==================== block 1
File: src/rtl/fetch_unit_pkg.sv
// Shared types for the fetch front end: fetch PC record, FSM states and queue entries.
package fetch_unit_pkg;

    localparam logic [3:0] RMASK_READ = 4'hF;
    localparam logic [3:0] RMASK_IDLE = 4'h0;

    typedef struct packed {
        logic [31:0] fetch_pc_curr;
        logic [31:0] fetch_pc_next;
    } fetch_output_reg_t;

    typedef enum logic [1:0] {
        IDLE  = 2'd0,
        FETCH = 2'd1,
        FLUSH = 2'd2
    } fetch_state_t;

    typedef struct packed {
        logic [31:0]       instr;
        fetch_output_reg_t pc;
    } fetch_queue_entry_t;

    function automatic fetch_output_reg_t make_fetch_pc(input logic [31:0] pc);
        fetch_output_reg_t r;
        r.fetch_pc_curr = pc;
        r.fetch_pc_next = pc + 32'd4;
        return r;
    endfunction

endpackage

File: src/rtl/fetch_queue.sv
// Circular FIFO of fetched instructions; flush empties it in one edge and wins over push/pop.
module fetch_queue
    import fetch_unit_pkg::*;
#(
    parameter int unsigned DEPTH = 4
) (
    input  logic                     clk,
    input  logic                     rst_n,
    input  logic                     push,
    input  logic                     pop,
    input  logic                     flush,
    input  fetch_queue_entry_t       wdata,
    output fetch_queue_entry_t       rdata,
    output logic                     full,
    output logic                     empty,
    output logic [$clog2(DEPTH):0]   count
);

    localparam int unsigned PW       = $clog2(DEPTH);
    localparam logic [PW:0] FULL_CNT = (PW+1)'(DEPTH);
    localparam logic [PW:0] CNT_ONE  = (PW+1)'(1);
    localparam logic [PW-1:0] PTR_ONE = PW'(1);

    fetch_queue_entry_t mem_r [DEPTH];
    logic [PW-1:0] wr_ptr_r;
    logic [PW-1:0] rd_ptr_r;
    logic [PW:0]   count_r;
    logic          do_push_s;
    logic          do_pop_s;

    assign empty     = (count_r == {(PW+1){1'b0}});
    assign full      = (count_r == FULL_CNT);
    assign count     = count_r;
    assign rdata     = mem_r[rd_ptr_r];
    assign do_pop_s  = pop && !empty;
    assign do_push_s = push && (!full || do_pop_s);

    // Pointer and occupancy bookkeeping.
    always_ff @(posedge clk or negedge rst_n) begin
        if (!rst_n) begin
            wr_ptr_r <= {PW{1'b0}};
            rd_ptr_r <= {PW{1'b0}};
            count_r  <= {(PW+1){1'b0}};
        end else if (flush) begin
            wr_ptr_r <= {PW{1'b0}};
            rd_ptr_r <= {PW{1'b0}};
            count_r  <= {(PW+1){1'b0}};
        end else begin
            if (do_push_s) wr_ptr_r <= wr_ptr_r + PTR_ONE;
            if (do_pop_s)  rd_ptr_r <= rd_ptr_r + PTR_ONE;
            case ({do_push_s, do_pop_s})
                2'b10:   count_r <= count_r + CNT_ONE;
                2'b01:   count_r <= count_r - CNT_ONE;
                default: count_r <= count_r;
            endcase
        end
    end

    // Entry storage; contents are only observed through a non-empty head.
    always_ff @(posedge clk) begin
        if (do_push_s && !flush) mem_r[wr_ptr_r] <= wdata;
    end

endmodule

File: src/rtl/fetch_unit.sv
// Fetch front end: owns the fetch PC, keeps one imem read in flight and queues returned words.
module fetch_unit
    import fetch_unit_pkg::*;
#(
    parameter logic [31:0] RESET_PC = 32'h1eceb000,
    parameter int unsigned FQ_DEPTH = 4
) (
    input  logic        clk,
    input  logic        rst_n,
    output logic [31:0] imem_addr,
    output logic [3:0]  imem_rmask,
    input  logic [31:0] imem_rdata,
    input  logic        imem_resp,
    input  logic        redirect_valid,
    input  logic [31:0] redirect_pc,
    output logic        out_valid,
    input  logic        out_ready,
    output logic [31:0] out_instr,
    output logic [63:0] out_fetch
);

    localparam int unsigned CW        = $clog2(FQ_DEPTH) + 1;
    localparam logic [CW-1:0] DEPTH_C = CW'(FQ_DEPTH);
    localparam logic [CW-1:0] ONE_C   = CW'(1);

    fetch_state_t       state_r;
    logic [31:0]        pc_r;
    logic [31:0]        addr_r;
    logic [3:0]         rmask_r;
    logic               pending_s;
    logic               redirect_s;
    logic               push_s;
    logic               pop_s;
    logic               full_s;
    logic               empty_s;
    logic [CW-1:0]      count_s;
    logic [CW-1:0]      count_next_s;
    fetch_queue_entry_t wdata_s;
    fetch_queue_entry_t head_s;

    assign pending_s  = (rmask_r == RMASK_READ);
    assign redirect_s = redirect_valid && (state_r != IDLE);
    assign push_s     = (state_r == FETCH) && pending_s && imem_resp && !redirect_s;
    assign out_valid  = !empty_s && !redirect_s;
    assign pop_s      = out_valid && out_ready;
    assign out_instr  = out_valid ? head_s.instr : 32'h0;
    assign out_fetch  = out_valid ? head_s.pc : 64'h0;
    assign imem_addr  = addr_r;
    assign imem_rmask = rmask_r;

    // Queue entry built from the returned word and the PC it was fetched from.
    always_comb begin
        wdata_s.instr = imem_rdata;
        wdata_s.pc    = make_fetch_pc(pc_r);
    end

    // Occupancy after this edge decides whether the follow-on request has a reserved slot.
    always_comb begin
        count_next_s = count_s;
        if (redirect_s) begin
            count_next_s = {CW{1'b0}};
        end else if (push_s && !pop_s) begin
            count_next_s = count_s + ONE_C;
        end else if (pop_s && !push_s) begin
            count_next_s = count_s - ONE_C;
        end else begin
            count_next_s = count_s;
        end
    end

    // Fetch FSM, fetch PC and registered memory request.
    always_ff @(posedge clk or negedge rst_n) begin
        if (!rst_n) begin
            state_r <= IDLE;
            pc_r    <= RESET_PC;
            addr_r  <= RESET_PC;
            rmask_r <= RMASK_IDLE;
        end else begin
            case (state_r)
                IDLE: begin
                    state_r <= FETCH;
                    addr_r  <= pc_r;
                    rmask_r <= RMASK_READ;
                end
                FETCH: begin
                    if (redirect_valid) begin
                        pc_r <= redirect_pc;
                        if (pending_s && !imem_resp) begin
                            state_r <= FLUSH;
                        end else begin
                            addr_r  <= redirect_pc;
                            rmask_r <= RMASK_READ;
                        end
                    end else if (pending_s) begin
                        if (imem_resp) begin
                            pc_r    <= pc_r + 32'd4;
                            addr_r  <= pc_r + 32'd4;
                            rmask_r <= (count_next_s < DEPTH_C) ? RMASK_READ : RMASK_IDLE;
                        end
                    end else begin
                        addr_r  <= pc_r;
                        rmask_r <= (!full_s || pop_s) ? RMASK_READ : RMASK_IDLE;
                    end
                end
                FLUSH: begin
                    // The stale request stays on the bus until memory answers it.
                    if (redirect_valid) begin
                        pc_r <= redirect_pc;
                        if (imem_resp) begin
                            state_r <= FETCH;
                            addr_r  <= redirect_pc;
                            rmask_r <= RMASK_READ;
                        end
                    end else if (imem_resp) begin
                        state_r <= FETCH;
                        addr_r  <= pc_r;
                        rmask_r <= RMASK_READ;
                    end
                end
                default: begin
                    state_r <= IDLE;
                    rmask_r <= RMASK_IDLE;
                end
            endcase
        end
    end

    fetch_queue #(
        .DEPTH (FQ_DEPTH)
    ) u_queue (
        .clk   (clk),
        .rst_n (rst_n),
        .push  (push_s),
        .pop   (pop_s),
        .flush (redirect_s),
        .wdata (wdata_s),
        .rdata (head_s),
        .full  (full_s),
        .empty (empty_s),
        .count (count_s)
    );

endmodule

File: config.mk
export PLATFORM = sky130hd
export DESIGN_NAME = fetch_unit
export DESIGN_NICKNAME = d
export VERILOG_FILES = /design/src/rtl/fetch_unit_pkg.sv /design/src/rtl/fetch_queue.sv /design/src/rtl/fetch_unit.sv
export SDC_FILE = /design/constraint.sdc
export NUM_CORES = 1
export LEC_CHECK = 0
export CORE_ASPECT_RATIO = 1.25
export CORE_UTILIZATION = 57
export CTS_CLUSTER_DIAMETER = 40
export DETAILED_ROUTE_END_ITERATION = 6
export PLACE_DENSITY = 0.87
export SETUP_SLACK_MARGIN = 0.4
export SYNTH_ARGS = -nofsm -noshare
export SYNTH_HDL_FRONTEND = slang
export SYNTH_SLANG_ARGS = --single-unit
File: constraint.sdc
create_clock -name clk -period 4.7 [get_ports clk]
set_clock_uncertainty 0.1 [all_clocks]
set_input_delay 0.94 -clock clk [delete_from_list [all_inputs] [get_ports clk]]
set_output_delay 0.94 -clock clk [all_outputs]
set_load 0.01 [all_outputs]
==> changes_impl.md <==
## Implementation

* Sw Share at 0.356
* Ant diodes at 0
* Vias in the first global route at 12900
* Final hold violations at 0
* Bufs on Longest Clock Path at 3
* PortBufs at 201
* Status: finished, final reports clean
* Fa+ha+maj area frac at 0.00824
* XORs/XNORs by Area at 0.0142
* Synthesized registers at ~450
* Reg2Reg Capture Point: u_queue.mem_r[3][37]
* Most flops, register: u_queue.mem_r
* Buffering overhead at 0.0977
* Clock buffer count from CTS at approximately 47
* Worst path required time at 3.66 ns
* Worst-path clk slew at approximately 0.060 ns
* Distinct cells, synth at between 70 and 80
* Gr busiest metal: met2
* Internal Power at 10.3 mW
* Top routing layer used: met4
* Clk latency of the worst-skew pair at roughly 0.57 ns
* First DRT Iteration DRCs at roughly 1600
* CP cell instances: inv_1 > ha_1 > nand2b_4 > buf_12 > and3_1 > clkdlybuf4s50_1
* WHS at between 0.3 and 0.4 ns
* Final WS setup at between 0.6 and 0.7 ns
* Grt met1 use at 0.363
* Flip-flops with a built-in enable at ~380
* DRC viols at 0
### Sequential cells grouped by signal name, block 1

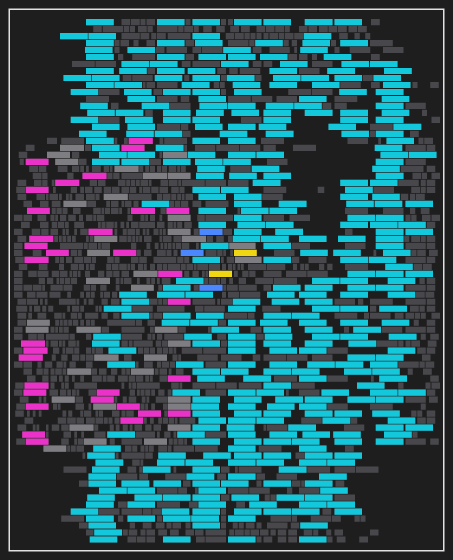
Key: u_queue.wr_ptr_r = yellow [sequential cells 2]; u_queue.mem_r = cyan [sequential cells 376, where all over the die]; u_queue.count = blue [sequential cells 3]; imem_addr = magenta [sequential cells 32, where middle left]
Another 37 sequential cells are not colored.
Core Util, Final: 0.702
Seq group: 6.09 mW
flop share of the area: 0.554
Flop area: 13200 sq um


==================== block 2
### Logic cells by family, block 2

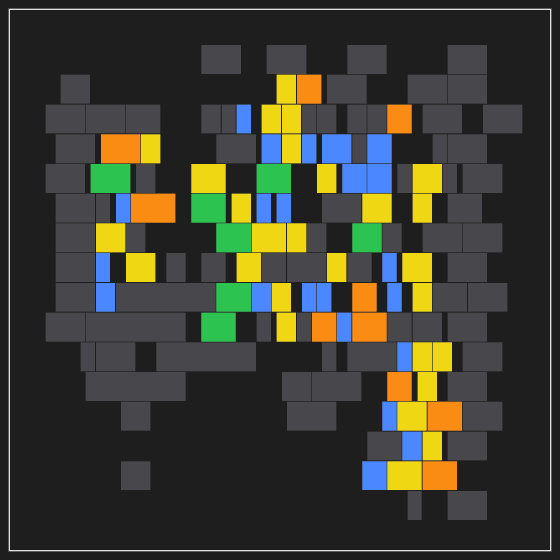
**src/rtl/rv32_pkg.sv**
```systemverilog
// Shared encodings for the RV32I multi-cycle control path: ALU ops, opcodes,
// FSM states, decode classes and datapath select values.
package rv32_pkg;

  typedef enum logic [3:0] {
    ALU_ADD  = 4'd0,
    ALU_SUB  = 4'd1,
    ALU_AND  = 4'd2,
    ALU_OR   = 4'd3,
    ALU_XOR  = 4'd4,
    ALU_EQ   = 4'd5,
    ALU_SLT  = 4'd6,
    ALU_SLTU = 4'd7,
    ALU_SLL  = 4'd8,
    ALU_SRL  = 4'd9,
    ALU_SRA  = 4'd10
  } alu_op_t;

  localparam int unsigned OPC_W = 7;

  localparam logic [OPC_W-1:0] OP_R      = 7'b0110011;
  localparam logic [OPC_W-1:0] OP_IMM    = 7'b0010011;
  localparam logic [OPC_W-1:0] OP_LOAD   = 7'b0000011;
  localparam logic [OPC_W-1:0] OP_STORE  = 7'b0100011;
  localparam logic [OPC_W-1:0] OP_BRANCH = 7'b1100011;
  localparam logic [OPC_W-1:0] OP_JAL    = 7'b1101111;

  typedef enum logic [3:0] {
    S_RST, S_FETCH, S_DECODE, S_EXEC_R, S_EXEC_I, S_WB_ALU, S_MEM_ADDR,
    S_MEM_RD, S_WB_MEM, S_MEM_WR, S_BRANCH, S_JAL, S_TRAP
  } state_t;

  // Which funct3 table the ALU decoder applies; CLS_ADD forces a plain add.
  typedef enum logic [1:0] {
    CLS_ADD, CLS_R, CLS_I, CLS_BR
  } dec_class_t;

  localparam logic [1:0] SRC_A_RS1   = 2'd0;
  localparam logic [1:0] SRC_A_PC    = 2'd1;
  localparam logic [1:0] SRC_A_OLDPC = 2'd2;

  localparam logic [1:0] SRC_B_RS2  = 2'd0;
  localparam logic [1:0] SRC_B_IMM  = 2'd1;
  localparam logic [1:0] SRC_B_FOUR = 2'd2;

  localparam logic [1:0] WB_ALUOUT = 2'd0;
  localparam logic [1:0] WB_MDR    = 2'd1;
  localparam logic [1:0] WB_PC     = 2'd2;

endpackage

```
**src/rtl/alu_dec.sv**
```systemverilog
// Combinational ALU opcode decoder: {class, funct3, f7b5} -> alu_op_t, plus a
// flag for funct3 values that have no meaning in the selected class.
module alu_dec
  import rv32_pkg::*;
(
  input  dec_class_t  cls,
  input  logic [2:0]  funct3,
  input  logic        f7b5,
  output alu_op_t     alu_op_c,
  output logic        bad_funct_c
);

  always_comb begin
    alu_op_c    = ALU_ADD;
    bad_funct_c = 1'b0;
    case (cls)
      CLS_R, CLS_I: begin
        case (funct3)
          // OP-IMM has no subtract; instr[30] is immediate data for ADDI
          3'b000: alu_op_c = (cls == CLS_R && f7b5) ? ALU_SUB : ALU_ADD;
          3'b001: alu_op_c = ALU_SLL;
          3'b010: alu_op_c = ALU_SLT;
          3'b011: alu_op_c = ALU_SLTU;
          3'b100: alu_op_c = ALU_XOR;
          3'b101: alu_op_c = f7b5 ? ALU_SRA : ALU_SRL;
          3'b110: alu_op_c = ALU_OR;
          3'b111: alu_op_c = ALU_AND;
        endcase
      end
      CLS_BR: begin
        case (funct3)
          3'b000, 3'b001: alu_op_c = ALU_SUB;
          3'b100, 3'b101: alu_op_c = ALU_SLT;
          3'b110, 3'b111: alu_op_c = ALU_SLTU;
          default:        bad_funct_c = 1'b1;
        endcase
      end
      default: alu_op_c = ALU_ADD;
    endcase
  end

endmodule

```
**src/rtl/multicycle_ctrl.sv**
```systemverilog
// Multi-cycle control FSM for the RV32I core: sequences fetch/decode/execute,
// drives datapath selects and enables, and the unified memory handshake.
module multicycle_ctrl
  import rv32_pkg::*;
#(
  parameter int unsigned XLEN = 32
) (
  input  logic            clk,
  input  logic            rst_n,
  input  logic [XLEN-1:0] instr,
  input  logic            zero,
  input  logic            mem_ready,
  output logic            mem_req,
  output logic            mem_we,
  output logic            addr_sel,
  output logic            ir_we,
  output logic            pc_we,
  output logic            pc_src,
  output logic [1:0]      alu_src_a,
  output logic [1:0]      alu_src_b,
  output logic [3:0]      alucontrol,
  output logic            reg_we,
  output logic [1:0]      wb_sel,
  output logic            illegal
);

  state_t           state_q, state_d;
  dec_class_t       cls;
  alu_op_t          alu_op_c;
  logic             bad_funct_c;
  logic             taken;
  logic [OPC_W-1:0] opcode;
  logic [2:0]       funct3;
  logic             f7b5;
  logic             unused_instr_bits;

  assign opcode = instr[OPC_W-1:0];
  assign funct3 = instr[14:12];
  assign f7b5   = instr[30];
  assign unused_instr_bits = ^{instr[XLEN-1:31], instr[29:15], instr[11:7]};

  // Branches compare with SUB/SLT/SLTU; funct3[0]^funct3[2] flips the sense of zero
  assign taken = zero ^ (funct3[0] ^ funct3[2]);

  alu_dec u_alu_dec (
    .cls         (cls),
    .funct3      (funct3),
    .f7b5        (f7b5),
    .alu_op_c    (alu_op_c),
    .bad_funct_c (bad_funct_c)
  );

  assign alucontrol = 4'(alu_op_c);

  always_ff @(posedge clk or negedge rst_n) begin
    if (!rst_n) state_q <= S_RST;
    else        state_q <= state_d;
  end

  always_comb begin
    state_d   = state_q;
    cls       = CLS_ADD;
    mem_req   = 1'b0;
    mem_we    = 1'b0;
    addr_sel  = 1'b0;
    ir_we     = 1'b0;
    pc_we     = 1'b0;
    pc_src    = 1'b0;
    alu_src_a = SRC_A_RS1;
    alu_src_b = SRC_B_RS2;
    reg_we    = 1'b0;
    wb_sel    = WB_ALUOUT;
    illegal   = 1'b0;
    case (state_q)
      S_RST: state_d = S_FETCH;
      S_FETCH: begin
        mem_req   = 1'b1;
        alu_src_a = SRC_A_PC;
        alu_src_b = SRC_B_FOUR;
        if (mem_ready) begin
          ir_we   = 1'b1;
          pc_we   = 1'b1;
          state_d = S_DECODE;
        end
      end
      S_DECODE: begin
        alu_src_a = SRC_A_OLDPC;
        alu_src_b = SRC_B_IMM;
        case (opcode)
          OP_R:               state_d = S_EXEC_R;
          OP_IMM:             state_d = S_EXEC_I;
          OP_LOAD, OP_STORE:  state_d = S_MEM_ADDR;
          OP_BRANCH:          state_d = S_BRANCH;
          OP_JAL:             state_d = S_JAL;
          default:            state_d = S_TRAP;
        endcase
      end
      S_EXEC_R: begin
        cls     = CLS_R;
        state_d = S_WB_ALU;
      end
      S_EXEC_I: begin
        cls       = CLS_I;
        alu_src_b = SRC_B_IMM;
        state_d   = S_WB_ALU;
      end
      S_WB_ALU: begin
        reg_we  = 1'b1;
        state_d = S_FETCH;
      end
      S_MEM_ADDR: begin
        alu_src_b = SRC_B_IMM;
        state_d   = (opcode == OP_STORE) ? S_MEM_WR : S_MEM_RD;
      end
      S_MEM_RD: begin
        mem_req  = 1'b1;
        addr_sel = 1'b1;
        if (mem_ready) state_d = S_WB_MEM;
      end
      S_WB_MEM: begin
        reg_we  = 1'b1;
        wb_sel  = WB_MDR;
        state_d = S_FETCH;
      end
      S_MEM_WR: begin
        mem_req  = 1'b1;
        mem_we   = 1'b1;
        addr_sel = 1'b1;
        if (mem_ready) state_d = S_FETCH;
      end
      S_BRANCH: begin
        cls = CLS_BR;
        if (bad_funct_c) begin
          state_d = S_TRAP;
        end else begin
          pc_we   = taken;
          pc_src  = taken;
          state_d = S_FETCH;
        end
      end
      S_JAL: begin
        reg_we  = 1'b1;
        wb_sel  = WB_PC;
        pc_we   = 1'b1;
        pc_src  = 1'b1;
        state_d = S_FETCH;
      end
      S_TRAP: illegal = 1'b1;
      default: state_d = S_RST;
    endcase
  end

endmodule

```
**config.mk**
```make
export PLATFORM = sky130hd
export DESIGN_NAME = multicycle_ctrl
export DESIGN_NICKNAME = d
export VERILOG_FILES = /design/src/rtl/rv32_pkg.sv /design/src/rtl/alu_dec.sv /design/src/rtl/multicycle_ctrl.sv
export SDC_FILE = /design/constraint.sdc
export NUM_CORES = 1
export LEC_CHECK = 0
export CORE_MARGIN = 2
export CORE_UTILIZATION = 37
export DETAILED_ROUTE_END_ITERATION = 10
export PLACE_DENSITY = 0.95
export REMOVE_ABC_BUFFERS = 1
export SYNTH_ARGS = -nofsm -noshare
export SYNTH_HDL_FRONTEND = slang
export SYNTH_SLANG_ARGS = --single-unit
```
**constraint.sdc**
```tcl
create_clock -name clk -period 5.7 [get_ports clk]
set_input_delay 0.855 -clock clk [delete_from_list [all_inputs] [get_ports clk]]
set_output_delay 0.855 -clock clk [all_outputs]
set_load 0.02 [all_outputs]
```
==> changes_impl.md <==
## Implementation

* Max Slew Vio Count at 0
* Yosys synthesis warning count at 0
* Clock power frac at 0.087
* PortBufs at 32
* Synthesis-to-finish area growth at 44.6%
* Sink Count at 4
* Site Rows at 16
* Status: finished, final reports clean
* Cell area leaders: dfrtp_1 13%, a21oi_1 9.2%, nand2_1 6.4%
* Slowest Stage Delay on Critical Path at ~0.62 ns
* Most flops, register: state_q
* DP HPWL at roughly 1.6 mm
* Nature of the critical path endpoint: primary output
* # Taps at 27
* Tmin final at 3.79 ns
Notes on 'Logic cells by family' of block 2 above:
Key: NAND gates = blue [cells 22]; inverting AOI/OAI gates = yellow [cells 27]; AND-OR and OR-AND gates = green [cells 7, where center]; AND and OR gates = orange [cells 10]
combinational share of cell area: 0.551
count of non-filler cells in the finished layout: 168
most frequent logic cell in the layout: clkdlybuf4s50_1


==================== block 3
### Sequential cells grouped by signal name, block 3

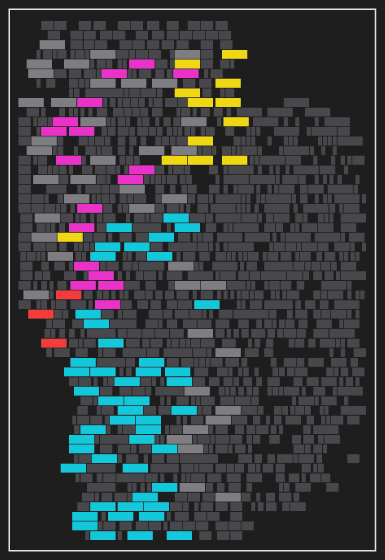
## config.mk

```make
export PLATFORM = sky130hd
export DESIGN_NAME = acc_core_mc
export DESIGN_NICKNAME = d
export VERILOG_FILES = /design/src/rtl/acc_core_pkg.sv /design/src/rtl/acc_core_alu.sv /design/src/rtl/acc_core_mc.sv
export SDC_FILE = /design/constraint.sdc
export NUM_CORES = 1
export LEC_CHECK = 0
export CORE_ASPECT_RATIO = 1.5
export CORE_MARGIN = 2
export CORE_UTILIZATION = 60
export CTS_BUF_LIST = sky130_fd_sc_hd__clkbuf_2
export DETAILED_ROUTE_END_ITERATION = 7
export PLACE_DENSITY = 0.9
export SLEW_MARGIN = 20
export SYNTH_ARGS = -nofsm -noshare
export SYNTH_HDL_FRONTEND = slang
export SYNTH_HIERARCHICAL = 1
export SYNTH_SLANG_ARGS = --single-unit
export TNS_END_PERCENT = 100
```

## constraint.sdc

```tcl
create_clock -name clk -period 11.8 [get_ports clk]
set_clock_uncertainty 0.15 [all_clocks]
set_input_delay 2.36 -clock clk [delete_from_list [all_inputs] [get_ports clk]]
set_output_delay 2.36 -clock clk [all_outputs]
set_load 0.05 [all_outputs]
```

## src/rtl/acc_core_pkg.sv

```systemverilog
// Shared definitions for the multicycle accumulator core.
// Contents: opcode width, opcode and FSM state enums, and small decode
// helpers used by the core and its ALU.
package acc_core_pkg;

   localparam int OPC_W = 5;

   typedef enum logic [OPC_W-1:0] {
      OP_NOP = 5'd0,
      OP_LDI = 5'd1,
      OP_LDM = 5'd2,
      OP_STM = 5'd3,
      OP_MVR = 5'd4,
      OP_MRA = 5'd5,
      OP_ADD = 5'd6,
      OP_SUB = 5'd7,
      OP_MUL = 5'd8,
      OP_INC = 5'd9,
      OP_CLR = 5'd10,
      OP_JMP = 5'd11,
      OP_JZ  = 5'd12,
      OP_JNZ = 5'd13,
      OP_END = 5'd31
   } opcode_e;

   typedef enum logic [2:0] {
      ST_FETCH,
      ST_DECODE,
      ST_EXEC,
      ST_MEM,
      ST_HALT
   } state_e;

   function automatic logic is_legal(input logic [OPC_W-1:0] op);
      return (op <= 5'd13) || (op == 5'd31);
   endfunction

   // Instructions executed in EXEC that write AC (and therefore z).
   // LDM writes AC too, but from the MEM state.
   function automatic logic writes_ac(input opcode_e op);
      case (op)
         OP_LDI, OP_MRA, OP_ADD, OP_SUB, OP_MUL, OP_INC, OP_CLR: return 1'b1;
         default:                                               return 1'b0;
      endcase
   endfunction

endpackage

```

## src/rtl/acc_core_alu.sv

```systemverilog
// Combinational ALU for the accumulator core.
// Ports:
//   op     - opcode selecting the operation
//   a      - accumulator operand
//   b      - second operand (register value, or immediate for LDI)
//   result - new accumulator value, modulo 2^DATA_W
//   zero   - result == 0
module acc_core_alu
   import acc_core_pkg::*;
#(
   parameter int DATA_W = 12
) (
   input  opcode_e           op,
   input  logic [DATA_W-1:0] a,
   input  logic [DATA_W-1:0] b,
   output logic [DATA_W-1:0] result,
   output logic              zero
);

   always_comb begin
      result = b;
      case (op)
         OP_ADD:  result = a + b;
         OP_SUB:  result = a - b;
         OP_MUL:  result = a * b;
         OP_INC:  result = a + DATA_W'(1);
         OP_CLR:  result = '0;
         default: result = b;
      endcase
      zero = (result == '0);
   end

endmodule

```

## src/rtl/acc_core_mc.sv

```systemverilog
// Multicycle accumulator processor core.
// Ports:
//   clk, rst_n        - clock, synchronous active-low reset
//   im_addr, im_data  - instruction ROM address (= PC) / word, one-cycle latency
//   dm_req, dm_we, dm_addr, dm_wdata, dm_ack, dm_rdata
//                     - registered data-memory request held until dm_ack
//   pc_out, ac_out    - debug views of PC and AC
//   end_process       - halted by END
//   illegal           - halted by an undefined opcode
//
// state     | meaning
// ----------+------------------------------------------------------
// ST_FETCH  | present PC on im_addr
// ST_DECODE | latch IR, PC+1, dispatch to EXEC / MEM / HALT
// ST_EXEC   | ALU op, register move or branch
// ST_MEM    | dm_req held; wait for dm_ack, LDM writes AC and z
// ST_HALT   | absorbing until reset
module acc_core_mc
   import acc_core_pkg::*;
#(
   parameter int DATA_W = 12,
   parameter int ADDR_W = 12,
   parameter int NREG   = 4
) (
   input  logic                    clk,
   input  logic                    rst_n,
   output logic [ADDR_W-1:0]       im_addr,
   input  logic [ADDR_W+OPC_W-1:0] im_data,
   output logic                    dm_req,
   output logic                    dm_we,
   output logic [ADDR_W-1:0]       dm_addr,
   output logic [DATA_W-1:0]       dm_wdata,
   input  logic                    dm_ack,
   input  logic [DATA_W-1:0]       dm_rdata,
   output logic [ADDR_W-1:0]       pc_out,
   output logic [DATA_W-1:0]       ac_out,
   output logic                    end_process,
   output logic                    illegal
);

   localparam int IR_W  = ADDR_W + OPC_W;
   localparam int IDX_W = $clog2(NREG);

   state_e              state_q, state_d;
   logic [ADDR_W-1:0]   pc_q, pc_d;
   logic [DATA_W-1:0]   ac_q, ac_d;
   logic                z_q, z_d;
   logic [IR_W-1:0]     ir_q, ir_d;
   logic [DATA_W-1:0]   regs_q [NREG];
   logic [DATA_W-1:0]   regs_d [NREG];
   logic                dm_req_q, dm_req_d;
   logic                dm_we_q, dm_we_d;
   logic [ADDR_W-1:0]   dm_addr_q, dm_addr_d;
   logic [DATA_W-1:0]   dm_wdata_q, dm_wdata_d;
   logic                end_q, end_d;
   logic                ill_q, ill_d;

   opcode_e             ir_op, dec_op;
   logic [ADDR_W-1:0]   ir_opd, dec_opd;
   logic [IDX_W-1:0]    ir_idx;
   logic [DATA_W-1:0]   alu_b, alu_res;
   logic                alu_zero;

   // DECODE dispatches on the ROM word directly; IR is only valid from EXEC on.
   assign dec_op  = opcode_e'(im_data[IR_W-1 -: OPC_W]);
   assign dec_opd = im_data[ADDR_W-1:0];
   assign ir_op   = opcode_e'(ir_q[IR_W-1 -: OPC_W]);
   assign ir_opd  = ir_q[ADDR_W-1:0];
   assign ir_idx  = ir_opd[IDX_W-1:0];

   assign alu_b = (ir_op == OP_LDI) ? DATA_W'(ir_opd) : regs_q[ir_idx];

   acc_core_alu #(.DATA_W(DATA_W)) u_alu (
      .op     (ir_op),
      .a      (ac_q),
      .b      (alu_b),
      .result (alu_res),
      .zero   (alu_zero)
   );

   always_comb begin
      state_d    = state_q;
      pc_d       = pc_q;
      ac_d       = ac_q;
      z_d        = z_q;
      ir_d       = ir_q;
      regs_d     = regs_q;
      dm_req_d   = dm_req_q;
      dm_we_d    = dm_we_q;
      dm_addr_d  = dm_addr_q;
      dm_wdata_d = dm_wdata_q;
      end_d      = end_q;
      ill_d      = ill_q;

      case (state_q)
         ST_FETCH: state_d = ST_DECODE;
         ST_DECODE: begin
            ir_d = im_data;
            pc_d = pc_q + ADDR_W'(1);
            if (dec_op == OP_LDM || dec_op == OP_STM) begin
               // Request fields are loaded here so they are registered and
               // stable from the first MEM cycle.
               state_d    = ST_MEM;
               dm_req_d   = 1'b1;
               dm_we_d    = (dec_op == OP_STM);
               dm_addr_d  = dec_opd;
               dm_wdata_d = ac_q;
            end else if (dec_op == OP_END) begin
               state_d = ST_HALT;
               end_d   = 1'b1;
            end else if (!is_legal(im_data[IR_W-1 -: OPC_W])) begin
               state_d = ST_HALT;
               ill_d   = 1'b1;
            end else begin
               state_d = ST_EXEC;
            end
         end
         ST_EXEC: begin
            state_d = ST_FETCH;
            if (writes_ac(ir_op)) begin
               ac_d = alu_res;
               z_d  = alu_zero;
            end
            case (ir_op)
               OP_MVR:  regs_d[ir_idx] = ac_q;
               OP_JMP:  pc_d = ir_opd;
               OP_JZ:   if (z_q)  pc_d = ir_opd;
               OP_JNZ:  if (!z_q) pc_d = ir_opd;
               default: ;
            endcase
         end
         ST_MEM: begin
            if (dm_ack) begin
               state_d    = ST_FETCH;
               dm_req_d   = 1'b0;
               dm_we_d    = 1'b0;
               dm_addr_d  = '0;
               dm_wdata_d = '0;
               if (!dm_we_q) begin
                  ac_d = dm_rdata;
                  z_d  = (dm_rdata == '0);
               end
            end
         end
         ST_HALT: state_d = ST_HALT;
         default: state_d = ST_FETCH;
      endcase
   end

   always_ff @(posedge clk) begin
      if (!rst_n) begin
         state_q    <= ST_FETCH;
         pc_q       <= '0;
         ac_q       <= '0;
         z_q        <= 1'b0;
         ir_q       <= '0;
         dm_req_q   <= 1'b0;
         dm_we_q    <= 1'b0;
         dm_addr_q  <= '0;
         dm_wdata_q <= '0;
         end_q      <= 1'b0;
         ill_q      <= 1'b0;
         for (int i = 0; i < NREG; i++) regs_q[i] <= '0;
      end else begin
         state_q    <= state_d;
         pc_q       <= pc_d;
         ac_q       <= ac_d;
         z_q        <= z_d;
         ir_q       <= ir_d;
         dm_req_q   <= dm_req_d;
         dm_we_q    <= dm_we_d;
         dm_addr_q  <= dm_addr_d;
         dm_wdata_q <= dm_wdata_d;
         end_q      <= end_d;
         ill_q      <= ill_d;
         regs_q     <= regs_d;
      end
   end

   assign im_addr     = pc_q;
   assign pc_out      = pc_q;
   assign ac_out      = ac_q;
   assign dm_req      = dm_req_q;
   assign dm_we       = dm_we_q;
   assign dm_addr     = dm_addr_q;
   assign dm_wdata    = dm_wdata_q;
   assign end_process = end_q;
   assign illegal     = ill_q;

endmodule

```

==> changes_impl.md <==
## Implementation

* H-tree depth at 4
* Yosys synthesis warning count at 6
* PortBufs at 95
* Fa+ha+maj area frac at 0.150
* Largest register FFs at 48
* Part of the power in registers at 0.532
* Comb. pwr at roughly 120 uW
* DRC viols at 2
* Least-Margin Pin Slew at 1.04 ns
* Vert. Die Dim at ~150 um
* Total chip power at between 800 and 900 uW
* Nature of the critical path endpoint: flop
* Hold Path End: regs_q[36]
* Cell family with most CP delay: adder cells
* Main logic family: simple AND/OR/NAND/NOR gates
* GR Util All Layers at 0.320
* Root Buffer: clkbuf_2
* Status: finished, violations left
* Worst hold start: regs_q[36]
* Clk tree area frac at 0.0238
* Clk latency of the worst-skew pair at between 0.7 and 0.8 ns
* Failing checks: design-rule violations
* Worst setup path endpoint: z_q
* Register share after synthesis at 0.274
## Picture notes: 'Sequential cells grouped by signal name' of block 3
Key: regs_q = cyan [sequential cells 48]; dm_wdata = yellow [sequential cells 12, where top center]; ir_q = magenta [sequential cells 17]; state_q = red [sequential cells 3]
Another 41 sequential cells are not colored.
flop share of the area: 0.244
Core Util, Final: 0.686
Seq group: 434 uW
Flop area: 2420 sq um


==================== block 4
### Clock nets, block 4

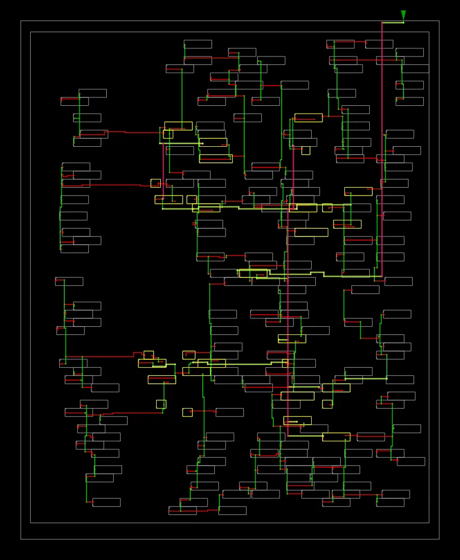
### Met4 routing, block 4

Supply wires on this layer in gray.
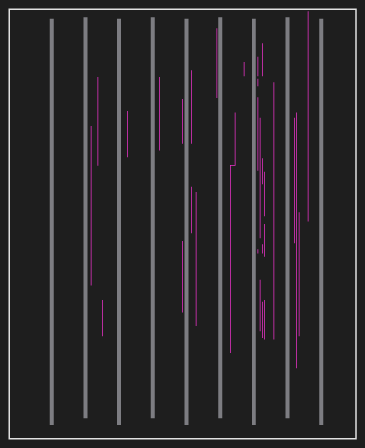
### Clock wires, drivers and flops, block 4

The bar under the picture is 50 um long.
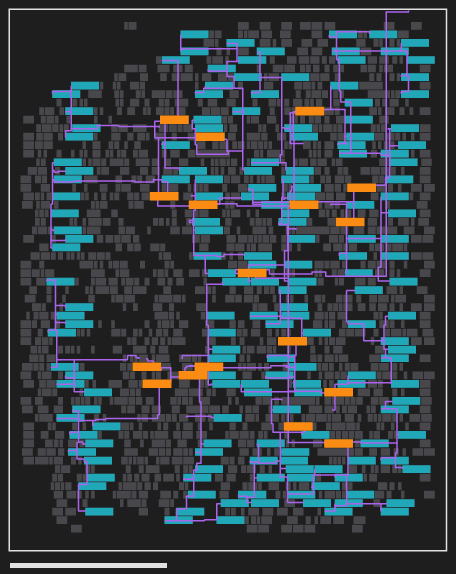
--- src/rtl/niosii_test_div_pkg.sv ---
// Shared widths, state encoding and operand helper for the iterative divider.
package niosii_test_div_pkg;

  localparam int DATA_W = 32;
  localparam int CNT_W  = $clog2(DATA_W);

  typedef enum logic [1:0] {IDLE, CALC, FIX, DONE} div_state_t;

  function automatic logic [DATA_W-1:0] magnitude(input logic [DATA_W-1:0] v,
                                                   input logic             isSigned);
    return (isSigned && v[DATA_W-1]) ? -v : v;
  endfunction

endpackage

--- src/rtl/niosii_test_div_step.sv ---
// One restoring-division iteration: shift in a dividend bit, trial-subtract the divisor.
module niosii_test_div_step
  import niosii_test_div_pkg::*;
(
  input  logic [DATA_W-1:0] rem_i,
  input  logic              dvd_bit_i,
  input  logic [DATA_W-1:0] divisor_i,
  output logic [DATA_W-1:0] rem_o,
  output logic              quot_bit_o
);

  logic [DATA_W:0] trial;

  assign trial      = {rem_i, dvd_bit_i};
  assign quot_bit_o = (trial >= {1'b0, divisor_i});
  // The difference is below the divisor whenever it is kept, so DATA_W bits suffice.
  assign rem_o      = quot_bit_o ? (trial[DATA_W-1:0] - divisor_i) : trial[DATA_W-1:0];

endmodule

--- src/rtl/niosii_test_nios2_gen2_0_cpu_div_cell.sv ---
// Iterative 32/32 signed/unsigned divider, one quotient bit per clock.
// Optional divide-by-zero trap enabled by defining NIOSII_DIV_DZ_TRAP_EN.
module niosii_test_nios2_gen2_0_cpu_div_cell
  import niosii_test_div_pkg::*;
(
  input  logic              clk,
  input  logic              reset,
  input  logic              E_div_start,
  input  logic              E_div_kill,
  input  logic              E_ctrl_div_signed,
  input  logic [DATA_W-1:0] E_src1,
  input  logic [DATA_W-1:0] E_src2,
  output logic              M_div_busy,
  output logic              M_div_done,
  output logic [DATA_W-1:0] M_div_quot,
  output logic [DATA_W-1:0] M_div_rem,
  output logic              M_div_dz
);

  div_state_t        state_q;
  logic [DATA_W-1:0] dvd_q, dsr_q, prem_q, quot_q, rem_q;
  logic [CNT_W-1:0]  cnt_q;
  logic              negQuot_q, negRem_q, dzPend_q, dz_q, busy_q, done_q;
  logic [DATA_W-1:0] prem_d;
  logic              quotBit_d;
  logic              accept;
  logic              src2Zero;

`ifdef NIOSII_DIV_DZ_TRAP_EN
  assign src2Zero = (E_src2 == '0);
`else
  assign src2Zero = 1'b0;
`endif

  // A new operation may start from IDLE or in the done cycle itself.
  assign accept = E_div_start && !E_div_kill && ((state_q == IDLE) || (state_q == DONE));

  niosii_test_div_step u_step (
    .rem_i      (prem_q),
    .dvd_bit_i  (dvd_q[DATA_W-1]),
    .divisor_i  (dsr_q),
    .rem_o      (prem_d),
    .quot_bit_o (quotBit_d)
  );

  always_ff @(posedge clk or posedge reset) begin
    if (reset) begin
      state_q   <= IDLE;
      dvd_q     <= '0;
      dsr_q     <= '0;
      prem_q    <= '0;
      quot_q    <= '0;
      rem_q     <= '0;
      cnt_q     <= '0;
      negQuot_q <= 1'b0;
      negRem_q  <= 1'b0;
      dzPend_q  <= 1'b0;
      dz_q      <= 1'b0;
      busy_q    <= 1'b0;
      done_q    <= 1'b0;
    end else begin
      done_q <= 1'b0;
      case (state_q)
        IDLE, DONE: begin
          state_q <= IDLE;
          busy_q  <= accept;
          if (accept) begin
            cnt_q <= '0;
            dz_q  <= 1'b0;
            if (src2Zero) begin
              // Trap path: FIX only forwards the raw dividend as remainder.
              state_q   <= FIX;
              dvd_q     <= '0;
              prem_q    <= E_src1;
              negQuot_q <= 1'b0;
              negRem_q  <= 1'b0;
              dzPend_q  <= 1'b1;
            end else begin
              state_q   <= CALC;
              dvd_q     <= magnitude(E_src1, E_ctrl_div_signed);
              dsr_q     <= magnitude(E_src2, E_ctrl_div_signed);
              prem_q    <= '0;
              negQuot_q <= E_ctrl_div_signed && (E_src1[DATA_W-1] ^ E_src2[DATA_W-1]);
              negRem_q  <= E_ctrl_div_signed && E_src1[DATA_W-1];
              dzPend_q  <= 1'b0;
            end
          end
        end
        CALC: begin
          if (E_div_kill) begin
            state_q <= IDLE;
            busy_q  <= 1'b0;
          end else begin
            prem_q <= prem_d;
            dvd_q  <= {dvd_q[DATA_W-2:0], quotBit_d};
            cnt_q  <= cnt_q + 1'b1;
            if (cnt_q == CNT_W'(DATA_W - 1)) state_q <= FIX;
          end
        end
        FIX: begin
          if (E_div_kill) begin
            state_q <= IDLE;
            busy_q  <= 1'b0;
          end else begin
            quot_q  <= negQuot_q ? -dvd_q : dvd_q;
            rem_q   <= negRem_q ? -prem_q : prem_q;
            dz_q    <= dzPend_q;
            done_q  <= 1'b1;
            state_q <= DONE;
          end
        end
        default: begin
          state_q <= IDLE;
          busy_q  <= 1'b0;
        end
      endcase
    end
  end

  assign M_div_busy = busy_q;
  assign M_div_done = done_q;
  assign M_div_quot = quot_q;
  assign M_div_rem  = rem_q;
  assign M_div_dz   = dz_q;

endmodule

--- config.mk ---
export PLATFORM = sky130hd
export DESIGN_NAME = niosii_test_nios2_gen2_0_cpu_div_cell
export DESIGN_NICKNAME = d
export VERILOG_FILES = /design/src/rtl/niosii_test_div_pkg.sv /design/src/rtl/niosii_test_div_step.sv /design/src/rtl/niosii_test_nios2_gen2_0_cpu_div_cell.sv
export SDC_FILE = /design/constraint.sdc
export NUM_CORES = 1
export LEC_CHECK = 0
export CORE_ASPECT_RATIO = 1.25
export CORE_MARGIN = 3
export CORE_UTILIZATION = 50
export DETAILED_ROUTE_END_ITERATION = 8
export GPL_TIMING_DRIVEN = 0
export PLACE_DENSITY = 0.73
export SLEW_MARGIN = 20
export SYNTH_ARGS = -nofsm -noshare
export SYNTH_HDL_FRONTEND = slang
export SYNTH_SLANG_ARGS = --single-unit
--- constraint.sdc ---
create_clock -name clk -period 8.1 [get_ports clk]
set_input_delay 1.62 -clock clk [delete_from_list [all_inputs] [get_ports clk]]
set_output_delay 1.62 -clock clk [all_outputs]
set_load 0.005 [all_outputs]
==> changes_impl.md <==
## Implementation

* Status: finished, final reports clean
* Met2 wire len at around 17 mm
* Worst-path clk slew at ~0.07 ns
* Wire length per cell at roughly 18 um
* Tmin final at roughly 4.3 ns
* Yosys-reported design area after synthesis at approximately 11000 sq um
* CP bufs+invs at 1
* RSZ-0062 raised after global routing: no
* Comb. pwr at 1.05 mW
* Main logic family: AND-OR/OR-AND gates
* DP HPWL at roughly 25 mm
* Grt met1 use at 0.317
* Largest cell class: multi-input combinational cells
* Count of non-filler cells in the finished layout at 1750
* Heaviest power group: sequential cells
* Final WS setup at roughly 3.8 ns
* Most frequent logic cell in the layout: o21ai_0
* RR Startpoint: prem_q[7]
* Flop area at 4280 sq um
* GR Layer Usage met2 at 0.502
Notes on 'Clock nets' of block 4 above:
Clock group: 856 uW
Flops: 171
Sink Count: 171
clk latency of the worst-skew pair: 0.43 ns

Notes on 'Met4 routing' of block 4 above:
The layer holds 3.2% of the routed length. The longest straight run is 103 um. 28 nets have wire on it. The wires run mostly vertical. The layer carries 1030 um of wire.
Via Count: 10100
routed wire length: 32.2 mm

Notes on 'Clock wires, drivers and flops' of block 4 above:
Key: flip-flops = cyan [count 171]; cells driving clock nets = orange [count 17]; clock wires = purple [length 2110 um]
There are 18 routed clock nets. Position of the flops: all over the die.
Clock power frac: 0.285
clk_skew: 0.0112 ns


==================== block 5
===== src/rtl/pll_lock_supervisor.sv =====
`default_nettype none
// ============================================================================
//  Module   : pll_lock_supervisor
//  Purpose  : Control-side companion to sys_pll. Pulses the PLL reset, waits
//             for lock with a timeout, qualifies lock stability, then releases
//             the fabric reset. Loss of lock in RUN re-asserts the fabric reset
//             and restarts the PLL.
//  Ports    : refclk    - free-running board reference clock (also PLL refclk)
//             reset     - synchronous active-high reset
//             extlock   - asynchronous PLL lock, synchronized internally
//             pll_rst   - PLL reset, active-high, registered
//             sys_rst   - fabric reset, active-high, registered
//             locked_ok - high only in RUN
//             fault     - retry limit exhausted (0 when feature disabled)
//             retry_cnt - lock-timeout retries, saturating
//             loss_cnt  - lock-loss events in RUN, saturating
//             state     - RESET_PLL=0 WAIT_LOCK=1 STABLE=2 RUN=3 LOST=4 FAULT=5
//  Options  : PLL_RETRY_LIMIT_EN - define to stop in FAULT after MAX_RETRY
//             timeouts; undefined means unlimited retries and fault tied low.
//  Revision : 1.0 - initial release
// ============================================================================
module pll_lock_supervisor #(
    parameter int RST_CYCLES    = 16,
    parameter int LOCK_TIMEOUT  = 65536,
    parameter int STABLE_CYCLES = 1024,
    parameter int GLITCH_CYCLES = 2,
    parameter int SYNC_STAGES   = 2,
    parameter int CNT_W         = 20,
    parameter int MAX_RETRY     = 7
) (
    input  logic       refclk,
    input  logic       reset,
    input  logic       extlock,
    output logic       pll_rst,
    output logic       sys_rst,
    output logic       locked_ok,
    output logic       fault,
    output logic [7:0] retry_cnt,
    output logic [7:0] loss_cnt,
    output logic [2:0] state
);

    typedef enum logic [2:0] {
        S_RESET_PLL = 3'd0,
        S_WAIT_LOCK = 3'd1,
        S_STABLE    = 3'd2,
        S_RUN       = 3'd3,
`ifdef PLL_RETRY_LIMIT_EN
        S_LOST      = 3'd4,
        S_FAULT     = 3'd5
`else
        S_LOST      = 3'd4
`endif
    } state_t;

    localparam logic [CNT_W-1:0] c_RST_LAST    = CNT_W'(RST_CYCLES - 1);
    localparam logic [CNT_W-1:0] c_TMO_LAST    = CNT_W'(LOCK_TIMEOUT - 1);
    localparam logic [CNT_W-1:0] c_STB_LAST    = CNT_W'(STABLE_CYCLES - 1);
    localparam logic [CNT_W-1:0] c_GLITCH_LAST = CNT_W'(GLITCH_CYCLES - 1);
    localparam logic [CNT_W-1:0] c_CNT_ONE     = CNT_W'(1);

    function automatic logic [CNT_W-1:0] f_sat_cnt(input logic [CNT_W-1:0] v);
        return (v == '1) ? v : v + c_CNT_ONE;
    endfunction

    function automatic logic [7:0] f_sat8(input logic [7:0] v);
        return (v == 8'hFF) ? v : v + 8'd1;
    endfunction

    logic [SYNC_STAGES-1:0] r_sync;
    state_t                 r_state;
    logic [CNT_W-1:0]       r_rst_cnt, r_tmo_cnt, r_stb_cnt, r_low_cnt;
    logic [7:0]             r_retry, r_loss;
    logic                   r_pll_rst, r_sys_rst, r_locked_ok;

    state_t                 w_state_nxt, w_tmo_state;
    logic [CNT_W-1:0]       w_rst_cnt_nxt, w_tmo_cnt_nxt, w_stb_cnt_nxt, w_low_cnt_nxt;
    logic [7:0]             w_retry_nxt, w_loss_nxt, w_tmo_retry;
    logic                   w_lock_s, w_tmo_hit;

    assign w_lock_s  = r_sync[SYNC_STAGES-1];
    // >= keeps a timeout reachable even if a lock drop lands on the last cycle
    assign w_tmo_hit = (r_tmo_cnt >= c_TMO_LAST);

    // Where a lock timeout sends the FSM, and what it does to retry_cnt.
    always_comb begin
        w_tmo_state = S_RESET_PLL;
        w_tmo_retry = f_sat8(r_retry);
`ifdef PLL_RETRY_LIMIT_EN
        if (r_retry == 8'(MAX_RETRY)) begin
            w_tmo_state = S_FAULT;
            w_tmo_retry = r_retry;
        end
`endif
    end

    always_comb begin
        w_state_nxt   = r_state;
        w_rst_cnt_nxt = r_rst_cnt;
        w_tmo_cnt_nxt = r_tmo_cnt;
        w_stb_cnt_nxt = r_stb_cnt;
        w_low_cnt_nxt = r_low_cnt;
        w_retry_nxt   = r_retry;
        w_loss_nxt    = r_loss;
        case (r_state)
            S_RESET_PLL: begin
                if (r_rst_cnt >= c_RST_LAST) begin
                    w_state_nxt   = S_WAIT_LOCK;
                    w_rst_cnt_nxt = '0;
                    w_tmo_cnt_nxt = '0;
                end else begin
                    w_rst_cnt_nxt = f_sat_cnt(r_rst_cnt);
                end
            end
            S_WAIT_LOCK: begin
                if (w_lock_s) begin
                    w_state_nxt   = S_STABLE;
                    w_stb_cnt_nxt = '0;
                    w_tmo_cnt_nxt = f_sat_cnt(r_tmo_cnt);
                end else if (w_tmo_hit) begin
                    w_state_nxt   = w_tmo_state;
                    w_retry_nxt   = w_tmo_retry;
                    w_rst_cnt_nxt = '0;
                end else begin
                    w_tmo_cnt_nxt = f_sat_cnt(r_tmo_cnt);
                end
            end
            S_STABLE: begin
                if (w_lock_s && (r_stb_cnt >= c_STB_LAST)) begin
                    w_state_nxt   = S_RUN;
                    w_low_cnt_nxt = '0;
                end else if (w_tmo_hit) begin
                    w_state_nxt   = w_tmo_state;
                    w_retry_nxt   = w_tmo_retry;
                    w_rst_cnt_nxt = '0;
                end else if (!w_lock_s) begin
                    // Timeout keeps running so lock chatter cannot stall forever
                    w_state_nxt   = S_WAIT_LOCK;
                    w_tmo_cnt_nxt = f_sat_cnt(r_tmo_cnt);
                end else begin
                    w_stb_cnt_nxt = f_sat_cnt(r_stb_cnt);
                    w_tmo_cnt_nxt = f_sat_cnt(r_tmo_cnt);
                end
            end
            S_RUN: begin
                if (w_lock_s) begin
                    w_low_cnt_nxt = '0;
                end else if (r_low_cnt >= c_GLITCH_LAST) begin
                    w_state_nxt   = S_LOST;
                    w_low_cnt_nxt = '0;
                    w_loss_nxt    = f_sat8(r_loss);
                end else begin
                    w_low_cnt_nxt = f_sat_cnt(r_low_cnt);
                end
            end
            S_LOST: begin
                w_state_nxt   = S_RESET_PLL;
                w_rst_cnt_nxt = '0;
            end
`ifdef PLL_RETRY_LIMIT_EN
            S_FAULT: begin
                w_state_nxt = S_FAULT;
            end
`endif
            default: begin
                w_state_nxt   = S_RESET_PLL;
                w_rst_cnt_nxt = '0;
            end
        endcase
    end

    always_ff @(posedge refclk) begin
        if (reset) begin
            r_sync      <= '0;
            r_state     <= S_RESET_PLL;
            r_rst_cnt   <= '0;
            r_tmo_cnt   <= '0;
            r_stb_cnt   <= '0;
            r_low_cnt   <= '0;
            r_retry     <= '0;
            r_loss      <= '0;
            r_pll_rst   <= 1'b1;
            r_sys_rst   <= 1'b1;
            r_locked_ok <= 1'b0;
        end else begin
            r_sync      <= {r_sync[SYNC_STAGES-2:0], extlock};
            r_state     <= w_state_nxt;
            r_rst_cnt   <= w_rst_cnt_nxt;
            r_tmo_cnt   <= w_tmo_cnt_nxt;
            r_stb_cnt   <= w_stb_cnt_nxt;
            r_low_cnt   <= w_low_cnt_nxt;
            r_retry     <= w_retry_nxt;
            r_loss      <= w_loss_nxt;
            // Outputs decoded from next state so they move with state
`ifdef PLL_RETRY_LIMIT_EN
            r_pll_rst   <= (w_state_nxt == S_RESET_PLL) || (w_state_nxt == S_FAULT);
`else
            r_pll_rst   <= (w_state_nxt == S_RESET_PLL);
`endif
            r_sys_rst   <= (w_state_nxt != S_RUN);
            r_locked_ok <= (w_state_nxt == S_RUN);
        end
    end

`ifdef PLL_RETRY_LIMIT_EN
    logic r_fault;
    always_ff @(posedge refclk) begin
        if (reset) begin
            r_fault <= 1'b0;
        end else begin
            r_fault <= (w_state_nxt == S_FAULT);
        end
    end
    assign fault = r_fault;
`else
    // Retry limit is not built; keep the parameter referenced.
    logic w_unused_max_retry;
    assign w_unused_max_retry = (MAX_RETRY != 0);
    assign fault = 1'b0;
`endif

    assign pll_rst   = r_pll_rst;
    assign sys_rst   = r_sys_rst;
    assign locked_ok = r_locked_ok;
    assign retry_cnt = r_retry;
    assign loss_cnt  = r_loss;
    assign state     = r_state;

endmodule
`default_nettype wire


===== config.mk =====
export PLATFORM = sky130hd
export DESIGN_NAME = pll_lock_supervisor
export DESIGN_NICKNAME = d
export VERILOG_FILES = /design/src/rtl/pll_lock_supervisor.sv
export SDC_FILE = /design/constraint.sdc
export NUM_CORES = 1
export LEC_CHECK = 0
export ABC_AREA = 1
export CORE_UTILIZATION = 40
export CTS_BUF_LIST = sky130_fd_sc_hd__clkbuf_4
export DETAILED_ROUTE_END_ITERATION = 10
export PLACE_DENSITY = 0.65
export SLEW_MARGIN = 20
export SYNTH_ARGS = -nofsm -noshare
export SYNTH_HDL_FRONTEND = slang
export SYNTH_SLANG_ARGS = --single-unit

===== constraint.sdc =====
create_clock -name refclk -period 2.5 [get_ports refclk]
set_clock_uncertainty 0.05 [all_clocks]
set_input_delay 0.25 -clock refclk [delete_from_list [all_inputs] [get_ports refclk]]
set_output_delay 0.25 -clock refclk [all_outputs]
set_load 0.01 [all_outputs]

### Met4 routing, block 5

Supply wires on this layer in gray.
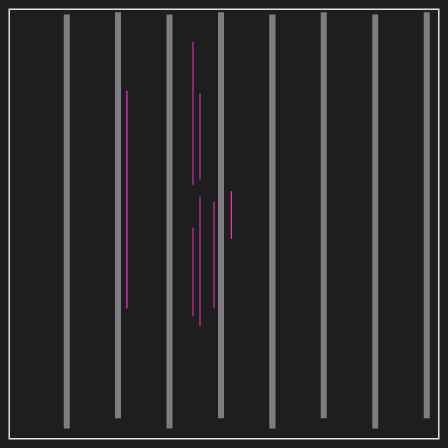
The wires run mostly vertical. The layer holds 2.0% of the routed length. The layer carries 214 um of wire. 5 nets have wire on it. The longest straight run is 57.1 um.
Via Count: 4383
routed wire length: 10.6 mm

==> changes_impl.md <==
## Implementation

* Init Core Util at 0.410
* Worst vdd ir at roughly 0.46 mV
* Core area at ~12000 sq um
* Core Util, Final at 0.453
* Cell Area, Synth at between 4000 and 5000 sq um
* Slowest Stage Delay on Critical Path at between 0.4 and 0.5 ns
* Main logic family: simple AND/OR/NAND/NOR gates
* Critical-path top delay cell: dfxtp_1
* Total chip power at 2.64 mW
* Status: finished, final reports clean
* Final WS setup at 0.224 ns
* Worst path required time at roughly 2.9 ns
* Sink Count at ~100
* Vias in the first global route at 4167
* Least-Margin Pin Slew at about 0.59 ns
* Logic pwr share at 0.021
* Met3 Use GR at 0.0466
* Count leader, synth: nand2_1
* First-pass GRT wire length at approximately 18 mm
* Most frequent CP cell: nor2_1
* Cells in synth_stat.txt at between 700 and 800
* Most frequent logic cell in the layout: nand2_1
* Tmin final at 2.28 ns
* Path depth of the worst reg2reg path at 9
* Chip area at around 13000 sq um
* Clk latency of the worst-skew pair at ~0.49 ns
* Root Buffer: clkbuf_4
* Floorplan Nets at between 700 and 800

==================== block 6
### Clock nets, block 6

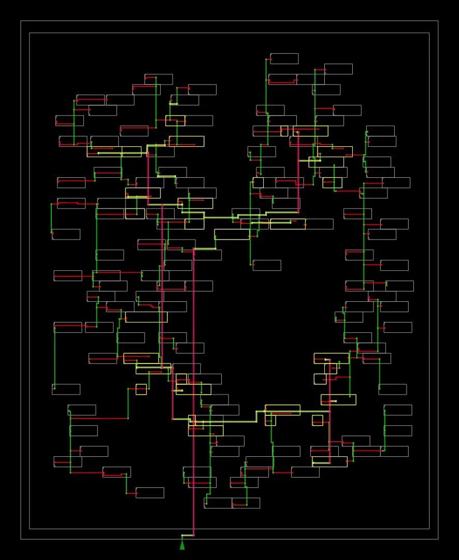
### Sequential cells grouped by signal name, block 6

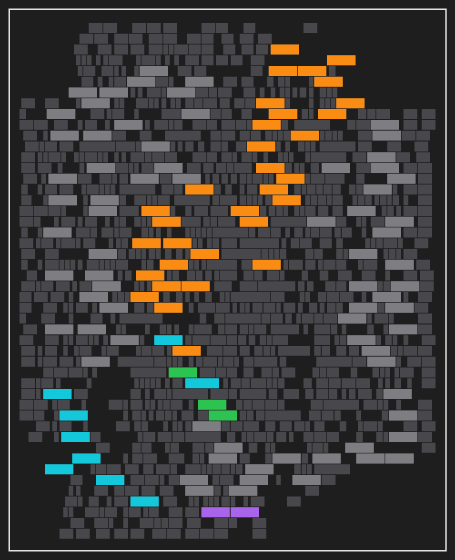
[src/rtl/dm_arbiter.sv]
// Two-port round-robin arbiter in front of a single-port word memory.
// One transaction in flight; byte-lane steering on loads, read-modify-write for sub-word stores.
module dm_arbiter #(
  parameter int AW = 9,
  parameter int DW = 32
) (
  input  logic                clk,
  input  logic                rst,
  input  logic [1:0]          req_i,
  input  logic [1:0]          we_i,
  input  logic [1:0][AW-1:0]  addr_i,
  input  logic [1:0][2:0]     type_i,
  input  logic [1:0][DW-1:0]  wdata_i,
  output logic [1:0]          gnt_o,
  output logic [1:0]          done_o,
  output logic [1:0]          err_o,
  output logic [DW-1:0]       rdata_o,
  output logic [AW-3:0]       mem_addr_o,
  output logic                mem_we_o,
  output logic [DW-1:0]       mem_wdata_o,
  input  logic [DW-1:0]       mem_rdata_i
);

  localparam logic [2:0] T_W  = 3'd0;
  localparam logic [2:0] T_H  = 3'd1;
  localparam logic [2:0] T_HU = 3'd2;
  localparam logic [2:0] T_B  = 3'd3;
  localparam logic [2:0] T_BU = 3'd4;

  typedef enum logic [1:0] {IDLE, ACC, RMW_RD, RMW_WR} state_t;

  state_t          state_q, state_d;
  logic            rr_q;
  logic            port_q, we_q, err_q;
  logic [AW-1:0]   addr_q;
  logic [2:0]      type_q;
  logic [DW-1:0]   wdata_q, merge_q, rdata_q;
  logic [1:0]      done_q, errp_q;

  logic            sel, req_err, req_sub;
  logic [2:0]      req_t;
  logic [AW-1:0]   req_a;
  logic [7:0]      lane_b;
  logic [15:0]     lane_h;
  logic [DW-1:0]   ld_ext, merged;

  assign mem_addr_o = addr_q[AW-1:2];
  assign rdata_o    = rdata_q;
  assign done_o     = done_q;
  assign err_o      = errp_q;

  always_comb begin
    state_d     = state_q;
    gnt_o       = '0;
    mem_we_o    = 1'b0;
    mem_wdata_o = wdata_q;
    // Both requesting: take the favoured port; otherwise whichever is asking.
    sel         = (&req_i) ? rr_q : req_i[1];
    req_t       = type_i[sel];
    req_a       = addr_i[sel];
    req_err     = (req_t > T_BU) ||
                  (((req_t == T_H) || (req_t == T_HU)) && req_a[0]) ||
                  ((req_t == T_W) && (req_a[1:0] != 2'b00));
    req_sub     = we_i[sel] && !req_err && (req_t != T_W);

    lane_b = mem_rdata_i[{addr_q[1:0], 3'b000} +: 8];
    lane_h = mem_rdata_i[{addr_q[1], 4'b0000} +: 16];
    case (type_q)
      T_H:     ld_ext = {{16{lane_h[15]}}, lane_h};
      T_HU:    ld_ext = {16'h0000, lane_h};
      T_B:     ld_ext = {{24{lane_b[7]}}, lane_b};
      T_BU:    ld_ext = {24'h000000, lane_b};
      default: ld_ext = mem_rdata_i;
    endcase

    merged = merge_q;
    case (type_q)
      T_H, T_HU: merged[{addr_q[1], 4'b0000} +: 16]   = wdata_q[15:0];
      T_B, T_BU: merged[{addr_q[1:0], 3'b000} +: 8]   = wdata_q[7:0];
      default:   merged = merge_q;
    endcase

    case (state_q)
      IDLE: if ((|req_i) && !rst) begin
        gnt_o[sel] = 1'b1;
        state_d    = req_sub ? RMW_RD : ACC;
      end
      ACC: begin
        mem_we_o = we_q && !err_q;
        state_d  = IDLE;
      end
      RMW_RD: state_d = RMW_WR;
      RMW_WR: begin
        mem_we_o    = 1'b1;
        mem_wdata_o = merged;
        state_d     = IDLE;
      end
      default: state_d = IDLE;
    endcase
    // An aborted operation must never reach memory.
    if (rst) mem_we_o = 1'b0;
  end

  always_ff @(posedge clk) begin
    if (rst) begin
      state_q <= IDLE;
      rr_q    <= 1'b0;
      port_q  <= 1'b0;
      we_q    <= 1'b0;
      err_q   <= 1'b0;
      addr_q  <= '0;
      type_q  <= '0;
      wdata_q <= '0;
      merge_q <= '0;
      rdata_q <= '0;
      done_q  <= '0;
      errp_q  <= '0;
    end else begin
      state_q <= state_d;
      done_q  <= '0;
      errp_q  <= '0;
      if (|gnt_o) begin
        rr_q    <= ~sel;
        port_q  <= sel;
        we_q    <= we_i[sel];
        addr_q  <= req_a;
        type_q  <= req_t;
        wdata_q <= wdata_i[sel];
        err_q   <= req_err;
      end
      case (state_q)
        ACC: begin
          rdata_q        <= (we_q || err_q) ? '0 : ld_ext;
          done_q[port_q] <= 1'b1;
          errp_q[port_q] <= err_q;
        end
        RMW_RD: merge_q <= mem_rdata_i;
        RMW_WR: begin
          rdata_q        <= '0;
          done_q[port_q] <= 1'b1;
        end
        default: ;
      endcase
    end
  end

endmodule

[config.mk]
export PLATFORM = sky130hd
export DESIGN_NAME = dm_arbiter
export DESIGN_NICKNAME = d
export VERILOG_FILES = /design/src/rtl/dm_arbiter.sv
export SDC_FILE = /design/constraint.sdc
export NUM_CORES = 1
export LEC_CHECK = 0
export CAP_MARGIN = 20
export CORE_ASPECT_RATIO = 1.25
export CORE_MARGIN = 2
export CORE_UTILIZATION = 45
export DETAILED_ROUTE_END_ITERATION = 8
export GPL_TIMING_DRIVEN = 0
export PLACE_DENSITY = 0.86
export SLEW_MARGIN = 20
export SYNTH_ARGS = -nofsm -noshare
export SYNTH_HDL_FRONTEND = slang
export SYNTH_SLANG_ARGS = --single-unit
[constraint.sdc]
create_clock -name clk -period 3.6 [get_ports clk]
set_clock_uncertainty 0.15 [all_clocks]
set_input_delay 0.72 -clock clk [delete_from_list [all_inputs] [get_ports clk]]
set_output_delay 0.72 -clock clk [all_outputs]
set_load 0.02 [all_outputs]
==> changes_impl.md <==
## Implementation

* Status: finished, final reports clean
* Max Slew Vio Count at 0
* Fmax at between 200 and 300 MHz
* Fa+ha+maj area frac at 0.0131
* Count of non-filler cells in the finished layout at approximately 1300
* Synthesis-to-finish area growth at 47.9%
* Ao+oa area frac at 0.277
* Max-cap violations at 0
* CP max FO at 8
* Flip-flops with a built-in enable at 0
* Final hold violations at 0
* Via Count at around 7400
* Largest net degree at the start of global routing at 20
* First-pass GRT wire length at about 36 mm
* Logic area at between 3000 and 4000 sq um
## Picture notes: 'Clock nets' of block 6
Flops: 118
clock buffer count from CTS: 17
Sink Count: 118

## Picture notes: 'Sequential cells grouped by signal name' of block 6
Key: type_q = green [sequential cells 3]; done_o = purple [sequential cells 2]; addr_q = cyan [sequential cells 9, where lower left]; merge_q = orange [sequential cells 32]
Another 72 sequential cells are not colored.
flop share of the area: 0.253
Flop area: 2370 sq um
Core Util, Final: 0.679
Seq group: 1.54 mW



==> gallery <==
Cell sizes after repair.
shot_01.png
The bar under the picture is 20 um long.
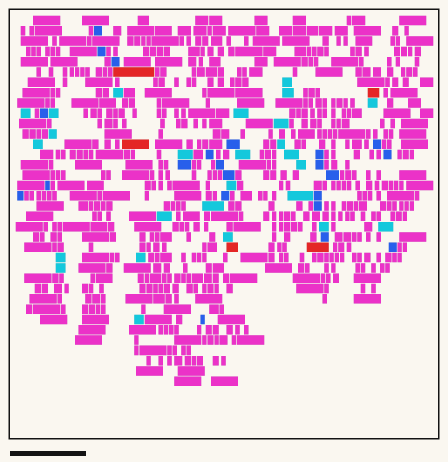
shot_02.png
The bar under the picture is 50 um long.
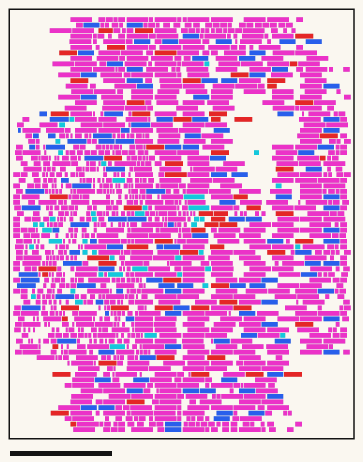
shot_03.png
The bar under the picture is 20 um long.
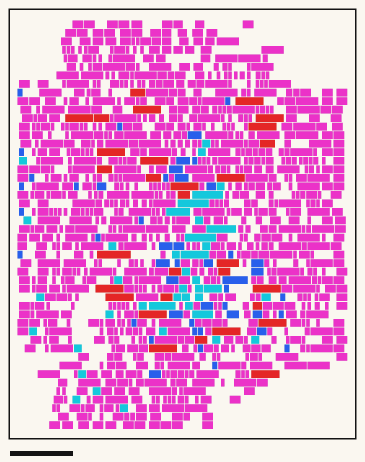
shot_04.png
The bar under the picture is 10 um long.
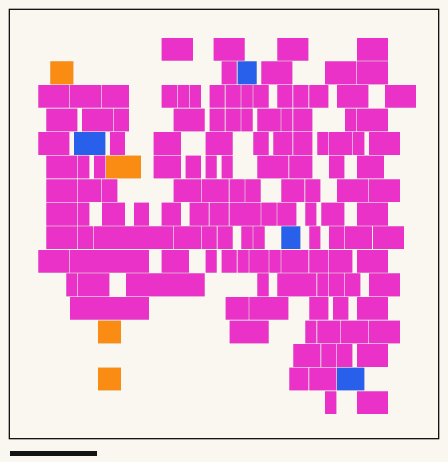
shot_05.png
The bar under the picture is 20 um long.
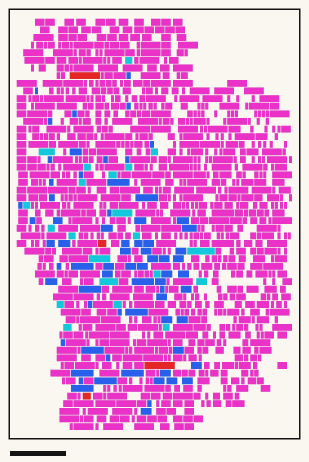
shot_06.png
The bar under the picture is 50 um long.
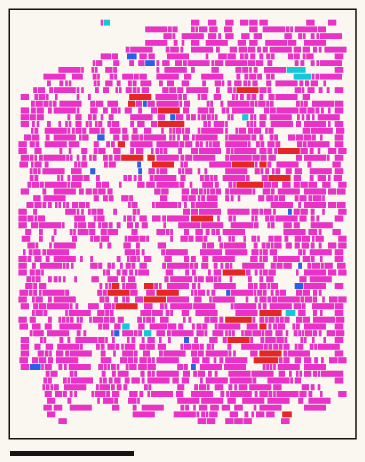
shot_04.png: block 2
shot_01.png: block 5
shot_03.png: block 6
shot_06.png: block 4
shot_05.png: block 3
shot_02.png: block 1
- smallest die: shot_04.png
- largest die: shot_02.png

Key to shot_05.png:
Key: drive 3 to 4 = cyan [cells 21]; drive 6 and up = red [cells 4]; drive 1 or less = magenta [cells 976]; drive 2 = blue [cells 70]


==> screenshots <==
Clock wires, drivers and flops.
picture 1
The bar under the picture is 20 um long.
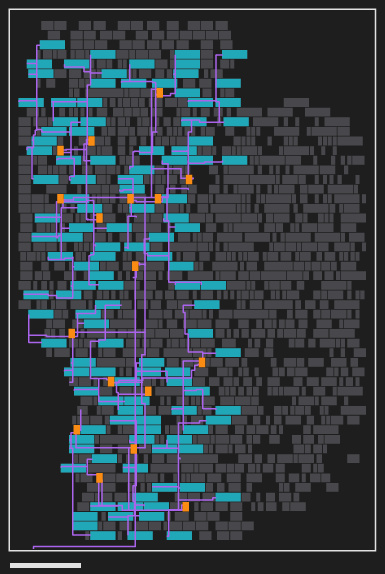
picture 2
The bar under the picture is 20 um long.
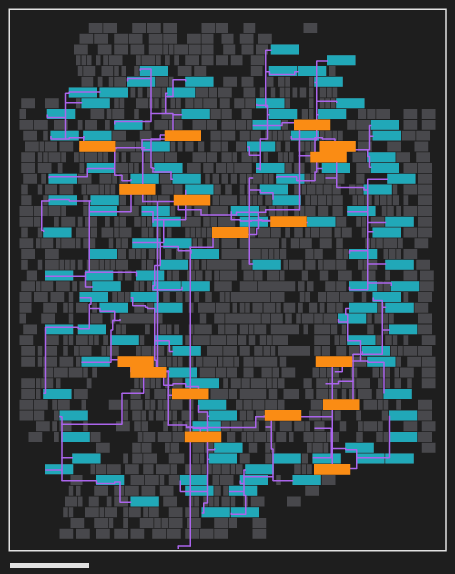
picture 3
The bar under the picture is 50 um long.
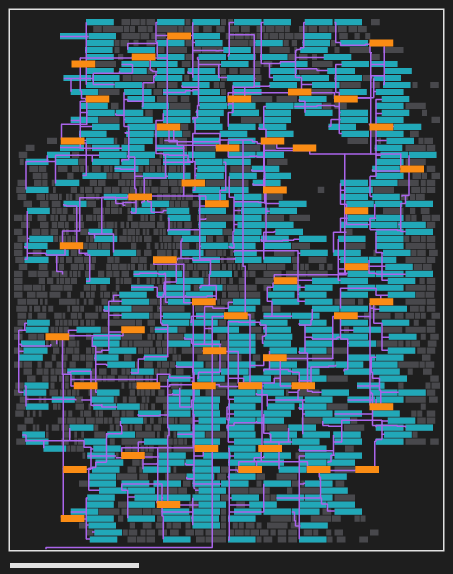
picture 4
The bar under the picture is 10 um long.
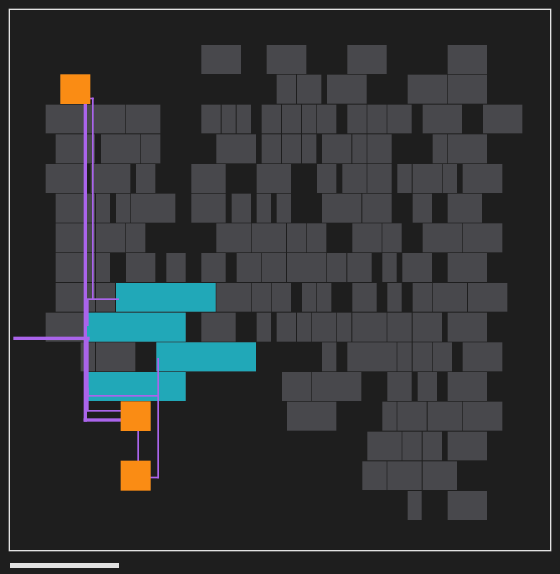
picture 5
The bar under the picture is 20 um long.
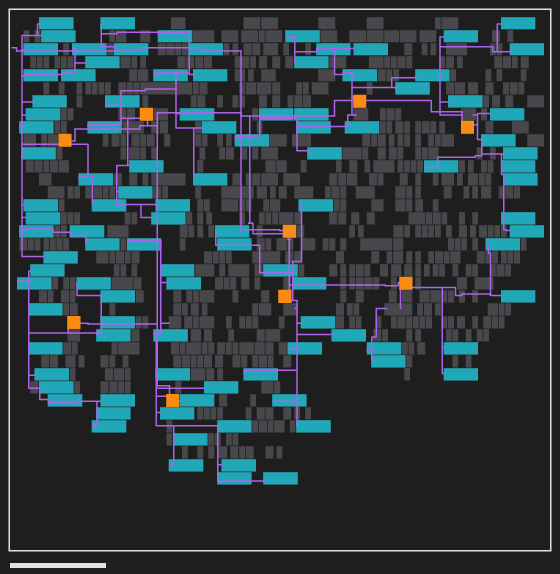
The one with the most sequential cells is picture 3.
The one with the smallest die is picture 4.
- picture 1 = block 3
- picture 2 = block 6
- picture 4 = block 2
- picture 5 = block 5
- picture 3 = block 1

No activity file was given, so power comes from the tool's default toggle rates.
